==================== block 1
### Routed clock nets over the placement, block 1

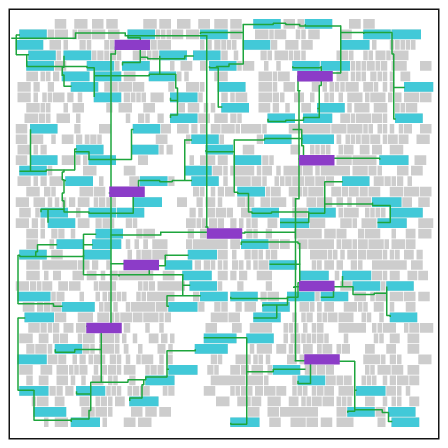
### Routed metal, one colour a layer, block 1

The bar under the picture is 20 µm long.
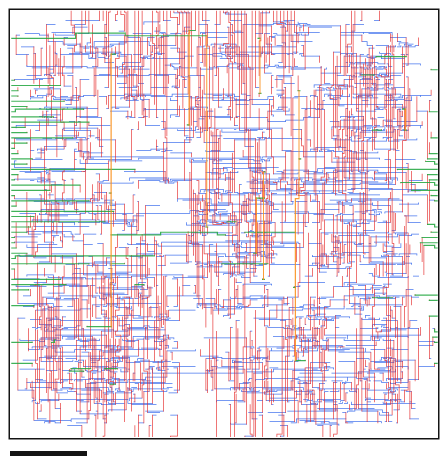
### src/rtl/axis_depacketizer.sv
// rtl/axis_depacketizer.sv - fixed-length AXI-Stream packet checker with indexed, registered output
// Forwards beats of well-framed packets and resynchronises on tlast after a length error.
module axis_depacketizer #(
  parameter int DATA_W  = 32,
  parameter int USER_W  = 8,
  parameter int PKT_LEN = 256,
  parameter int CNT_W   = 16,
  parameter int IDX_W   = $clog2(PKT_LEN)
) (
  input  logic              clk,
  input  logic              rst,
  input  logic [DATA_W-1:0] s_tdata,
  input  logic [USER_W-1:0] s_tuser,
  input  logic              s_tvalid,
  output logic              s_tready,
  input  logic              s_tlast,
  output logic [DATA_W-1:0] m_tdata,
  output logic [USER_W-1:0] m_tuser,
  output logic              m_tvalid,
  input  logic              m_tready,
  output logic              m_sop,
  output logic              m_eop,
  output logic [IDX_W-1:0]  m_idx,
  output logic [CNT_W-1:0]  pkt_count,
  output logic [CNT_W-1:0]  short_err_cnt,
  output logic [CNT_W-1:0]  long_err_cnt,
  output logic              err_pulse,
  output logic              aligned
);

  typedef enum logic {ALIGNED = 1'b0, HUNT = 1'b1} state_t;

  localparam logic [IDX_W-1:0] LAST_IDX = IDX_W'(PKT_LEN - 1);
  localparam logic [CNT_W-1:0] CNT_MAX  = '1;

  state_t              state_q, state_d;
  logic [IDX_W-1:0]    idx_q, idx_d;
  logic                m_tvalid_q, m_tvalid_d;
  logic [DATA_W-1:0]   m_tdata_q, m_tdata_d;
  logic [USER_W-1:0]   m_tuser_q, m_tuser_d;
  logic [IDX_W-1:0]    m_idx_q, m_idx_d;
  logic                m_sop_q, m_sop_d;
  logic                m_eop_q, m_eop_d;
  logic [CNT_W-1:0]    pkt_count_q, pkt_count_d;
  logic [CNT_W-1:0]    short_q, short_d;
  logic [CNT_W-1:0]    long_q, long_d;
  logic                err_pulse_q, err_pulse_d;
  logic                accept;

  function automatic logic [CNT_W-1:0] sat_inc(input logic [CNT_W-1:0] v);
    return (v == CNT_MAX) ? v : v + 1'b1;
  endfunction

  // HUNT always drains the input, so ready never waits on the output stage there
  assign s_tready = (state_q == HUNT) || !m_tvalid_q || m_tready;
  assign accept   = s_tvalid && s_tready;

  always_comb begin
    state_d     = state_q;
    idx_d       = idx_q;
    m_tvalid_d  = m_tvalid_q;
    m_tdata_d   = m_tdata_q;
    m_tuser_d   = m_tuser_q;
    m_idx_d     = m_idx_q;
    m_sop_d     = m_sop_q;
    m_eop_d     = m_eop_q;
    pkt_count_d = pkt_count_q;
    short_d     = short_q;
    long_d      = long_q;
    err_pulse_d = 1'b0;

    if (m_tready) begin
      m_tvalid_d = 1'b0;
    end

    if (accept) begin
      if (state_q == ALIGNED) begin
        m_tvalid_d = 1'b1;
        m_tdata_d  = s_tdata;
        m_tuser_d  = s_tuser;
        m_idx_d    = idx_q;
        m_sop_d    = (idx_q == '0);
        m_eop_d    = s_tlast;
        if (s_tlast) begin
          idx_d = '0;
          if (idx_q == LAST_IDX) begin
            pkt_count_d = sat_inc(pkt_count_q);
          end else begin
            short_d     = sat_inc(short_q);
            err_pulse_d = 1'b1;
          end
        end else if (idx_q == LAST_IDX) begin
          // Overlong packet: forward the full-length prefix, then hunt for its tlast
          long_d      = sat_inc(long_q);
          err_pulse_d = 1'b1;
          state_d     = HUNT;
          idx_d       = '0;
        end else begin
          idx_d = idx_q + 1'b1;
        end
      end else if (s_tlast) begin
        state_d = ALIGNED;
        idx_d   = '0;
      end
    end
  end

  always_ff @(posedge clk) begin
    if (rst) begin
      state_q     <= ALIGNED;
      idx_q       <= '0;
      m_tvalid_q  <= 1'b0;
      m_tdata_q   <= '0;
      m_tuser_q   <= '0;
      m_idx_q     <= '0;
      m_sop_q     <= 1'b0;
      m_eop_q     <= 1'b0;
      pkt_count_q <= '0;
      short_q     <= '0;
      long_q      <= '0;
      err_pulse_q <= 1'b0;
    end else begin
      state_q     <= state_d;
      idx_q       <= idx_d;
      m_tvalid_q  <= m_tvalid_d;
      m_tdata_q   <= m_tdata_d;
      m_tuser_q   <= m_tuser_d;
      m_idx_q     <= m_idx_d;
      m_sop_q     <= m_sop_d;
      m_eop_q     <= m_eop_d;
      pkt_count_q <= pkt_count_d;
      short_q     <= short_d;
      long_q      <= long_d;
      err_pulse_q <= err_pulse_d;
    end
  end

  assign m_tvalid      = m_tvalid_q;
  assign m_tdata       = m_tdata_q;
  assign m_tuser       = m_tuser_q;
  assign m_idx         = m_idx_q;
  assign m_sop         = m_sop_q;
  assign m_eop         = m_eop_q;
  assign pkt_count     = pkt_count_q;
  assign short_err_cnt = short_q;
  assign long_err_cnt  = long_q;
  assign err_pulse     = err_pulse_q;
  assign aligned       = (state_q == ALIGNED);

endmodule

### config.mk
export PLATFORM = sky130hd
export DESIGN_NAME = axis_depacketizer
export DESIGN_NICKNAME = d
export VERILOG_FILES = /design/src/rtl/axis_depacketizer.sv
export SDC_FILE = /design/constraint.sdc
export NUM_CORES = 1
export LEC_CHECK = 0
export ABC_AREA = 1
export CAP_MARGIN = 10
export CORE_UTILIZATION = 43
export DETAILED_ROUTE_END_ITERATION = 12
export HOLD_SLACK_MARGIN = 0.03
export PLACE_DENSITY_LB_ADDON = 0.05
export SLEW_MARGIN = 20
export SYNTH_ARGS = -nofsm -noshare
export SYNTH_HDL_FRONTEND = slang
export SYNTH_SLANG_ARGS = --single-unit
### constraint.sdc
create_clock -name clk -period 1.4 [get_ports clk]
set_input_delay 0.28 -clock clk [delete_from_list [all_inputs] [get_ports clk]]
set_output_delay 0.28 -clock clk [all_outputs]
set_load 0.01 [all_outputs]
==> results.ini <==
[cells_and_area]
instances_no_fill = 1097
fin_area_um2 = 8039
seqCellArea_um2 = 2241

[die]
die_h_um = 111.1

[worst_setup_path]
path_delay_family = simple AND/OR/NAND/NOR gates
path_cells = ha_4 -> nand2_4 -> nor2_4 -> nand3_4 -> nor2_4 -> nand2_4 -> buf_12 -> nor3b_2 -> nor2_1
crit_start = idx_q[1]
worstPathArrival_ns = 1.82

[status]
violations = design-rule violations, negative setup slack
run_status = finished, violations left

[synthesis]
synth_seq_share_pct = 42.67
netlist_instances = 718

[timing]
finalSetupViolations = 52
timing.final.ws_setup_ns = -0.1832

[clock_network]
cts_tree = built
clk_pin_slew_worst_paths_ns = 0.07
cts_resized = 183

[job]
warning_count = 30

[routing]
drc_errors = 10

About 'Routed clock nets over the placement' of block 1:
- purple: cells driving clock nets (count 9)
- green: clock wires (length 1360 µm)
- cyan: flip-flops (count 109)
- flops lie: widely spread

About 'Routed metal, one colour a layer' of block 1:
- orange: met4 (wire length 278 µm)
- red: met2 (wire length 7780 µm)
- green: met3 (wire length 630 µm)
- blue: met1 (wire length 6290 µm)
routed len/inst: 13.65 µm
total track usage: 24.30%
vias: 5493
DRT Wirelength: 14980 µm


==================== block 2
### Port wiring, block 2

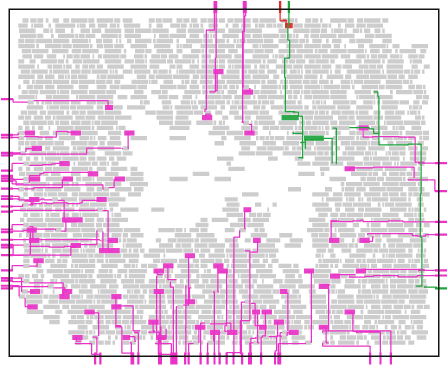
### Routed metal, one colour a layer, block 2

The bar under the picture is 50 µm long.
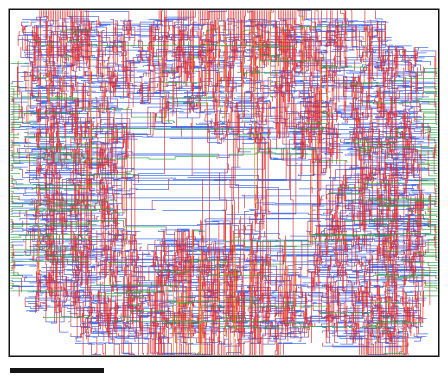
### Routed clock nets over the placement, block 2

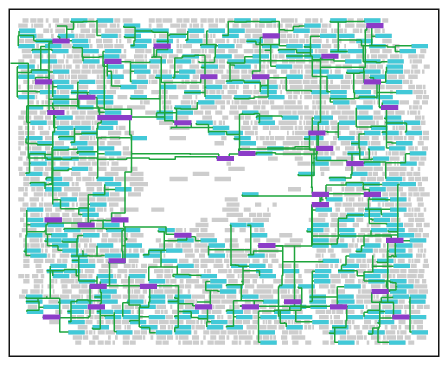
<file path="config.mk">
export PLATFORM = sky130hd
export DESIGN_NAME = complex_operand_sequencer
export DESIGN_NICKNAME = d
export VERILOG_FILES = /design/src/rtl/complex_operand_sequencer.sv
export SDC_FILE = /design/constraint.sdc
export NUM_CORES = 1
export LEC_CHECK = 0
export ABC_AREA = 0
export CORE_ASPECT_RATIO = 0.8
export CORE_MARGIN = 4
export CORE_UTILIZATION = 46
export CTS_CLUSTER_DIAMETER = 100
export DETAILED_ROUTE_END_ITERATION = 10
export MAX_ROUTING_LAYER = met4
export PLACE_DENSITY = 0.77
export REMOVE_ABC_BUFFERS = 1
export SETUP_SLACK_MARGIN = 0.4
export SYNTH_ARGS = -nofsm -noshare
export SYNTH_HDL_FRONTEND = slang
export SYNTH_SLANG_ARGS = --single-unit
</file>
<file path="constraint.sdc">
create_clock -name clk -period 2.3 [get_ports clk]
set_input_delay 0.69 -clock clk [delete_from_list [all_inputs] [get_ports clk]]
set_output_delay 0.69 -clock clk [all_outputs]
set_load 0.05 [all_outputs]
</file>
<file path="src/rtl/complex_operand_sequencer.sv">
// rtl/complex_operand_sequencer.sv - captures complex row-blocks and issues ordered operand pairs to the MAC array
module complex_operand_sequencer #(
   parameter int WORD_LEN   = 16,
   parameter int MATRIX_DIM = 4,
   localparam int VW        = WORD_LEN * MATRIX_DIM
) (
   input  logic          clk,
   input  logic          rst_n,
   input  logic          in_valid,
   output logic          in_ready,
   input  logic [1:0]    mode,
   input  logic [VW-1:0] ar_row,
   input  logic [VW-1:0] ai_row,
   input  logic [VW-1:0] br_row,
   input  logic [VW-1:0] bi_row,
   input  logic          flush,
   output logic          out_valid,
   input  logic          out_ready,
   output logic [VW-1:0] mx,
   output logic [VW-1:0] my,
   output logic [1:0]    term,
   output logic          dest_imag,
   output logic          sub,
   output logic          last
);

   typedef enum logic {IDLE, ISSUE} state_t;

   state_t        state;
   logic [VW-1:0] ar_q, ai_q, br_q, bi_q;
   logic          conj_q;

   logic [1:0]    nxt_term;
   logic [VW-1:0] nxt_mx, nxt_my;
   logic          nxt_dest_imag, nxt_sub, nxt_last;

   assign in_ready = (state == IDLE) && !flush;

   // Term 0 is loaded straight from the input rows at capture, so this only
   // needs to cover the advance from the captured copies.
   always_comb begin
      nxt_term      = term + 2'd1;
      nxt_mx        = ar_q;
      nxt_my        = br_q;
      nxt_dest_imag = 1'b0;
      nxt_sub       = 1'b0;
      nxt_last      = (nxt_term == 2'd3);
      case (nxt_term)
         2'd1: begin
            nxt_mx  = ai_q;
            nxt_my  = bi_q;
            nxt_sub = !conj_q;
         end
         2'd2: begin
            nxt_mx        = ar_q;
            nxt_my        = bi_q;
            nxt_dest_imag = 1'b1;
            nxt_sub       = conj_q;
         end
         2'd3: begin
            nxt_mx        = ai_q;
            nxt_my        = br_q;
            nxt_dest_imag = 1'b1;
         end
         default: ;
      endcase
   end

   always_ff @(posedge clk or negedge rst_n) begin
      if (!rst_n) begin
         state     <= IDLE;
         out_valid <= 1'b0;
         term      <= 2'd0;
         dest_imag <= 1'b0;
         sub       <= 1'b0;
         last      <= 1'b0;
         mx        <= '0;
         my        <= '0;
         ar_q      <= '0;
         ai_q      <= '0;
         br_q      <= '0;
         bi_q      <= '0;
         conj_q    <= 1'b0;
      end else if (flush) begin
         state     <= IDLE;
         out_valid <= 1'b0;
         last      <= 1'b0;
         term      <= 2'd0;
      end else begin
         case (state)
            IDLE: begin
               if (in_valid && in_ready) begin
                  ar_q      <= ar_row;
                  ai_q      <= ai_row;
                  br_q      <= br_row;
                  bi_q      <= bi_row;
                  conj_q    <= (mode == 2'b10);
                  mx        <= ar_row;
                  my        <= br_row;
                  term      <= 2'd0;
                  dest_imag <= 1'b0;
                  sub       <= 1'b0;
                  // Real-only blocks are a single beat.
                  last      <= (mode == 2'b00);
                  out_valid <= 1'b1;
                  state     <= ISSUE;
               end
            end
            ISSUE: begin
               if (out_valid && out_ready) begin
                  if (last) begin
                     out_valid <= 1'b0;
                     last      <= 1'b0;
                     state     <= IDLE;
                  end else begin
                     term      <= nxt_term;
                     mx        <= nxt_mx;
                     my        <= nxt_my;
                     dest_imag <= nxt_dest_imag;
                     sub       <= nxt_sub;
                     last      <= nxt_last;
                  end
               end
            end
            default: state <= IDLE;
         endcase
      end
   end

endmodule

</file>
==> results.ini <==
[synthesis]
ys_sh_aoi_pct = 6.255
netlist_instances = 1371

[timing]
period_needed_ns = 2.143
worst_pin_slew_ns = 0.6026

[cells_and_area]
fin_nets = 2136
syn2layout_area_growth_pct = 55.48
lay_top_cells = dfrtp_1 (389), mux2_4 (339), clkdlybuf4s50_1 (259)
layout.comb_gates.multi_input = 866

[routing]
wl_met2_um = 30460
dr.pass1.iters = 6
wl_met1_um = 27470

[global_routing]
met2_usage_pct = 38.67
grtUsageMet3_pct = 4.848
grt_use_met1_pct = 31.79

[worst_setup_path]
worstPathArrival_ns = 1.45

[place]
postPlaceCellArea_um2 = 22540
dpl.hpwl_um = 31370

[job]
warning_count = 33

[clock_network]
cts_tree = built

[status]
run_status = completed

About 'Port wiring' of block 2:
- magenta: `bi_row` (bits 64; direction input; edge 29 bottom, 25 left, 6 right, 4 top; end cells 64; buffers 64; wire 2670 µm)
- green: `term` (bits 2; direction output; edge 1 right, 1 top; end cells 2; buffers 4; wire 319 µm)
- red: `in_ready` (bits 1; direction output; edge top; end cells 1; buffers 1; wire 13.9 µm)

About 'Routed metal, one colour a layer' of block 2:
- blue: met1 (wire length 27.5 mm)
- orange: met4 (wire length 1540 µm)
- red: met2 (wire length 30.5 mm)
- green: met3 (wire length 4000 µm)

About 'Routed clock nets over the placement' of block 2:
- purple: cells driving clock nets (count 41)
- green: clock wires (length 4960 µm)
- cyan: flip-flops (count 392)
- flops lie: widely spread


==================== block 3
### Routed metal, one colour a layer, block 3

The bar under the picture is 50 µm long.
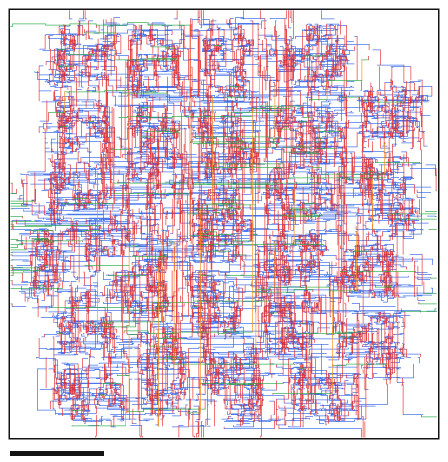
### Routed clock nets over the placement, block 3

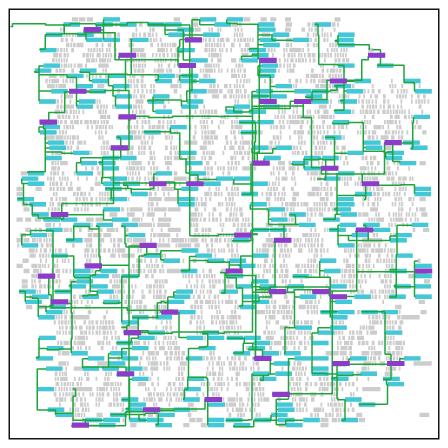
`src/rtl/scint_pulse_conditioner_if.sv`:
```
// Scintillator conditioner bus: raw lines, enable, count clear in;
// conditioned hits, hit OR and saturating hit count out.
interface scint_pulse_conditioner_if #(
  parameter int N_CH = 24
);
  logic [N_CH-1:0] pmt_in;
  logic            enable;
  logic            count_clr;
  logic [N_CH-1:0] hit_out;
  logic            hit_any;
  logic [15:0]     hit_count;

  modport master (
    output pmt_in, enable, count_clr,
    input  hit_out, hit_any, hit_count
  );

  modport slave (
    input  pmt_in, enable, count_clr,
    output hit_out, hit_any, hit_count
  );
endinterface

```
`src/rtl/scint_pulse_conditioner.sv`:
```
// Per-channel sync, glitch reject, stretch, dead time, hit counter.
// Ports: sys_clk_pll, rst_n (async low), bus (slave modport).
module scint_pulse_conditioner #(
  parameter int N_CH      = 24,
  parameter int MIN_WIDTH = 2,
  parameter int STRETCH   = 16,
  parameter int DEAD_TIME = 64
) (
  input  logic                       sys_clk_pll,
  input  logic                       rst_n,
  scint_pulse_conditioner_if.slave   bus
);

  typedef enum logic [1:0] {
    IDLE,
    QUAL,
    STRCH,
    DEAD
  } st_e;

  localparam logic [8:0] MW = 9'(MIN_WIDTH);
  localparam logic [8:0] ST = 9'(STRETCH);
  localparam logic [8:0] DT = 9'(DEAD_TIME);

  st_e             state_q [N_CH];
  st_e             state_d [N_CH];
  logic [7:0]      cnt_q   [N_CH];
  logic [7:0]      cnt_d   [N_CH];
  logic [N_CH-1:0] sync1_q;
  logic [N_CH-1:0] sync2_q;
  logic [N_CH-1:0] hit_q;
  logic [N_CH-1:0] hit_d;
  logic [N_CH-1:0] acc;
  logic [15:0]     count_q;
  logic [15:0]     count_d;
  logic [16:0]     sum;
  logic [8:0]      cnt_p1;

  always_comb begin
    cnt_p1 = '0;
    for (int i = 0; i < N_CH; i++) begin
      state_d[i] = state_q[i];
      cnt_d[i]   = cnt_q[i];
      acc[i]     = 1'b0;
      cnt_p1     = {1'b0, cnt_q[i]} + 9'd1;
      if (!bus.enable) begin
        state_d[i] = IDLE;
        cnt_d[i]   = '0;
      end else begin
        case (state_q[i])
          IDLE: begin
            if (sync2_q[i]) begin
              if (MIN_WIDTH == 1) begin
                state_d[i] = STRCH;
                cnt_d[i]   = '0;
                acc[i]     = 1'b1;
              end else begin
                state_d[i] = QUAL;
                cnt_d[i]   = 8'd1;
              end
            end
          end
          QUAL: begin
            if (!sync2_q[i]) begin
              state_d[i] = IDLE;
              cnt_d[i]   = '0;
            end else if (cnt_p1 == MW) begin
              state_d[i] = STRCH;
              cnt_d[i]   = '0;
              acc[i]     = 1'b1;
            end else begin
              cnt_d[i] = cnt_p1[7:0];
            end
          end
          STRCH: begin
            if (cnt_p1 == ST) begin
              state_d[i] = DEAD;
              cnt_d[i]   = '0;
            end else begin
              cnt_d[i] = cnt_p1[7:0];
            end
          end
          DEAD: begin
            // Expiry is counted so that the channel can leave DEAD
            // max(DEAD_TIME,1) edges after entering it; a still-high
            // line keeps it parked until a fresh rising edge.
            if (cnt_p1 < DT) begin
              cnt_d[i] = cnt_p1[7:0];
            end else if (!sync2_q[i]) begin
              state_d[i] = IDLE;
              cnt_d[i]   = '0;
            end
          end
          default: begin
            state_d[i] = IDLE;
            cnt_d[i]   = '0;
          end
        endcase
      end
      hit_d[i] = (state_d[i] == STRCH);
    end
  end

  // 17-bit sum so the carry flags saturation.
  always_comb begin
    sum = {1'b0, count_q};
    for (int i = 0; i < N_CH; i++) begin
      sum = sum + 17'(acc[i]);
    end
    if (bus.count_clr) begin
      count_d = '0;
    end else if (sum[16]) begin
      count_d = 16'hFFFF;
    end else begin
      count_d = sum[15:0];
    end
  end

  always_ff @(posedge sys_clk_pll or negedge rst_n) begin
    if (!rst_n) begin
      sync1_q <= '0;
      sync2_q <= '0;
      hit_q   <= '0;
      count_q <= '0;
      for (int i = 0; i < N_CH; i++) begin
        state_q[i] <= IDLE;
        cnt_q[i]   <= '0;
      end
    end else begin
      sync1_q <= bus.pmt_in;
      sync2_q <= sync1_q;
      hit_q   <= hit_d;
      count_q <= count_d;
      for (int i = 0; i < N_CH; i++) begin
        state_q[i] <= state_d[i];
        cnt_q[i]   <= cnt_d[i];
      end
    end
  end

  assign bus.hit_out   = hit_q;
  assign bus.hit_any   = |hit_q;
  assign bus.hit_count = count_q;

endmodule
```
`src/flat_wrapper.sv`:
```
// flat-port wrapper written by rule: the top's interface ports become plain ports
module scint_pulse_conditioner_flat 
#(
  parameter int N_CH      = 24,
  parameter int MIN_WIDTH = 2,
  parameter int STRETCH   = 16,
  parameter int DEAD_TIME = 64
)
  (sys_clk_pll, rst_n, bus_pmt_in, bus_enable, bus_count_clr, bus_hit_out, bus_hit_any, bus_hit_count);
  scint_pulse_conditioner_if #(.N_CH(N_CH)) bus_i ();
  input  logic sys_clk_pll;
  input  logic rst_n;
  input wire logic [$bits(bus_i.pmt_in)-1:0] bus_pmt_in;
  input wire logic [$bits(bus_i.enable)-1:0] bus_enable;
  input wire logic [$bits(bus_i.count_clr)-1:0] bus_count_clr;
  output wire logic [$bits(bus_i.hit_out)-1:0] bus_hit_out;
  output wire logic [$bits(bus_i.hit_any)-1:0] bus_hit_any;
  output wire logic [$bits(bus_i.hit_count)-1:0] bus_hit_count;
  assign bus_i.pmt_in = bus_pmt_in;
  assign bus_i.enable = bus_enable;
  assign bus_i.count_clr = bus_count_clr;
  assign bus_hit_out = bus_i.hit_out;
  assign bus_hit_any = bus_i.hit_any;
  assign bus_hit_count = bus_i.hit_count;
  scint_pulse_conditioner #(.N_CH(N_CH), .MIN_WIDTH(MIN_WIDTH), .STRETCH(STRETCH), .DEAD_TIME(DEAD_TIME)) u_core (.sys_clk_pll(sys_clk_pll), .rst_n(rst_n), .bus(bus_i));
endmodule
```
`config.mk`:
```
export PLATFORM = sky130hd
export DESIGN_NAME = scint_pulse_conditioner_flat
export DESIGN_NICKNAME = d
export VERILOG_FILES = /design/src/rtl/scint_pulse_conditioner_if.sv /design/src/rtl/scint_pulse_conditioner.sv /design/src/flat_wrapper.sv
export SDC_FILE = /design/constraint.sdc
export NUM_CORES = 1
export LEC_CHECK = 0
export ABC_AREA = 1
export CAP_MARGIN = 0
export CORE_MARGIN = 3
export CORE_UTILIZATION = 45
export DETAILED_ROUTE_END_ITERATION = 10
export GPL_ROUTABILITY_DRIVEN = 0
export GPL_TIMING_DRIVEN = 0
export SETUP_SLACK_MARGIN = 0.3
export SYNTH_ARGS = -nofsm -noshare
export SYNTH_HDL_FRONTEND = slang
export SYNTH_SLANG_ARGS = --single-unit
```
`constraint.sdc`:
```
create_clock -name sys_clk_pll -period 14.6 [get_ports sys_clk_pll]
set_clock_uncertainty 0.15 [all_clocks]
set_input_delay 4.38 -clock sys_clk_pll [delete_from_list [all_inputs] [get_ports sys_clk_pll]]
set_output_delay 4.38 -clock sys_clk_pll [all_outputs]
set_load 0.01 [all_outputs]
```
==> results.ini <==
[status]
run_status = completed

[cells_and_area]
layout.comb_gates.multi_input = 2308
instances_no_fill = 3892

[synthesis]
ys_sh_aoi_pct = 7.358
top_logic_kind = simple AND/OR/NAND/NOR gates
synth_nets = 3267

[min_path]
hold_end = u_core.sync2_q[6]

[die]
core.rowCount = 80
tap_cells = 615

[power_and_ir_drop]
p_comb_share_pct = 19.5
sequentialPower_mw = 1.04

[timing]
holdWs_ns = 0.1960
hold_viol_final = 0

[clock_network]
cts_hold_buffers = 0
cts_resized = 0

[routing]
ant_nets = 0

[place]
postPlaceCellArea_um2 = 23420

Notes on 'Routed metal, one colour a layer' of block 3 above:
- orange: met4 (wire length 1280 µm)
- red: met2 (wire length 24.9 mm)
- green: met3 (wire length 2890 µm)
- blue: met1 (wire length 25.9 mm)

Notes on 'Routed clock nets over the placement' of block 3 above:
- cyan: flip-flops (count 328)
- green: clock wires (length 5000 µm)
- purple: cells driving clock nets (count 42)
- flops lie: widely spread
- routed clock nets: 43
power share of the clock group: 40.1%
clk pwr: 1.03 mW
clock latency (worst-skew pair): 0.56 ns


==================== block 4
### Routed clock nets over the placement, block 4

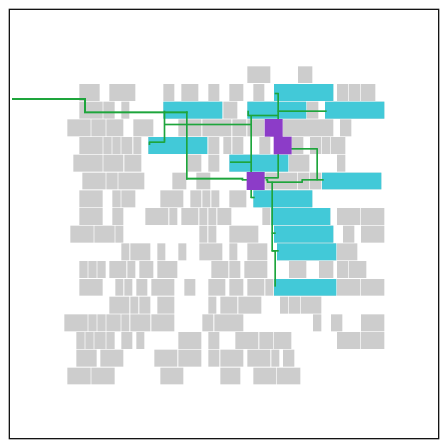
### Routed metal, one colour a layer, block 4

The bar under the picture is 20 µm long.
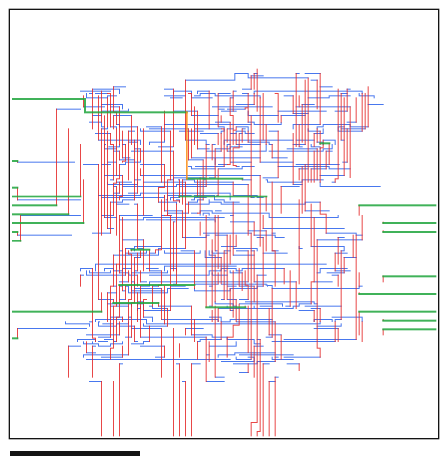
[src/rtl/mc_ctrl_pkg.sv]
// Shared definitions for the multi-cycle MIPS control unit.
//   state_t  - FSM state encodings. These values appear on the debug state port.
//   OP_*     - opcode field values the controller recognises.
//   ALU_OP_*, SRCB_*, PCSRC_* - datapath select encodings.
//   ctrl_t   - bundle of every control output. It is built combinationally each cycle.
package mc_ctrl_pkg;

    typedef enum logic [3:0] {
        FETCH    = 4'd0,
        DECODE   = 4'd1,
        MEM_ADDR = 4'd2,
        MEM_RD   = 4'd3,
        MEM_WB   = 4'd4,
        MEM_WR   = 4'd5,
        EXEC     = 4'd6,
        ALU_WB   = 4'd7,
        BRANCH   = 4'd8,
        JUMP     = 4'd9,
        ADDI_EX  = 4'd10,
        ADDI_WB  = 4'd11,
        FAULT    = 4'd15
    } state_t;

    localparam logic [5:0] OP_RTYPE = 6'b000000;
    localparam logic [5:0] OP_LW    = 6'b100011;
    localparam logic [5:0] OP_SW    = 6'b101011;
    localparam logic [5:0] OP_BEQ   = 6'b000100;
    localparam logic [5:0] OP_J     = 6'b000010;
    localparam logic [5:0] OP_ADDI  = 6'b001000;

    localparam logic [1:0] ALU_OP_ADD   = 2'b00;
    localparam logic [1:0] ALU_OP_SUB   = 2'b01;
    localparam logic [1:0] ALU_OP_FUNCT = 2'b10;

    localparam logic [1:0] SRCB_REG      = 2'b00;
    localparam logic [1:0] SRCB_FOUR     = 2'b01;
    localparam logic [1:0] SRCB_SEXT     = 2'b10;
    localparam logic [1:0] SRCB_SEXT_SH2 = 2'b11;

    localparam logic [1:0] PCSRC_ALU     = 2'b00;
    localparam logic [1:0] PCSRC_ALU_OUT = 2'b01;
    localparam logic [1:0] PCSRC_JUMP    = 2'b10;

    typedef struct packed {
        logic       pc_en;
        logic       i_or_d;
        logic       mem_read;
        logic       mem_write;
        logic       ir_write;
        logic       reg_dst;
        logic       mem_to_reg;
        logic       reg_write;
        logic       alu_src_a;
        logic [1:0] alu_src_b;
        logic [1:0] alu_op;
        logic [1:0] pc_source;
        logic       instr_done;
        logic       fault;
    } ctrl_t;

endpackage

[src/rtl/mem_wait_timer.sv]
// Saturating counter of consecutive memory wait cycles.
//   clk     - system clock, rising edge
//   clr     - asynchronous active-high clear
//   waiting - controller is in a state that holds a memory strobe
//   ready   - memory completed the access this cycle
//   expired - this wait cycle is the TIMEOUT-th consecutive one
//             (combinational, suppressed when ready is high)
module mem_wait_timer #(
    parameter int TIMEOUT = 16
) (
    input  logic clk,
    input  logic clr,
    input  logic waiting,
    input  logic ready,
    output logic expired
);

    localparam logic [7:0] LAST = 8'(TIMEOUT - 1);

    logic [7:0] count_reg;
    logic [7:0] count_next;

    // A memory state is left only on ready or on expiry. Clearing on
    // ready or on not-waiting therefore restarts the count on every state change.
    always_comb begin
        count_next = count_reg;
        if (!waiting || ready) begin
            count_next = 8'd0;
        end else if (count_reg != LAST) begin
            count_next = count_reg + 8'd1;
        end
    end

    always_ff @(posedge clk or posedge clr) begin
        if (clr) begin
            count_reg <= 8'd0;
        end else begin
            count_reg <= count_next;
        end
    end

    // count_reg holds the waits already completed. This cycle would be wait number TIMEOUT.
    assign expired = waiting & ~ready & (count_reg == LAST);

endmodule

[src/rtl/multicycle_control_unit.sv]
// Multi-cycle MIPS controller. It sequences fetch, decode, execute, memory and
// write-back over a single shared memory port.
//   clk, clr            - clock and asynchronous active-high reset
//   opcode              - instruction[31:26] from the instruction register
//   F_zero              - ALU zero flag, used for the beq PC update
//   mem_ready           - shared memory completes the access this cycle
//   pc_en .. pc_source  - datapath enables and selects
//   instr_done          - pulse on the last cycle of each retired instruction
//   fault               - high in the sticky FAULT state
//   state               - current state encoding, for debug
module multicycle_control_unit
    import mc_ctrl_pkg::*;
#(
    parameter int TIMEOUT = 16
) (
    input  logic       clk,
    input  logic       clr,
    input  logic [5:0] opcode,
    input  logic       F_zero,
    input  logic       mem_ready,
    output logic       pc_en,
    output logic       i_or_d,
    output logic       mem_read,
    output logic       mem_write,
    output logic       ir_write,
    output logic       reg_dst,
    output logic       mem_to_reg,
    output logic       reg_write,
    output logic       alu_src_a,
    output logic [1:0] alu_src_b,
    output logic [1:0] alu_op,
    output logic [1:0] pc_source,
    output logic       instr_done,
    output logic       fault,
    output logic [3:0] state
);

    state_t state_reg;
    state_t state_next;
    ctrl_t  ctrl;
    logic   pc_write;
    logic   pc_write_cond;
    logic   waiting;
    logic   expired;

    assign waiting = (state_reg == FETCH) || (state_reg == MEM_RD) || (state_reg == MEM_WR);

    mem_wait_timer #(.TIMEOUT(TIMEOUT)) u_timer (
        .clk     (clk),
        .clr     (clr),
        .waiting (waiting),
        .ready   (mem_ready),
        .expired (expired)
    );

    always_ff @(posedge clk or posedge clr) begin
        if (clr) begin
            state_reg <= FETCH;
        end else begin
            state_reg <= state_next;
        end
    end

    always_comb begin
        ctrl          = '0;
        pc_write      = 1'b0;
        pc_write_cond = 1'b0;
        state_next    = state_reg;

        case (state_reg)
            FETCH: begin
                ctrl.mem_read  = 1'b1;
                ctrl.alu_src_b = SRCB_FOUR;
                ctrl.alu_op    = ALU_OP_ADD;
                ctrl.pc_source = PCSRC_ALU;
                if (mem_ready) begin
                    ctrl.ir_write = 1'b1;
                    pc_write      = 1'b1;
                    state_next    = DECODE;
                end else if (expired) begin
                    state_next = FAULT;
                end
            end
            DECODE: begin
                // The branch target is computed speculatively into ALU out.
                ctrl.alu_src_b = SRCB_SEXT_SH2;
                ctrl.alu_op    = ALU_OP_ADD;
                case (opcode)
                    OP_LW, OP_SW: state_next = MEM_ADDR;
                    OP_RTYPE:     state_next = EXEC;
                    OP_BEQ:       state_next = BRANCH;
                    OP_J:         state_next = JUMP;
                    OP_ADDI:      state_next = ADDI_EX;
                    default:      state_next = FAULT;
                endcase
            end
            MEM_ADDR: begin
                ctrl.alu_src_a = 1'b1;
                ctrl.alu_src_b = SRCB_SEXT;
                ctrl.alu_op    = ALU_OP_ADD;
                state_next     = (opcode == OP_SW) ? MEM_WR : MEM_RD;
            end
            MEM_RD: begin
                ctrl.mem_read = 1'b1;
                ctrl.i_or_d   = 1'b1;
                if (mem_ready) begin
                    state_next = MEM_WB;
                end else if (expired) begin
                    state_next = FAULT;
                end
            end
            MEM_WB: begin
                ctrl.reg_write  = 1'b1;
                ctrl.mem_to_reg = 1'b1;
                ctrl.instr_done = 1'b1;
                state_next      = FETCH;
            end
            MEM_WR: begin
                ctrl.mem_write = 1'b1;
                ctrl.i_or_d    = 1'b1;
                if (mem_ready) begin
                    ctrl.instr_done = 1'b1;
                    state_next      = FETCH;
                end else if (expired) begin
                    state_next = FAULT;
                end
            end
            EXEC: begin
                ctrl.alu_src_a = 1'b1;
                ctrl.alu_src_b = SRCB_REG;
                ctrl.alu_op    = ALU_OP_FUNCT;
                state_next     = ALU_WB;
            end
            ALU_WB: begin
                ctrl.reg_write  = 1'b1;
                ctrl.reg_dst    = 1'b1;
                ctrl.instr_done = 1'b1;
                state_next      = FETCH;
            end
            BRANCH: begin
                ctrl.alu_src_a  = 1'b1;
                ctrl.alu_src_b  = SRCB_REG;
                ctrl.alu_op     = ALU_OP_SUB;
                ctrl.pc_source  = PCSRC_ALU_OUT;
                ctrl.instr_done = 1'b1;
                pc_write_cond   = 1'b1;
                state_next      = FETCH;
            end
            JUMP: begin
                ctrl.pc_source  = PCSRC_JUMP;
                ctrl.instr_done = 1'b1;
                pc_write        = 1'b1;
                state_next      = FETCH;
            end
            ADDI_EX: begin
                ctrl.alu_src_a = 1'b1;
                ctrl.alu_src_b = SRCB_SEXT;
                ctrl.alu_op    = ALU_OP_ADD;
                state_next     = ADDI_WB;
            end
            ADDI_WB: begin
                ctrl.reg_write  = 1'b1;
                ctrl.instr_done = 1'b1;
                state_next      = FETCH;
            end
            FAULT: begin
                ctrl.fault = 1'b1;
                state_next = FAULT;
            end
            default: begin
                // Encodings 12..14 are unreachable. If one appears, stop safely.
                state_next = FAULT;
            end
        endcase

        ctrl.pc_en = pc_write | (pc_write_cond & F_zero);

        // While clr is high, every strobe is forced off. An aborted
        // instruction therefore issues no writes.
        if (clr) begin
            ctrl       = '0;
            state_next = FETCH;
        end
    end

    assign pc_en      = ctrl.pc_en;
    assign i_or_d     = ctrl.i_or_d;
    assign mem_read   = ctrl.mem_read;
    assign mem_write  = ctrl.mem_write;
    assign ir_write   = ctrl.ir_write;
    assign reg_dst    = ctrl.reg_dst;
    assign mem_to_reg = ctrl.mem_to_reg;
    assign reg_write  = ctrl.reg_write;
    assign alu_src_a  = ctrl.alu_src_a;
    assign alu_src_b  = ctrl.alu_src_b;
    assign alu_op     = ctrl.alu_op;
    assign pc_source  = ctrl.pc_source;
    assign instr_done = ctrl.instr_done;
    assign fault      = ctrl.fault;
    assign state      = state_reg;

endmodule

[config.mk]
export PLATFORM = sky130hd
export DESIGN_NAME = multicycle_control_unit
export DESIGN_NICKNAME = d
export VERILOG_FILES = /design/src/rtl/mc_ctrl_pkg.sv /design/src/rtl/mem_wait_timer.sv /design/src/rtl/multicycle_control_unit.sv
export SDC_FILE = /design/constraint.sdc
export NUM_CORES = 1
export LEC_CHECK = 0
export CORE_MARGIN = 8
export CORE_UTILIZATION = 48
export DETAILED_ROUTE_END_ITERATION = 12
export PLACE_DENSITY_LB_ADDON = 0.05
export SLEW_MARGIN = 20
export SYNTH_ARGS = -nofsm -noshare
export SYNTH_HDL_FRONTEND = slang
export SYNTH_HIERARCHICAL = 1
export SYNTH_SLANG_ARGS = --single-unit
[constraint.sdc]
create_clock -name clk -period 2.6 [get_ports clk]
set_input_delay 0.39 -clock clk [delete_from_list [all_inputs] [get_ports clk]]
set_output_delay 0.39 -clock clk [all_outputs]
set_load 0.005 [all_outputs]
==> results.ini <==
[worst_setup_path]
crit_start = state[0]
r2r_end = state[2]

[cells_and_area]
design.seq.count = 12
comb_area_um2 = 735.7
fin_nets = 193
diodes = 0

[die]
core.rowCount = 18

[synthesis]
synth_async_sr_flop_share_pct = 100.0
netlist_instances = 151

[power_and_ir_drop]
p_leak_nw = 0.6053

[global_routing]
grt_overflow_total = 0

[job]
max_cap_viol_count = 0

[routing]
wl_met1_um = 1503
wl_met2_um = 1530

[status]
run_status = completed

About 'Routed clock nets over the placement' of block 4:
- cyan: flip-flops (count 12)
- green: clock wires (length 151 µm)
- purple: cells driving clock nets (count 3)
- routed clock nets: 4

About 'Routed metal, one colour a layer' of block 4:
- red: met2 (wire length 1530 µm)
- orange: met4 (wire length 10.2 µm)
- green: met3 (wire length 208 µm)
- blue: met1 (wire length 1500 µm)
vias: 1228
DRT Wirelength: 3251 µm
routed len/inst: 15.41 µm
total track usage: 15.29%


==================== block 5
**src/rtl/rs_age_select.sv**
```systemverilog
// Reservation station with CDB wakeup and oldest-ready selection through an age matrix.
// older_q[j][i] set means entry j was inserted before entry i.
module rs_age_select #(
   parameter int RS_SIZE_BIT   = 3,
   parameter int ROB_WIDTH_BIT = 4,
   parameter int TYPE_BIT      = 4,
   parameter int N_CDB         = 2
) (
   input  logic                            clk_in,
   input  logic                            rst_n_in,
   input  logic                            rdy_in,
   input  logic                            flush,
   input  logic                            inst_valid,
   input  logic [TYPE_BIT-1:0]             inst_type,
   input  logic [ROB_WIDTH_BIT-1:0]        inst_rob_id,
   input  logic [31:0]                     inst_r1,
   input  logic [31:0]                     inst_r2,
   input  logic [ROB_WIDTH_BIT-1:0]        inst_dep1,
   input  logic [ROB_WIDTH_BIT-1:0]        inst_dep2,
   input  logic                            inst_has_dep1,
   input  logic                            inst_has_dep2,
   input  logic [N_CDB-1:0]                cdb_valid,
   input  logic [N_CDB*ROB_WIDTH_BIT-1:0]  cdb_rob_id,
   input  logic [N_CDB*32-1:0]             cdb_value,
   output logic                            issue_valid,
   input  logic                            issue_ready,
   output logic [TYPE_BIT-1:0]             issue_type,
   output logic [ROB_WIDTH_BIT-1:0]        issue_rob_id,
   output logic [31:0]                     issue_r1,
   output logic [31:0]                     issue_r2,
   output logic                            full,
   output logic [RS_SIZE_BIT:0]            count
);

   localparam int RS_SIZE = 1 << RS_SIZE_BIT;
   localparam logic [RS_SIZE_BIT:0] FULL_CNT = (RS_SIZE_BIT+1)'(RS_SIZE);

   logic [RS_SIZE-1:0]       busy_q, busy_d, hd1_q, hd1_d, hd2_q, hd2_d;
   logic [RS_SIZE-1:0]       older_q [RS_SIZE];
   logic [RS_SIZE-1:0]       older_d [RS_SIZE];
   logic [TYPE_BIT-1:0]      type_q  [RS_SIZE];
   logic [TYPE_BIT-1:0]      type_d  [RS_SIZE];
   logic [ROB_WIDTH_BIT-1:0] rob_q   [RS_SIZE];
   logic [ROB_WIDTH_BIT-1:0] rob_d   [RS_SIZE];
   logic [ROB_WIDTH_BIT-1:0] dep1_q  [RS_SIZE];
   logic [ROB_WIDTH_BIT-1:0] dep1_d  [RS_SIZE];
   logic [ROB_WIDTH_BIT-1:0] dep2_q  [RS_SIZE];
   logic [ROB_WIDTH_BIT-1:0] dep2_d  [RS_SIZE];
   logic [31:0]              r1_q    [RS_SIZE];
   logic [31:0]              r1_d    [RS_SIZE];
   logic [31:0]              r2_q    [RS_SIZE];
   logic [31:0]              r2_d    [RS_SIZE];
   logic [RS_SIZE_BIT:0]     count_q, count_d;
   logic                     full_q, full_d;

   logic [RS_SIZE-1:0]       ready_s;
   logic                     sel_found_s, blocked_s, free_found_s;
   logic [RS_SIZE_BIT-1:0]   sel_idx_s, free_idx_s;
   logic                     ins_fire_s, iss_fire_s;
   logic [32:0]              m1_s, m2_s;

   // Returns {hit, value}; the loop runs downward so the lowest matching channel wins.
   function automatic logic [32:0] cdb_lookup(input logic [ROB_WIDTH_BIT-1:0] tag,
                                              input logic [N_CDB-1:0] v,
                                              input logic [N_CDB*ROB_WIDTH_BIT-1:0] ids,
                                              input logic [N_CDB*32-1:0] vals);
      logic [32:0] r;
      r = 33'd0;
      for (int k = N_CDB - 1; k >= 0; k--) begin
         if (v[k] && (ids[k*ROB_WIDTH_BIT +: ROB_WIDTH_BIT] == tag)) begin
            r = {1'b1, vals[k*32 +: 32]};
         end else begin
            r = r;
         end
      end
      return r;
   endfunction

   // Oldest-ready selection, lowest free slot, and the combinational issue port.
   always_comb begin
      ready_s      = busy_q & ~hd1_q & ~hd2_q;
      sel_found_s  = 1'b0;
      sel_idx_s    = '0;
      free_found_s = 1'b0;
      free_idx_s   = '0;
      blocked_s    = 1'b0;
      for (int i = 0; i < RS_SIZE; i++) begin
         blocked_s = 1'b0;
         for (int j = 0; j < RS_SIZE; j++) begin
            blocked_s = blocked_s | (ready_s[j] & older_q[j][i]);
         end
         if (ready_s[i] && !blocked_s && !sel_found_s) begin
            sel_found_s = 1'b1;
            sel_idx_s   = RS_SIZE_BIT'(i);
         end else begin
            sel_found_s = sel_found_s;
         end
         if (!busy_q[i] && !free_found_s) begin
            free_found_s = 1'b1;
            free_idx_s   = RS_SIZE_BIT'(i);
         end else begin
            free_found_s = free_found_s;
         end
      end
      issue_valid = rdy_in & sel_found_s;
      if (sel_found_s) begin
         issue_type   = type_q[sel_idx_s];
         issue_rob_id = rob_q[sel_idx_s];
         issue_r1     = r1_q[sel_idx_s];
         issue_r2     = r2_q[sel_idx_s];
      end else begin
         issue_type   = '0;
         issue_rob_id = '0;
         issue_r1     = 32'd0;
         issue_r2     = 32'd0;
      end
   end

   // Next-state: flush beats insert and issue; wakeup, free and insert otherwise.
   always_comb begin
      busy_d  = busy_q;  hd1_d  = hd1_q;  hd2_d  = hd2_q;  older_d = older_q;
      type_d  = type_q;  rob_d  = rob_q;  dep1_d = dep1_q; dep2_d  = dep2_q;
      r1_d    = r1_q;    r2_d   = r2_q;   count_d = count_q; full_d = full_q;
      m1_s    = 33'd0;   m2_s   = 33'd0;
      ins_fire_s = inst_valid & ~full_q & ~flush & rdy_in & free_found_s;
      iss_fire_s = issue_valid & issue_ready & ~flush;
      if (!rdy_in) begin
         busy_d = busy_q;
      end else if (flush) begin
         busy_d  = '0;
         count_d = '0;
         full_d  = 1'b0;
      end else begin
         for (int i = 0; i < RS_SIZE; i++) begin
            m1_s = cdb_lookup(dep1_q[i], cdb_valid, cdb_rob_id, cdb_value);
            m2_s = cdb_lookup(dep2_q[i], cdb_valid, cdb_rob_id, cdb_value);
            if (busy_q[i] && hd1_q[i] && m1_s[32]) begin
               r1_d[i]  = m1_s[31:0];
               hd1_d[i] = 1'b0;
            end else begin
               hd1_d[i] = hd1_q[i];
            end
            if (busy_q[i] && hd2_q[i] && m2_s[32]) begin
               r2_d[i]  = m2_s[31:0];
               hd2_d[i] = 1'b0;
            end else begin
               hd2_d[i] = hd2_q[i];
            end
         end
         if (iss_fire_s) begin
            busy_d[sel_idx_s] = 1'b0;
         end else begin
            busy_d[sel_idx_s] = busy_q[sel_idx_s];
         end
         if (ins_fire_s) begin
            m1_s = cdb_lookup(inst_dep1, cdb_valid, cdb_rob_id, cdb_value);
            m2_s = cdb_lookup(inst_dep2, cdb_valid, cdb_rob_id, cdb_value);
            busy_d[free_idx_s] = 1'b1;
            type_d[free_idx_s] = inst_type;
            rob_d[free_idx_s]  = inst_rob_id;
            dep1_d[free_idx_s] = inst_dep1;
            dep2_d[free_idx_s] = inst_dep2;
            r1_d[free_idx_s]   = (inst_has_dep1 && m1_s[32]) ? m1_s[31:0] : inst_r1;
            r2_d[free_idx_s]   = (inst_has_dep2 && m2_s[32]) ? m2_s[31:0] : inst_r2;
            hd1_d[free_idx_s]  = inst_has_dep1 & ~m1_s[32];
            hd2_d[free_idx_s]  = inst_has_dep2 & ~m2_s[32];
            older_d[free_idx_s] = '0;
            for (int j = 0; j < RS_SIZE; j++) begin
               older_d[j][free_idx_s] = busy_q[j];
            end
         end else begin
            busy_d[free_idx_s] = busy_d[free_idx_s];
         end
         case ({ins_fire_s, iss_fire_s})
            2'b10:   count_d = count_q + {{RS_SIZE_BIT{1'b0}}, 1'b1};
            2'b01:   count_d = count_q - {{RS_SIZE_BIT{1'b0}}, 1'b1};
            default: count_d = count_q;
         endcase
         full_d = (count_d == FULL_CNT);
      end
   end

   // State registers; reset discards every entry immediately.
   always_ff @(posedge clk_in or negedge rst_n_in) begin
      if (!rst_n_in) begin
         busy_q  <= '0;
         hd1_q   <= '0;
         hd2_q   <= '0;
         count_q <= '0;
         full_q  <= 1'b0;
         for (int i = 0; i < RS_SIZE; i++) begin
            older_q[i] <= '0;
            type_q[i]  <= '0;
            rob_q[i]   <= '0;
            dep1_q[i]  <= '0;
            dep2_q[i]  <= '0;
            r1_q[i]    <= 32'd0;
            r2_q[i]    <= 32'd0;
         end
      end else begin
         busy_q  <= busy_d;
         hd1_q   <= hd1_d;
         hd2_q   <= hd2_d;
         count_q <= count_d;
         full_q  <= full_d;
         older_q <= older_d;
         type_q  <= type_d;
         rob_q   <= rob_d;
         dep1_q  <= dep1_d;
         dep2_q  <= dep2_d;
         r1_q    <= r1_d;
         r2_q    <= r2_d;
      end
   end

   assign count = count_q;
   assign full  = full_q;

endmodule

```
**config.mk**
```make
export PLATFORM = sky130hd
export DESIGN_NAME = rs_age_select
export DESIGN_NICKNAME = d
export VERILOG_FILES = /design/src/rtl/rs_age_select.sv
export SDC_FILE = /design/constraint.sdc
export NUM_CORES = 2
export LEC_CHECK = 0
export CAP_MARGIN = 20
export CORE_MARGIN = 5
export CORE_UTILIZATION = 30
export DETAILED_ROUTE_END_ITERATION = 8
export SLEW_MARGIN = 10
export SYNTH_ARGS = -nofsm -noshare
export SYNTH_HDL_FRONTEND = slang
export SYNTH_SLANG_ARGS = --single-unit
```
**constraint.sdc**
```tcl
create_clock -name clk_in -period 5.6 [get_ports clk_in]
set_input_delay 0.56 -clock clk_in [delete_from_list [all_inputs] [get_ports clk_in]]
set_output_delay 0.56 -clock clk_in [all_outputs]
set_load 0.01 [all_outputs]
```
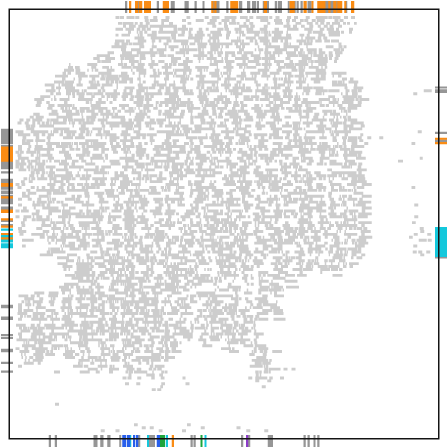
*I/O pins on the die edge, block 5*
Pins as bars across the die edge, other pins in grey.
- cyan: `issue_r2` (pins 32; direction output; edge 20 right, 8 left, 4 bottom)
- orange: `cdb_value` (pins 64; direction input; edge 42 top, 19 left, 2 right, 1 bottom)
- blue: `cdb_rob_id` (pins 8; direction input; edge bottom)
- green: `inst_dep2` (pins 4; direction input; edge bottom)
- purple: `issue_ready` (pins 1; direction input; edge bottom)
- all pins by edge: 98 top, 70 left, 43 bottom, 29 right

==> results.ini <==
[place]
dpl.hpwl_um = 130800

[status]
run_status = completed

[timing]
period_used_pct = 97.29

[synthesis]
synth_top_area_share_pct = 40.76
synth_seq_share_pct = 40.76
top_logic_kind = AND-OR/OR-AND gates

[worst_setup_path]
worstPathArrival_ns = 4.89
path_delay_family = simple AND/OR/NAND/NOR gates
path_max_fanout = 31
r2r_end = r1_q[132]

[cells_and_area]
fin_area_um2 = 53290
clk_share_pct = 5.550

[power_and_ir_drop]
p_clk_mw = 6.02
p_comb_mw = 3.72

[die]
die_h_um = 397.3


==================== block 6
### Port wiring, block 6

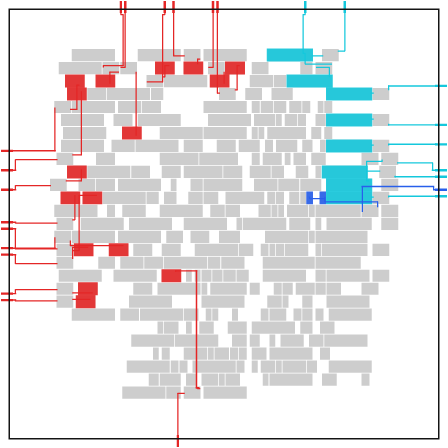
===== src/rtl/indicator_scan.sv =====
// ---------------------------------------------------------------------------
// indicator16 -- hex nibble to seven-segment decoder.
//
// Output is active-low for a common-anode display.
// Bit 7 is the decimal point and is always driven dark (1) here.
// Bits 6..0 map to segments g..a.
//
// Ports:
//   nibble_i  [3:0]  hex value to display
//   seg_o     [7:0]  active-low segment pattern {dp, g, f, e, d, c, b, a}
// ---------------------------------------------------------------------------
module indicator16 (
  input  logic [3:0] nibble_i,
  output logic [7:0] seg_o
);

  always_comb begin
    seg_o = 8'hFF;
    case (nibble_i)
      4'h0: seg_o = 8'hC0;
      4'h1: seg_o = 8'hF9;
      4'h2: seg_o = 8'hA4;
      4'h3: seg_o = 8'hB0;
      4'h4: seg_o = 8'h99;
      4'h5: seg_o = 8'h92;
      4'h6: seg_o = 8'h82;
      4'h7: seg_o = 8'hF8;
      4'h8: seg_o = 8'h80;
      4'h9: seg_o = 8'h90;
      4'hA: seg_o = 8'h88;
      4'hB: seg_o = 8'h83;
      4'hC: seg_o = 8'hC6;
      4'hD: seg_o = 8'hA1;
      4'hE: seg_o = 8'h86;
      4'hF: seg_o = 8'h8E;
      default: seg_o = 8'hFF;
    endcase
  end

endmodule

// ---------------------------------------------------------------------------
// indicator_scan -- four-digit multiplexed seven-segment display driver.
//
// Each digit is selected for DIV clock cycles in turn, 0 -> 1 -> 2 -> 3.
// A new 16-bit value is accepted through a valid/ready handshake into a
// one-entry pending register. The value moves into the displayed shadow
// register only at the end of a full frame, so a frame never mixes old
// and new digits.
//
// Ports:
//   clk           system clock, rising-edge active
//   rst_n         asynchronous active-low reset
//   load_data_i   [15:0] four hex nibbles, nibble i shown on digit i
//   load_valid_i  producer offers load_data_i
//   load_ready_o  pending register is empty and can take a value
//   dp_mask_i     [3:0] live decimal-point request per digit (1 = lit)
//   lzb_i         live leading-zero blanking enable
//   enable_i      live display enable (0 = all digits dark)
//   segments_o    [7:0] active-low segments {dp, g..a}, registered
//   anodes_o      [3:0] active-low digit select, registered
//   frame_done_o  one-cycle pulse on the cycle after each frame boundary
// ---------------------------------------------------------------------------
module indicator_scan #(
  parameter int unsigned DIV = 50000
) (
  input  logic        clk,
  input  logic        rst_n,
  input  logic [15:0] load_data_i,
  input  logic        load_valid_i,
  output logic        load_ready_o,
  input  logic [3:0]  dp_mask_i,
  input  logic        lzb_i,
  input  logic        enable_i,
  output logic [7:0]  segments_o,
  output logic [3:0]  anodes_o,
  output logic        frame_done_o
);

  localparam int unsigned CW = (DIV > 1) ? $clog2(DIV) : 1;
  localparam logic [CW-1:0] TERM = CW'(DIV - 1);

  // Scan timing state
  logic [CW-1:0] presc_q, presc_d;
  logic [1:0]    idx_q, idx_d;

  // Load path: one-entry pending buffer feeding the displayed shadow value
  logic [15:0]   pending_q, pending_d;
  logic          pend_full_q, pend_full_d;
  logic [15:0]   shadow_q, shadow_d;

  // Registered display outputs
  logic [7:0]    seg_q, seg_d;
  logic [3:0]    an_q, an_d;
  logic          fdone_q, fdone_d;

  logic          presc_tc;
  logic          frame_end;
  logic          load_fire;
  logic [3:0]    cur_nibble;
  logic [7:0]    dec_seg;
  logic [3:0]    zero_from;
  logic          blank;
  logic          dp_on;
  logic [3:0]    an_sel;

  assign presc_tc     = (presc_q == TERM);
  assign frame_end    = presc_tc && (idx_q == 2'd3);
  assign load_ready_o = !pend_full_q;
  assign load_fire    = load_valid_i && !pend_full_q;

  // Prescaler and digit index. The index steps only on the prescaler
  // terminal count, so every digit slot is exactly DIV cycles long.
  always_comb begin
    presc_d = presc_q + CW'(1);
    idx_d   = idx_q;
    if (presc_tc) begin
      presc_d = '0;
      idx_d   = idx_q + 2'd1;
    end
  end

  // Pending/shadow handoff. A copy at the frame boundary and a new
  // transfer can never coincide: a copy needs pend_full_q=1, which holds
  // load_ready_o low and blocks the transfer in that same cycle.
  always_comb begin
    pending_d   = pending_q;
    pend_full_d = pend_full_q;
    shadow_d    = shadow_q;
    if (frame_end && pend_full_q) begin
      shadow_d    = pending_q;
      pend_full_d = 1'b0;
    end else if (load_fire) begin
      pending_d   = load_data_i;
      pend_full_d = 1'b1;
    end
  end

  assign cur_nibble = shadow_q[{idx_q, 2'b00} +: 4];

  indicator16 u_dec (
    .nibble_i (cur_nibble),
    .seg_o    (dec_seg)
  );

  // zero_from[i] is set when shadow nibbles i..3 are all zero.
  // Digit 0 is never blanked, so its entry is tied low.
  assign zero_from[3] = (shadow_q[15:12] == 4'h0);
  assign zero_from[2] = zero_from[3] && (shadow_q[11:8] == 4'h0);
  assign zero_from[1] = zero_from[2] && (shadow_q[7:4] == 4'h0);
  assign zero_from[0] = 1'b0;

  assign blank  = lzb_i && zero_from[idx_q];
  assign dp_on  = dp_mask_i[idx_q];
  assign an_sel = ~(4'b0001 << idx_q);

  // Next display outputs come from the current index and shadow value.
  // They are then registered, so the display trails the index by one cycle.
  // A blanked digit with a lit decimal point stays selected and shows
  // only the point.
  always_comb begin
    seg_d   = 8'hFF;
    an_d    = 4'hF;
    fdone_d = frame_end;
    if (enable_i) begin
      if (!blank) begin
        seg_d = {dec_seg[7] & ~dp_on, dec_seg[6:0]};
        an_d  = an_sel;
      end else if (dp_on) begin
        seg_d = 8'h7F;
        an_d  = an_sel;
      end
    end
  end

  always_ff @(posedge clk or negedge rst_n) begin
    if (!rst_n) begin
      presc_q     <= '0;
      idx_q       <= 2'd0;
      pending_q   <= 16'h0000;
      pend_full_q <= 1'b0;
      shadow_q    <= 16'h0000;
      seg_q       <= 8'hFF;
      an_q        <= 4'hF;
      fdone_q     <= 1'b0;
    end else begin
      presc_q     <= presc_d;
      idx_q       <= idx_d;
      pending_q   <= pending_d;
      pend_full_q <= pend_full_d;
      shadow_q    <= shadow_d;
      seg_q       <= seg_d;
      an_q        <= an_d;
      fdone_q     <= fdone_d;
    end
  end

  assign segments_o   = seg_q;
  assign anodes_o     = an_q;
  assign frame_done_o = fdone_q;

endmodule


===== config.mk =====
export PLATFORM = sky130hd
export DESIGN_NAME = indicator_scan
export DESIGN_NICKNAME = d
export VERILOG_FILES = /design/src/rtl/indicator_scan.sv
export SDC_FILE = /design/constraint.sdc
export NUM_CORES = 1
export LEC_CHECK = 0
export CORE_MARGIN = 8
export CORE_UTILIZATION = 55
export DETAILED_ROUTE_END_ITERATION = 6
export HOLD_SLACK_MARGIN = 0.05
export PLACE_DENSITY = 0.8
export SLEW_MARGIN = 40
export SYNTH_ARGS = -nofsm -noshare
export SYNTH_HDL_FRONTEND = slang
export SYNTH_SLANG_ARGS = --single-unit

===== constraint.sdc =====
create_clock -name clk -period 2.8 [get_ports clk]
set_input_delay 0.56 -clock clk [delete_from_list [all_inputs] [get_ports clk]]
set_output_delay 0.56 -clock clk [all_outputs]
set_load 0.01 [all_outputs]

==> results.ini <==
[cells_and_area]
largest_cell_class = sequential cells
reg_top3 = pending_q: 16 flops, presc_q: 16 flops, shadow_q: 16 flops

[power_and_ir_drop]
sw_frac_of_total_pct = 20.51

[synthesis]
top_logic_kind = multiplexers
ys_types = 43
area_leaders = dfrtp_1 (44%), dfstp_2 (11%), mux2_2 (7.5%), mux2_1 (4.9%), ha_1 (4.6%)

[worst_setup_path]
critical_path.slowest_cell = or4b_2
crit_start = lzb_i
r2r_cells = 5
crit_cells = 5

[timing]
holdWs_ns = 0.1897

[global_routing]
grt_use_met1_pct = 19.03
grt-busiest-layer = met2

[die]
die_h_um = 89.69

[routing]
drt_wl_total_um = 5449

[status]
run_status = completed

About 'Port wiring' of block 6:
- blue: `enable_i` (bits 1; direction input; edge right; end cells 2; buffers 1; wire 38.2 µm)
- cyan: `segments_o` (bits 8; direction output; edge 6 right, 2 top; end cells 8; buffers 8; wire 107 µm)
- red: `load_data_i` (bits 16; direction input; edge 9 left, 6 top, 1 bottom; end cells 16; buffers 16; wire 340 µm)


==================== block 7
## config.mk

```make
export PLATFORM = sky130hd
export DESIGN_NAME = mdc_stream_sink
export DESIGN_NICKNAME = d
export VERILOG_FILES = /design/src/rtl/mdc_sink_pkg.sv /design/src/rtl/mdc_sink_fifo.sv /design/src/rtl/mdc_stream_sink.sv
export SDC_FILE = /design/constraint.sdc
export NUM_CORES = 1
export LEC_CHECK = 0
export CAP_MARGIN = 20
export CORE_AREA = 2 2 130 132
export DETAILED_ROUTE_END_ITERATION = 6
export DIE_AREA = 0 0 132 134
export PLACE_DENSITY = 0.77
export SLEW_MARGIN = 20
export SYNTH_ARGS = -nofsm -noshare
export SYNTH_HDL_FRONTEND = slang
export SYNTH_HIERARCHICAL = 1
export SYNTH_SLANG_ARGS = --single-unit
```

## constraint.sdc

```tcl
create_clock -name clock -period 8.6 [get_ports clock]
set_clock_uncertainty 0.2 [all_clocks]
set_input_delay 2.15 -clock clock [delete_from_list [all_inputs] [get_ports clock]]
set_output_delay 2.15 -clock clock [all_outputs]
set_load 0.02 [all_outputs]
```

## src/rtl/mdc_sink_pkg.sv

```systemverilog
// Shared types and default sizing for the dataflow stream sink.
package mdc_sink_pkg;

    localparam int unsigned MDC_DATA_WIDTH = 32;
    localparam int unsigned MDC_DEPTH      = 4;
    localparam int unsigned MDC_LEN_WIDTH  = 16;

    typedef enum logic [1:0] {
        ST_IDLE  = 2'd0,
        ST_RUN   = 2'd1,
        ST_DRAIN = 2'd2,
        ST_DONE  = 2'd3
    } sink_state_t;

endpackage

```

## src/rtl/mdc_sink_fifo.sv

```systemverilog
// Registered circular buffer with read/write pointers and occupancy count.
module mdc_sink_fifo import mdc_sink_pkg::*; #(
    parameter int unsigned DATA_WIDTH = MDC_DATA_WIDTH,
    parameter int unsigned DEPTH      = MDC_DEPTH
) (
    input  logic                  clock,
    input  logic                  reset,
    input  logic                  push,
    input  logic [DATA_WIDTH-1:0] push_data,
    input  logic                  pop,
    output logic [DATA_WIDTH-1:0] pop_data,
    output logic                  empty,
    output logic                  full
);

    localparam int unsigned AW = $clog2(DEPTH);
    localparam int unsigned CW = AW + 1;

    logic [DATA_WIDTH-1:0] mem [DEPTH];
    logic [AW-1:0]         wr_ptr;
    logic [AW-1:0]         rd_ptr;
    logic [CW-1:0]         count;
    logic                  do_push;
    logic                  do_pop;

    assign empty    = (count == '0);
    assign full     = (count == CW'(DEPTH));
    assign do_push  = push && !full;
    assign do_pop   = pop && !empty;
    assign pop_data = empty ? '0 : mem[rd_ptr];

    always_ff @(posedge clock) begin
        if (do_push) begin
            mem[wr_ptr] <= push_data;
        end
    end

    // DEPTH is a power of two, so pointers wrap by plain overflow.
    always_ff @(posedge clock) begin
        if (!reset) begin
            wr_ptr <= '0;
            rd_ptr <= '0;
            count  <= '0;
        end else begin
            if (do_push) begin
                wr_ptr <= wr_ptr + AW'(1);
            end
            if (do_pop) begin
                rd_ptr <= rd_ptr + AW'(1);
            end
            case ({do_push, do_pop})
                2'b10:   count <= count + CW'(1);
                2'b01:   count <= count - CW'(1);
                default: count <= count;
            endcase
        end
    end

endmodule

```

## src/rtl/mdc_stream_sink.sv

```systemverilog
// Frame-oriented sink: buffers a producer stream of len words toward a streamer.
module mdc_stream_sink import mdc_sink_pkg::*; #(
    parameter int unsigned DATA_WIDTH = MDC_DATA_WIDTH,
    parameter int unsigned DEPTH      = MDC_DEPTH,
    parameter int unsigned LEN_WIDTH  = MDC_LEN_WIDTH
) (
    input  logic                  clock,
    input  logic                  reset,
    input  logic                  start,
    input  logic [LEN_WIDTH-1:0]  len,
    input  logic [DATA_WIDTH-1:0] in_data,
    input  logic                  in_wr,
    output logic                  in_full,
    output logic [DATA_WIDTH-1:0] out_data,
    output logic                  out_valid,
    input  logic                  out_ready,
    output logic                  out_last,
    output logic                  busy,
    output logic                  done,
    output logic                  overflow
);

    sink_state_t           state_q;
    sink_state_t           state_d;
    logic [LEN_WIDTH-1:0]  len_q;
    logic [LEN_WIDTH-1:0]  wr_cnt;
    logic [LEN_WIDTH-1:0]  rd_cnt;
    logic                  overflow_q;
    logic                  fifo_empty;
    logic                  fifo_full;
    logic [DATA_WIDTH-1:0] fifo_data;
    logic                  accept;
    logic                  xfer;
    logic                  start_acc;

    mdc_sink_fifo #(
        .DATA_WIDTH (DATA_WIDTH),
        .DEPTH      (DEPTH)
    ) u_fifo (
        .clock     (clock),
        .reset     (reset),
        .push      (accept),
        .push_data (in_data),
        .pop       (xfer),
        .pop_data  (fifo_data),
        .empty     (fifo_empty),
        .full      (fifo_full)
    );

    // Outputs are gated by reset so they read idle while reset is held.
    assign out_valid = reset && !fifo_empty;
    assign out_data  = reset ? fifo_data : '0;
    assign out_last  = out_valid && (rd_cnt == len_q - LEN_WIDTH'(1));
    assign xfer      = out_valid && out_ready;
    assign overflow  = reset && overflow_q;

    always_ff @(posedge clock) begin
        if (!reset) begin
            state_q <= ST_IDLE;
        end else begin
            state_q <= state_d;
        end
    end

    always_comb begin
        state_d   = state_q;
        in_full   = 1'b1;
        busy      = 1'b0;
        done      = 1'b0;
        accept    = 1'b0;
        start_acc = 1'b0;
        case (state_q)
            ST_IDLE: begin
                if (start) begin
                    start_acc = 1'b1;
                    state_d   = (len == '0) ? ST_DONE : ST_RUN;
                end
            end
            ST_RUN: begin
                busy    = 1'b1;
                in_full = fifo_full;
                accept  = in_wr && !fifo_full;
                if (accept && (wr_cnt + LEN_WIDTH'(1) == len_q)) begin
                    state_d = ST_DRAIN;
                end
            end
            ST_DRAIN: begin
                busy = 1'b1;
                if (xfer && out_last) begin
                    state_d = ST_DONE;
                end
            end
            ST_DONE: begin
                done    = 1'b1;
                state_d = ST_IDLE;
            end
            default: state_d = ST_IDLE;
        endcase
        if (!reset) begin
            in_full   = 1'b1;
            busy      = 1'b0;
            done      = 1'b0;
            accept    = 1'b0;
            start_acc = 1'b0;
        end
    end

    always_ff @(posedge clock) begin
        if (!reset) begin
            len_q      <= '0;
            wr_cnt     <= '0;
            rd_cnt     <= '0;
            overflow_q <= 1'b0;
        end else begin
            if (start_acc) begin
                len_q  <= len;
                wr_cnt <= '0;
                rd_cnt <= '0;
            end else begin
                if (accept) begin
                    wr_cnt <= wr_cnt + LEN_WIDTH'(1);
                end
                if (xfer) begin
                    rd_cnt <= rd_cnt + LEN_WIDTH'(1);
                end
            end
            if (in_wr && in_full) begin
                overflow_q <= 1'b1;
            end else if (start_acc) begin
                overflow_q <= 1'b0;
            end
        end
    end

endmodule
```

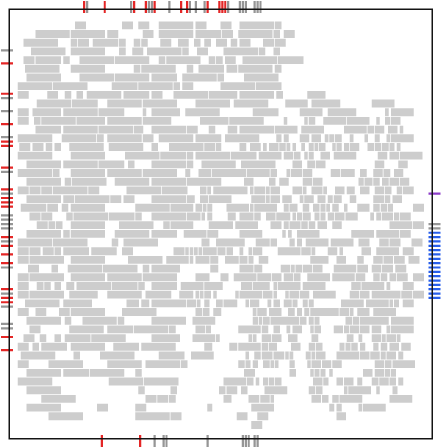
*I/O pins on the die edge, block 7*
Pins as bars across the die edge, other pins in grey.
- purple: `out_valid` (pins 1; direction output; edge right)
- red: `in_data` (pins 32; direction input; edge 19 left, 11 top, 2 bottom)
- blue: `len` (pins 16; direction input; edge right)
- all pins by edge: 35 left, 26 top, 19 right, 11 bottom

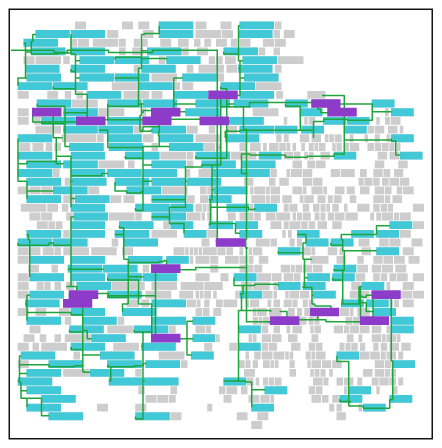
*Routed clock nets over the placement, block 7*
- green: clock wires (length 1960 µm)
- purple: cells driving clock nets (count 17)
- cyan: flip-flops (count 188)
- routed clock nets: 18
- flops lie: widely spread

==> results.ini <==
[synthesis]
top_logic_kind = simple AND/OR/NAND/NOR gates
netlist_instances = 686
ys_types = 67
synth_flops = 188
yosys_warnings = 6

[power_and_ir_drop]
p_comb_share_pct = 14.8
ir_drop_mv = 0.2132

[place]
routabilityCongestion = 0.8764
dpl.hpwl_um = 12030
dp_cells = 960

[routing]
highest_layer = met4
wl_per_cell_um = 18.37

[die]
die_h_um = 134
die_area_um2 = 17690

[cells_and_area]
layout.comb_gates.multi_input = 442
final-nonclk-buf-share_pct = 9.072
comb_area_um2 = 3472
seqCellArea_um2 = 5046

[worst_setup_path]
path_delay_family = simple AND/OR/NAND/NOR gates
cp_data_required_time_ns = 6.25
path_buffers = 2

[status]
run_status = completed

[min_path]
hold_path_depth = 1

[clock_network]
cts_setup_buffers = 0
clk_pin_slew_worst_paths_ns = 0.07

[timing]
setup_tns_ns = 0
worst_pin_slew_ns = 0.9239


==================== block 8
### Port wiring, block 8

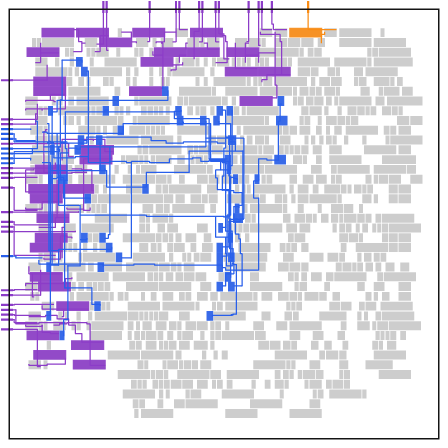
--- config.mk ---
export PLATFORM = sky130hd
export DESIGN_NAME = boot_loader
export DESIGN_NICKNAME = d
export VERILOG_FILES = /design/src/rtl/boot_pkg.sv /design/src/rtl/boot_word_packer.sv /design/src/rtl/boot_loader.sv
export SDC_FILE = /design/constraint.sdc
export NUM_CORES = 1
export LEC_CHECK = 0
export ABC_AREA = 0
export CAP_MARGIN = 10
export CORE_MARGIN = 4
export CORE_UTILIZATION = 53
export CTS_CLUSTER_SIZE = 24
export DETAILED_ROUTE_END_ITERATION = 8
export GPL_TIMING_DRIVEN = 0
export HOLD_SLACK_MARGIN = 0.15
export PLACE_DENSITY = 0.74
export SLEW_MARGIN = 20
export SYNTH_ARGS = -nofsm -noshare
export SYNTH_HDL_FRONTEND = slang
export SYNTH_SLANG_ARGS = --single-unit
--- constraint.sdc ---
create_clock -name clk -period 5.6 [get_ports clk]
set_input_delay 1.4 -clock clk [delete_from_list [all_inputs] [get_ports clk]]
set_output_delay 1.4 -clock clk [all_outputs]
set_load 0.05 [all_outputs]
--- src/rtl/boot_pkg.sv ---
// Shared types and constants for the boot loader: FSM state encoding and counter sizing.
package boot_pkg;

  typedef enum logic [2:0] {
    IDLE,
    HDR0,
    HDR1,
    DATA,
    RELEASE,
    RUN,
    ERR
  } boot_state_e;

  localparam int unsigned HDR_BYTES = 2;
  // 17 bits so a full 2**16-word count compares exactly without wrapping.
  localparam int unsigned CntW = 17;

endpackage

--- src/rtl/boot_word_packer.sv ---
// Packs a little-endian byte stream into 32-bit words; word_valid pulses for one cycle
// after the fourth byte of each word is accepted.
module boot_word_packer
  import boot_pkg::*;
(
  input  logic        clk,
  input  logic        srst,
  input  logic        clear,
  input  logic        byte_valid,
  input  logic [7:0]  byte_data,
  output logic        word_last,
  output logic [31:0] word,
  output logic        word_valid
);

  logic [1:0]  idx_q;
  logic [23:0] part_q;
  logic [31:0] word_q;
  logic        valid_q;

  // Accepted byte completes the current word.
  assign word_last  = byte_valid && (idx_q == 2'd3);
  assign word       = word_q;
  assign word_valid = valid_q;

  always_ff @(posedge clk or posedge srst) begin
    if (srst) begin
      idx_q   <= 2'd0;
      part_q  <= 24'd0;
      word_q  <= 32'd0;
      valid_q <= 1'b0;
    end else begin
      valid_q <= 1'b0;
      if (clear) begin
        idx_q  <= 2'd0;
        part_q <= 24'd0;
      end else if (byte_valid) begin
        idx_q <= idx_q + 2'd1;
        unique case (idx_q)
          2'd0: part_q[7:0]   <= byte_data;
          2'd1: part_q[15:8]  <= byte_data;
          2'd2: part_q[23:16] <= byte_data;
          2'd3: begin
            word_q  <= {byte_data, part_q};
            valid_q <= 1'b1;
          end
          default: ;
        endcase
      end
    end
  end

endmodule

--- src/rtl/boot_loader.sv ---
// Streams a length-prefixed byte image into instruction memory and holds the core in reset
// until the image is written, releasing it a fixed number of cycles afterwards.
module boot_loader
  import boot_pkg::*;
#(
  parameter int unsigned ADDR_W      = 8,
  parameter int unsigned RELEASE_DLY = 4
) (
  input  logic              clk,
  input  logic              srst,
  input  logic              start,
  input  logic              s_valid,
  input  logic [7:0]        s_data,
  output logic              s_ready,
  output logic              imem_we,
  output logic [ADDR_W-1:0] imem_addr,
  output logic [31:0]       imem_wdata,
  output logic              core_srst,
  output logic              busy,
  output logic              done,
  output logic              err
);

  localparam logic [CntW-1:0] Capacity = CntW'(1) << ADDR_W;
  localparam int unsigned     DlyW     = $clog2(RELEASE_DLY + 1);
  localparam logic [DlyW-1:0] DlyLast  = DlyW'(RELEASE_DLY - 1);

  boot_state_e     state_q;
  logic [15:0]     n_q;
  logic [CntW-1:0] word_cnt_q;
  logic [CntW-1:0] words_in_q;
  logic [DlyW-1:0] dly_q;

  logic            xfer;
  logic [15:0]     n_hdr;
  logic            pack_valid;
  logic            pack_clear;
  logic            word_last;
  logic [CntW-1:0] word_cnt_inc;
  logic [CntW-1:0] words_in_inc;

  assign xfer         = s_valid && s_ready;
  assign n_hdr        = {s_data, n_q[7:0]};
  assign pack_valid   = xfer && (state_q == DATA);
  assign pack_clear   = start && ((state_q == IDLE) || (state_q == RUN));
  assign word_cnt_inc = word_cnt_q + CntW'(1);
  assign words_in_inc = words_in_q + CntW'(1);
  assign imem_addr    = word_cnt_q[ADDR_W-1:0];

  boot_word_packer u_packer (
    .clk        (clk),
    .srst       (srst),
    .clear      (pack_clear),
    .byte_valid (pack_valid),
    .byte_data  (s_data),
    .word_last  (word_last),
    .word       (imem_wdata),
    .word_valid (imem_we)
  );

  always_ff @(posedge clk or posedge srst) begin
    if (srst) begin
      state_q    <= IDLE;
      n_q        <= 16'd0;
      word_cnt_q <= '0;
      words_in_q <= '0;
      dly_q      <= '0;
      s_ready    <= 1'b0;
      core_srst  <= 1'b1;
      busy       <= 1'b0;
      done       <= 1'b0;
      err        <= 1'b0;
    end else begin
      unique case (state_q)
        IDLE: begin
          if (start) begin
            state_q <= HDR0;
            s_ready <= 1'b1;
            busy    <= 1'b1;
          end
        end
        HDR0: begin
          if (xfer) begin
            n_q[7:0] <= s_data;
            state_q  <= HDR1;
          end
        end
        HDR1: begin
          if (xfer) begin
            n_q[15:8] <= s_data;
            if (n_hdr == 16'd0) begin
              state_q <= RELEASE;
              s_ready <= 1'b0;
              dly_q   <= '0;
            end else if (CntW'(n_hdr) > Capacity) begin
              state_q <= ERR;
              s_ready <= 1'b0;
              busy    <= 1'b0;
              err     <= 1'b1;
            end else begin
              state_q <= DATA;
            end
          end
        end
        DATA: begin
          // Stop accepting as soon as the final byte of the image is in.
          if (word_last) begin
            words_in_q <= words_in_inc;
            if (words_in_inc == CntW'(n_q)) s_ready <= 1'b0;
          end
          if (imem_we) begin
            word_cnt_q <= word_cnt_inc;
            if (word_cnt_inc == CntW'(n_q)) begin
              state_q <= RELEASE;
              dly_q   <= '0;
            end
          end
        end
        RELEASE: begin
          if (dly_q == DlyLast) begin
            state_q   <= RUN;
            core_srst <= 1'b0;
            done      <= 1'b1;
            busy      <= 1'b0;
          end else begin
            dly_q <= dly_q + DlyW'(1);
          end
        end
        RUN: begin
          if (start) begin
            state_q    <= HDR0;
            core_srst  <= 1'b1;
            done       <= 1'b0;
            busy       <= 1'b1;
            s_ready    <= 1'b1;
            n_q        <= 16'd0;
            word_cnt_q <= '0;
            words_in_q <= '0;
            dly_q      <= '0;
          end
        end
        ERR: state_q <= ERR;
        default: state_q <= IDLE;
      endcase
    end
  end

endmodule

==> results.ini <==
[cells_and_area]
instances_no_fill = 1036
fin_nets = 876
layout.comb_gates.multi_input = 579
fillers = 1035
final-nonclk-buf-share_pct = 10.69

[synthesis]
syn_area_um2 = 6551
synth_seq_share_pct = 45.86
synth_flops = 120

[power_and_ir_drop]
p_sw_mw = 1.608

[worst_setup_path]
crit_start = s_data[6]
worstSetupEndpoint = dly_q[0]

[routing]
highest_layer = met4
wl_met1_um = 7558
route.met3.wl_um = 979
ant_nets = 0
dr.pass1.iters = 5

[global_routing]
grt_use_met1_pct = 32.11
grt_max_degree = 75
grt_pass1_vias = 5917

[status]
run_status = completed

[die]
die_w_um = 119.2

Notes on 'Port wiring' of block 8 above:
- blue: `s_data` (bits 8; direction input; edge left; end cells 53; buffers 8; wire 1450 µm)
- purple: `imem_wdata` (bits 32; direction output; edge 19 left, 13 top; end cells 32; buffers 32; wire 906 µm)
- orange: `err` (bits 1; direction output; edge top; end cells 1; buffers 1; wire 17.0 µm)


==================== block 9
## src/rtl/wbu_gpr.sv

```systemverilog
// wbu_gpr: one-entry writeback stage feeding a GPR file with bypassed read ports and retire counting
module wbu_gpr #(
  parameter int DATAWIDTH = 32,
  parameter int ADDRWIDTH = 5
) (
  input  logic                 clk,
  input  logic                 rst_n,
  input  logic                 in_valid,
  output logic                 in_ready,
  input  logic [ADDRWIDTH-1:0] in_rd,
  input  logic                 in_wen,
  input  logic [DATAWIDTH-1:0] in_data,
  input  logic                 wb_stall,
  input  logic [ADDRWIDTH-1:0] rs1_addr,
  input  logic [ADDRWIDTH-1:0] rs2_addr,
  output logic [DATAWIDTH-1:0] gpr_rdata1,
  output logic [DATAWIDTH-1:0] gpr_rdata2,
  output logic                 retire_valid,
  output logic [31:0]          retire_cnt
);
  localparam int NREG = 2 ** ADDRWIDTH;
  logic [DATAWIDTH-1:0] gpr_q [NREG];
  logic [DATAWIDTH-1:0] gpr_d [NREG];
  logic                 pend_valid_q, pend_valid_d;
  logic                 pend_wen_q, pend_wen_d;
  logic [ADDRWIDTH-1:0] pend_rd_q, pend_rd_d;
  logic [DATAWIDTH-1:0] pend_data_q, pend_data_d;
  logic                 retire_valid_q, retire_valid_d;
  logic [31:0]          retire_cnt_q, retire_cnt_d;
  logic                 commit, accept;

  assign in_ready = !pend_valid_q || !wb_stall;

  always_comb begin
    commit = pend_valid_q && !wb_stall;
    accept = in_valid && in_ready;
    gpr_d = gpr_q;
    if (commit && pend_wen_q && pend_rd_q != '0) gpr_d[pend_rd_q] = pend_data_q;
    pend_valid_d = accept || (pend_valid_q && !commit);
    pend_rd_d = accept ? in_rd : pend_rd_q;
    pend_wen_d = accept ? in_wen : pend_wen_q;
    pend_data_d = accept ? in_data : pend_data_q;
    retire_valid_d = commit;
    retire_cnt_d = retire_cnt_q + 32'(commit);
  end

  always_ff @(posedge clk or negedge rst_n) begin
    if (!rst_n) begin
      gpr_q <= '{default: '0};
      pend_valid_q <= 1'b0;
      pend_wen_q <= 1'b0;
      pend_rd_q <= '0;
      pend_data_q <= '0;
      retire_valid_q <= 1'b0;
      retire_cnt_q <= '0;
    end else begin
      gpr_q <= gpr_d;
      pend_valid_q <= pend_valid_d;
      pend_wen_q <= pend_wen_d;
      pend_rd_q <= pend_rd_d;
      pend_data_q <= pend_data_d;
      retire_valid_q <= retire_valid_d;
      retire_cnt_q <= retire_cnt_d;
    end
  end

  // x0 reads as zero even when the pending entry targets it
  function automatic logic [DATAWIDTH-1:0] read_port(input logic [ADDRWIDTH-1:0] a);
    return (a == '0) ? '0 :
           (pend_valid_q && pend_wen_q && pend_rd_q == a) ? pend_data_q : gpr_q[a];
  endfunction

  assign gpr_rdata1 = read_port(rs1_addr);
  assign gpr_rdata2 = read_port(rs2_addr);
  assign retire_valid = retire_valid_q;
  assign retire_cnt = retire_cnt_q;
endmodule
```

## config.mk

```make
export PLATFORM = sky130hd
export DESIGN_NAME = wbu_gpr
export DESIGN_NICKNAME = d
export VERILOG_FILES = /design/src/rtl/wbu_gpr.sv
export SDC_FILE = /design/constraint.sdc
export NUM_CORES = 2
export LEC_CHECK = 0
export CORE_ASPECT_RATIO = 0.5
export CORE_MARGIN = 3
export CORE_UTILIZATION = 30
export DETAILED_ROUTE_END_ITERATION = 16
export REMOVE_ABC_BUFFERS = 1
export SLEW_MARGIN = 5
export SYNTH_ARGS = -nofsm -noshare
export SYNTH_HDL_FRONTEND = slang
export SYNTH_SLANG_ARGS = --single-unit
```

## constraint.sdc

```tcl
create_clock -name clk -period 4 [get_ports clk]
set_clock_uncertainty 0.15 [all_clocks]
set_input_delay 0.8 -clock clk [delete_from_list [all_inputs] [get_ports clk]]
set_output_delay 0.8 -clock clk [all_outputs]
set_load 0.005 [all_outputs]
```

==> results.ini <==
[clock_network]
worstSkewPairLatency_ns = 0.74
cts_setup_buffers = 47
cts_resized = 192

[power_and_ir_drop]
p_comb_mw = 8.24

[min_path]
hold_path_depth = 0

[timing]
hold_viol_final = 0
maxSlewViolCount = 0

[status]
run_status = completed

[routing]
route.met3.wl_um = 16920
highest_layer = met4

[die]
ios = 150

[cells_and_area]
syn2layout_area_growth_pct = 23.24
design.seq.count = 1096

[place]
routabilityCongestion = 0.8604

[worst_setup_path]
cp-end-kind = primary output
cp-start-kind = primary input
path_delay_family = buffers and inverters

[synthesis]
ys_sh_aoi_pct = 5.486
synth_async_sr_flop_share_pct = 100.0

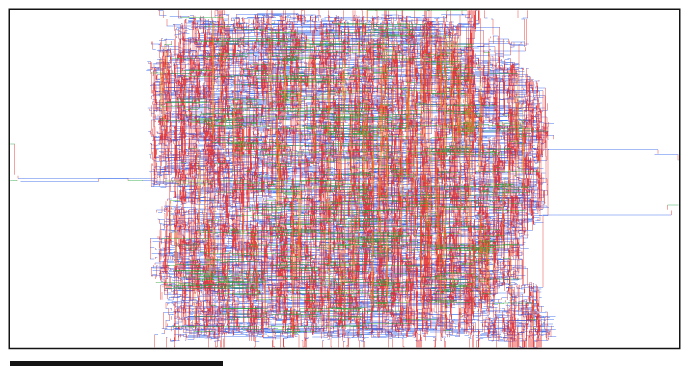
*Routed metal, one colour a layer, block 9*
The bar under the picture is 200 µm long.
- red: met2 (wire length 97.7 mm)
- blue: met1 (wire length 84.4 mm)
- green: met3 (wire length 16900 µm)
- orange: met4 (wire length 10500 µm)
total track usage: 20.83%
vias: 40190
DRT Wirelength: 209500 µm
routed len/inst: 30.03 µm

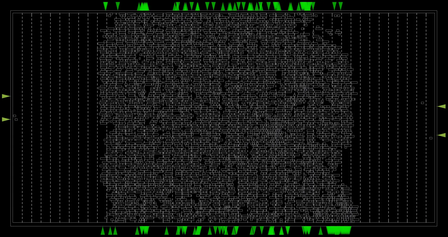
*Cell placement, block 9*
Tap Count: 2530
Placeable Area: 190600 µm²
Final Util: 37.37%


==================== block 10
### Routed clock nets over the placement, block 10

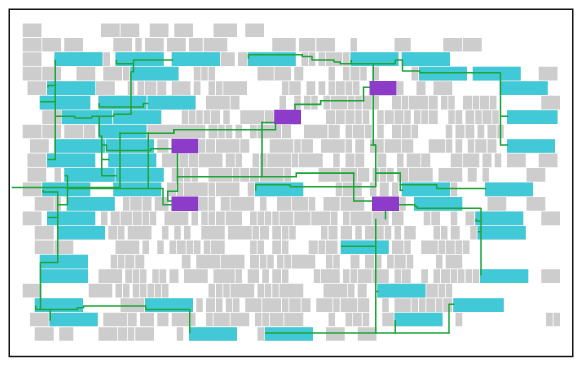
### Port wiring, block 10

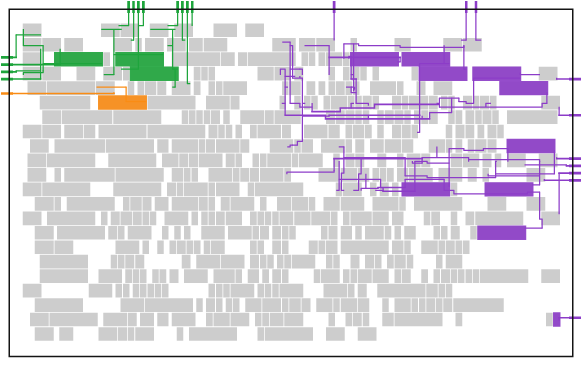
==> src/rtl/vga_pixel_pipeline.sv <==
`timescale 1ns/1ps
// Two-stage pixel pipeline behind the VGA timing controller: draws a border and a
// box that bounces once per frame (on the vsync falling edge), with aligned sync/enable.
module vga_pixel_pipeline #(
  parameter int unsigned H_ACTIVE      = 640,
  parameter int unsigned V_ACTIVE      = 480,
  parameter int unsigned BOX_SIZE      = 32,
  parameter int unsigned STEP          = 2,
  parameter int unsigned BORDER_W      = 4,
  parameter logic [11:0] BORDER_COLOUR = 12'hFFF,
  parameter logic [11:0] BOX_COLOUR    = 12'hF00,
  parameter logic [11:0] BG_COLOUR     = 12'h00F
) (
  input  logic       Master_Clock_In,
  input  logic       Reset_N_In,
  input  logic       Sync_Horiz_In,
  input  logic       Sync_Vert_In,
  input  logic       Disp_Ena_In,
  input  logic [9:0] Val_Col_In,
  input  logic [9:0] Val_Row_In,
  input  logic       Pause_In,
  output logic       Sync_Horiz_Out,
  output logic       Sync_Vert_Out,
  output logic       Disp_Ena_Out,
  output logic [11:0] RGB_Out,
  output logic [9:0] Box_X_Out,
  output logic [9:0] Box_Y_Out
);

  localparam int unsigned PW = 10;
  localparam int unsigned WW = 11;

  localparam logic [WW-1:0] BORDER_LO = WW'(BORDER_W);
  localparam logic [WW-1:0] BORDER_HX = WW'(H_ACTIVE - BORDER_W);
  localparam logic [WW-1:0] BORDER_HY = WW'(V_ACTIVE - BORDER_W);
  localparam logic [WW-1:0] BOX_W     = WW'(BOX_SIZE);
  localparam logic [WW-1:0] X_LIMIT   = WW'(H_ACTIVE - BOX_SIZE);
  localparam logic [WW-1:0] Y_LIMIT   = WW'(V_ACTIVE - BOX_SIZE);
  localparam logic [WW-1:0] STEP_W    = WW'(STEP);
  localparam logic [PW-1:0] STEP_P    = PW'(STEP);

  logic          s1_hs, s1_vs, s1_de;
  logic [PW-1:0] s1_col, s1_row;
  logic          vs_hist, primed;
  logic          x_dir, y_dir;
  logic          tick_c;
  logic [11:0]   colour_c;
  logic [WW-1:0] x_next_c, y_next_c;
  logic [WW-1:0] col_w, row_w, bx_w, by_w;

  // Stage 1: capture the timing inputs.
  always_ff @(posedge Master_Clock_In or negedge Reset_N_In) begin
    if (!Reset_N_In) begin
      s1_hs  <= 1'b1;
      s1_vs  <= 1'b1;
      s1_de  <= 1'b0;
      s1_col <= '0;
      s1_row <= '0;
    end else begin
      s1_hs  <= Sync_Horiz_In;
      s1_vs  <= Sync_Vert_In;
      s1_de  <= Disp_Ena_In;
      s1_col <= Val_Col_In;
      s1_row <= Val_Row_In;
    end
  end

  assign col_w = {1'b0, s1_col};
  assign row_w = {1'b0, s1_row};
  assign bx_w  = {1'b0, Box_X_Out};
  assign by_w  = {1'b0, Box_Y_Out};

  // Colour selection, border first, then box, then background.
  always_comb begin
    colour_c = BG_COLOUR;
    if (col_w < BORDER_LO || col_w >= BORDER_HX || row_w < BORDER_LO || row_w >= BORDER_HY)
      colour_c = BORDER_COLOUR;
    else if (col_w >= bx_w && col_w < bx_w + BOX_W && row_w >= by_w && row_w < by_w + BOX_W)
      colour_c = BOX_COLOUR;
  end

  // Stage 2: registered colour with sync/enable kept in step.
  always_ff @(posedge Master_Clock_In or negedge Reset_N_In) begin
    if (!Reset_N_In) begin
      Sync_Horiz_Out <= 1'b1;
      Sync_Vert_Out  <= 1'b1;
      Disp_Ena_Out   <= 1'b0;
      RGB_Out        <= '0;
    end else begin
      Sync_Horiz_Out <= s1_hs;
      Sync_Vert_Out  <= s1_vs;
      Disp_Ena_Out   <= s1_de;
      RGB_Out        <= s1_de ? colour_c : 12'h000;
    end
  end

  // primed blocks a tick on the first cycle out of reset when vsync is already low.
  assign tick_c = vs_hist & ~Sync_Vert_In & primed;

  // Returns {direction, position} for one axis after a motion step.
  function automatic logic [WW-1:0] axis_next(input logic [PW-1:0] pos, input logic dir,
                                              input logic [WW-1:0] limit);
    logic [WW-1:0] p;
    p = {1'b0, pos};
    axis_next = {dir, pos};
    if (dir) begin
      if (p + STEP_W >= limit) axis_next = {1'b0, limit[PW-1:0]};
      else                     axis_next = {1'b1, pos + STEP_P};
    end else begin
      if (p <= STEP_W) axis_next = {1'b1, {PW{1'b0}}};
      else             axis_next = {1'b0, pos - STEP_P};
    end
  endfunction

  always_comb begin
    x_next_c = {x_dir, Box_X_Out};
    y_next_c = {y_dir, Box_Y_Out};
    if (tick_c && !Pause_In) begin
      x_next_c = axis_next(Box_X_Out, x_dir, X_LIMIT);
      y_next_c = axis_next(Box_Y_Out, y_dir, Y_LIMIT);
    end
  end

  // Frame-edge detection and box position state.
  always_ff @(posedge Master_Clock_In or negedge Reset_N_In) begin
    if (!Reset_N_In) begin
      vs_hist   <= 1'b1;
      primed    <= 1'b0;
      x_dir     <= 1'b1;
      y_dir     <= 1'b1;
      Box_X_Out <= '0;
      Box_Y_Out <= '0;
    end else begin
      vs_hist   <= Sync_Vert_In;
      primed    <= 1'b1;
      x_dir     <= x_next_c[WW-1];
      y_dir     <= y_next_c[WW-1];
      Box_X_Out <= x_next_c[PW-1:0];
      Box_Y_Out <= y_next_c[PW-1:0];
    end
  end

endmodule

==> config.mk <==
export PLATFORM = sky130hd
export DESIGN_NAME = vga_pixel_pipeline
export DESIGN_NICKNAME = d
export VERILOG_FILES = /design/src/rtl/vga_pixel_pipeline.sv
export SDC_FILE = /design/constraint.sdc
export NUM_CORES = 1
export LEC_CHECK = 0
export ABC_AREA = 1
export CAP_MARGIN = 10
export CORE_ASPECT_RATIO = 0.6
export CORE_MARGIN = 2
export CORE_UTILIZATION = 58
export DETAILED_ROUTE_END_ITERATION = 10
export GPL_TIMING_DRIVEN = 1
export PLACE_DENSITY = 0.86
export SLEW_MARGIN = 20
export SYNTH_ARGS = -nofsm -noshare
export SYNTH_HDL_FRONTEND = slang
export SYNTH_SLANG_ARGS = --single-unit
export TNS_END_PERCENT = 20
==> constraint.sdc <==
create_clock -name Master_Clock_In -period 5 [get_ports Master_Clock_In]
set_input_delay 0.5 -clock Master_Clock_In [delete_from_list [all_inputs] [get_ports Master_Clock_In]]
set_output_delay 0.5 -clock Master_Clock_In [all_outputs]
set_load 0.005 [all_outputs]
==> results.ini <==
[status]
run_status = completed

[clock_network]
cts_tree = built

[cells_and_area]
drive_above_1_share_pct = 7.407
comb_share_pct = 48.52
clock_buffers = 5

[synthesis]
top_logic_kind = simple AND/OR/NAND/NOR gates
ys_sh_mux_pct = 0

[die]
die_w_um = 105.7
die_area_um2 = 6871

[global_routing]
antenna_found_initial = 0
grt_use_met1_pct = 38.37

[timing]
timing.final.ws_setup_ns = 2.521

[worst_setup_path]
worstSetupEndpoint = RGB_Out[3]
path_buffers = 3
critical_path.slowest_cell = dfrtp_1

[routing]
ant_nets = 0

## Picture notes: 'Routed clock nets over the placement' of block 10
- cyan: flip-flops (count 48)
- green: clock wires (length 633 µm)
- purple: cells driving clock nets (count 5)
- routed clock nets: 6
- flops lie: widely spread
clk pwr: 0.295 mW
power share of the clock group: 16.6%
clock latency (worst-skew pair): 0.32 ns
Final Skew: 0.01242 ns

## Picture notes: 'Port wiring' of block 10
- orange: `Disp_Ena_Out` (bits 1; direction output; edge left; end cells 1; buffers 1; wire 31.2 µm)
- purple: `Box_Y_Out` (bits 10; direction output; edge 7 right, 3 top; end cells 10; buffers 9; wire 606 µm)
- green: `RGB_Out` (bits 12; direction output; edge 8 top, 4 left; end cells 3; buffers 12; wire 162 µm)
I/O Pins: 61
port buffer count: 56



==> gallery <==
Routed clock nets over the placement.
image #1
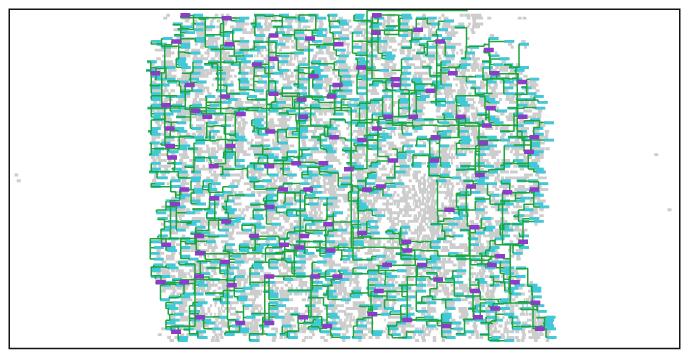
image #2
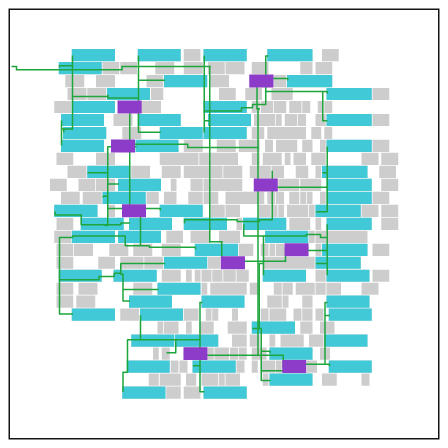
image #3
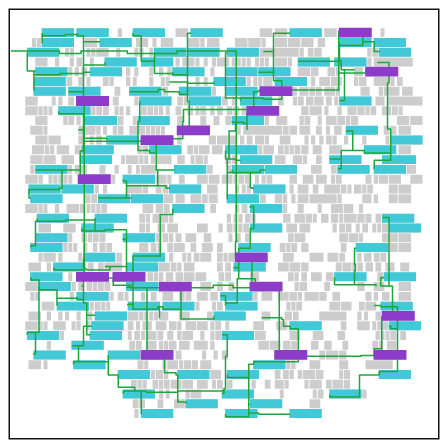
image #4
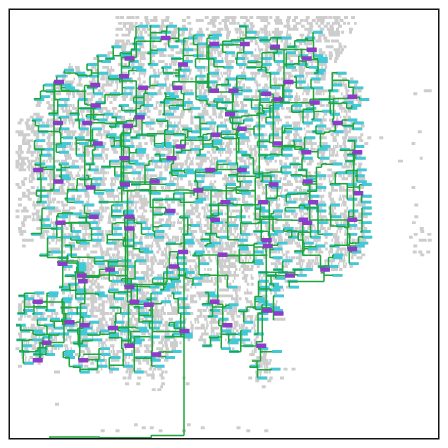
- image #4 = block 5
- image #1 = block 9
- image #2 = block 6
- image #3 = block 8


==> gallery <==
Routed metal, one colour a layer.
picture 1
The bar under the picture is 20 µm long.
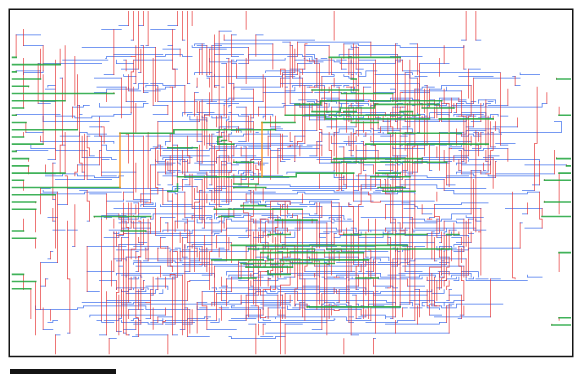
picture 2
The bar under the picture is 20 µm long.
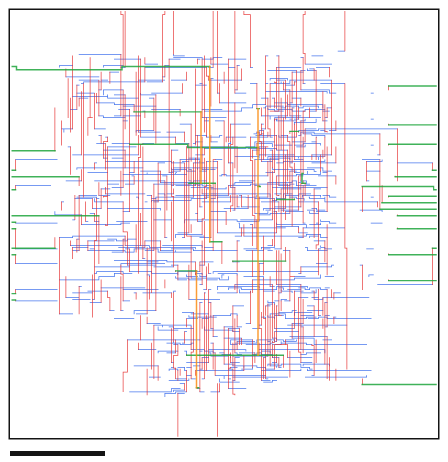
picture 3
The bar under the picture is 100 µm long.
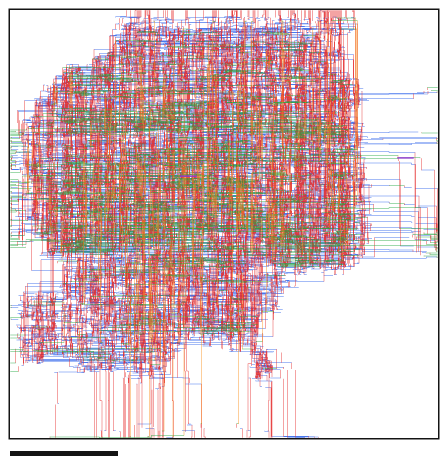
picture 4
The bar under the picture is 20 µm long.
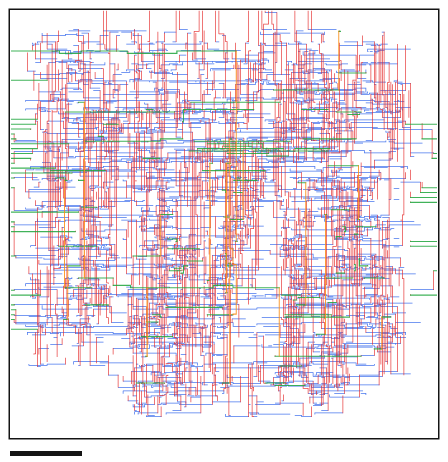
picture 5
The bar under the picture is 50 µm long.
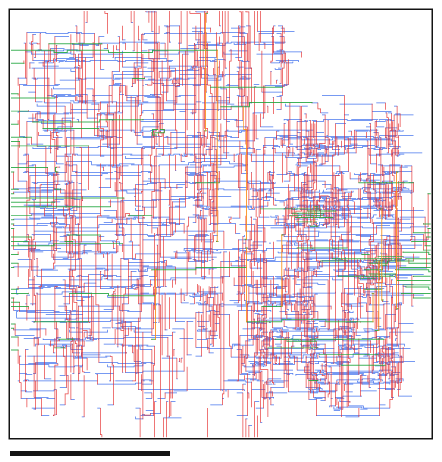
Picture 3 is block 5.
Picture 4 is block 8.
Picture 1 is block 10.
Picture 5 is block 7.
Picture 2 is block 6.

Key to picture 3:
- green: met3 (wire length 27.7 mm)
- blue: met1 (wire length 82.3 mm)
- orange: met4 (wire length 14000 µm)
- purple: met5 (wire length 27.6 µm)
- red: met2 (wire length 93.3 mm)

No activity file was given, so power comes from the tool's default toggle rates.
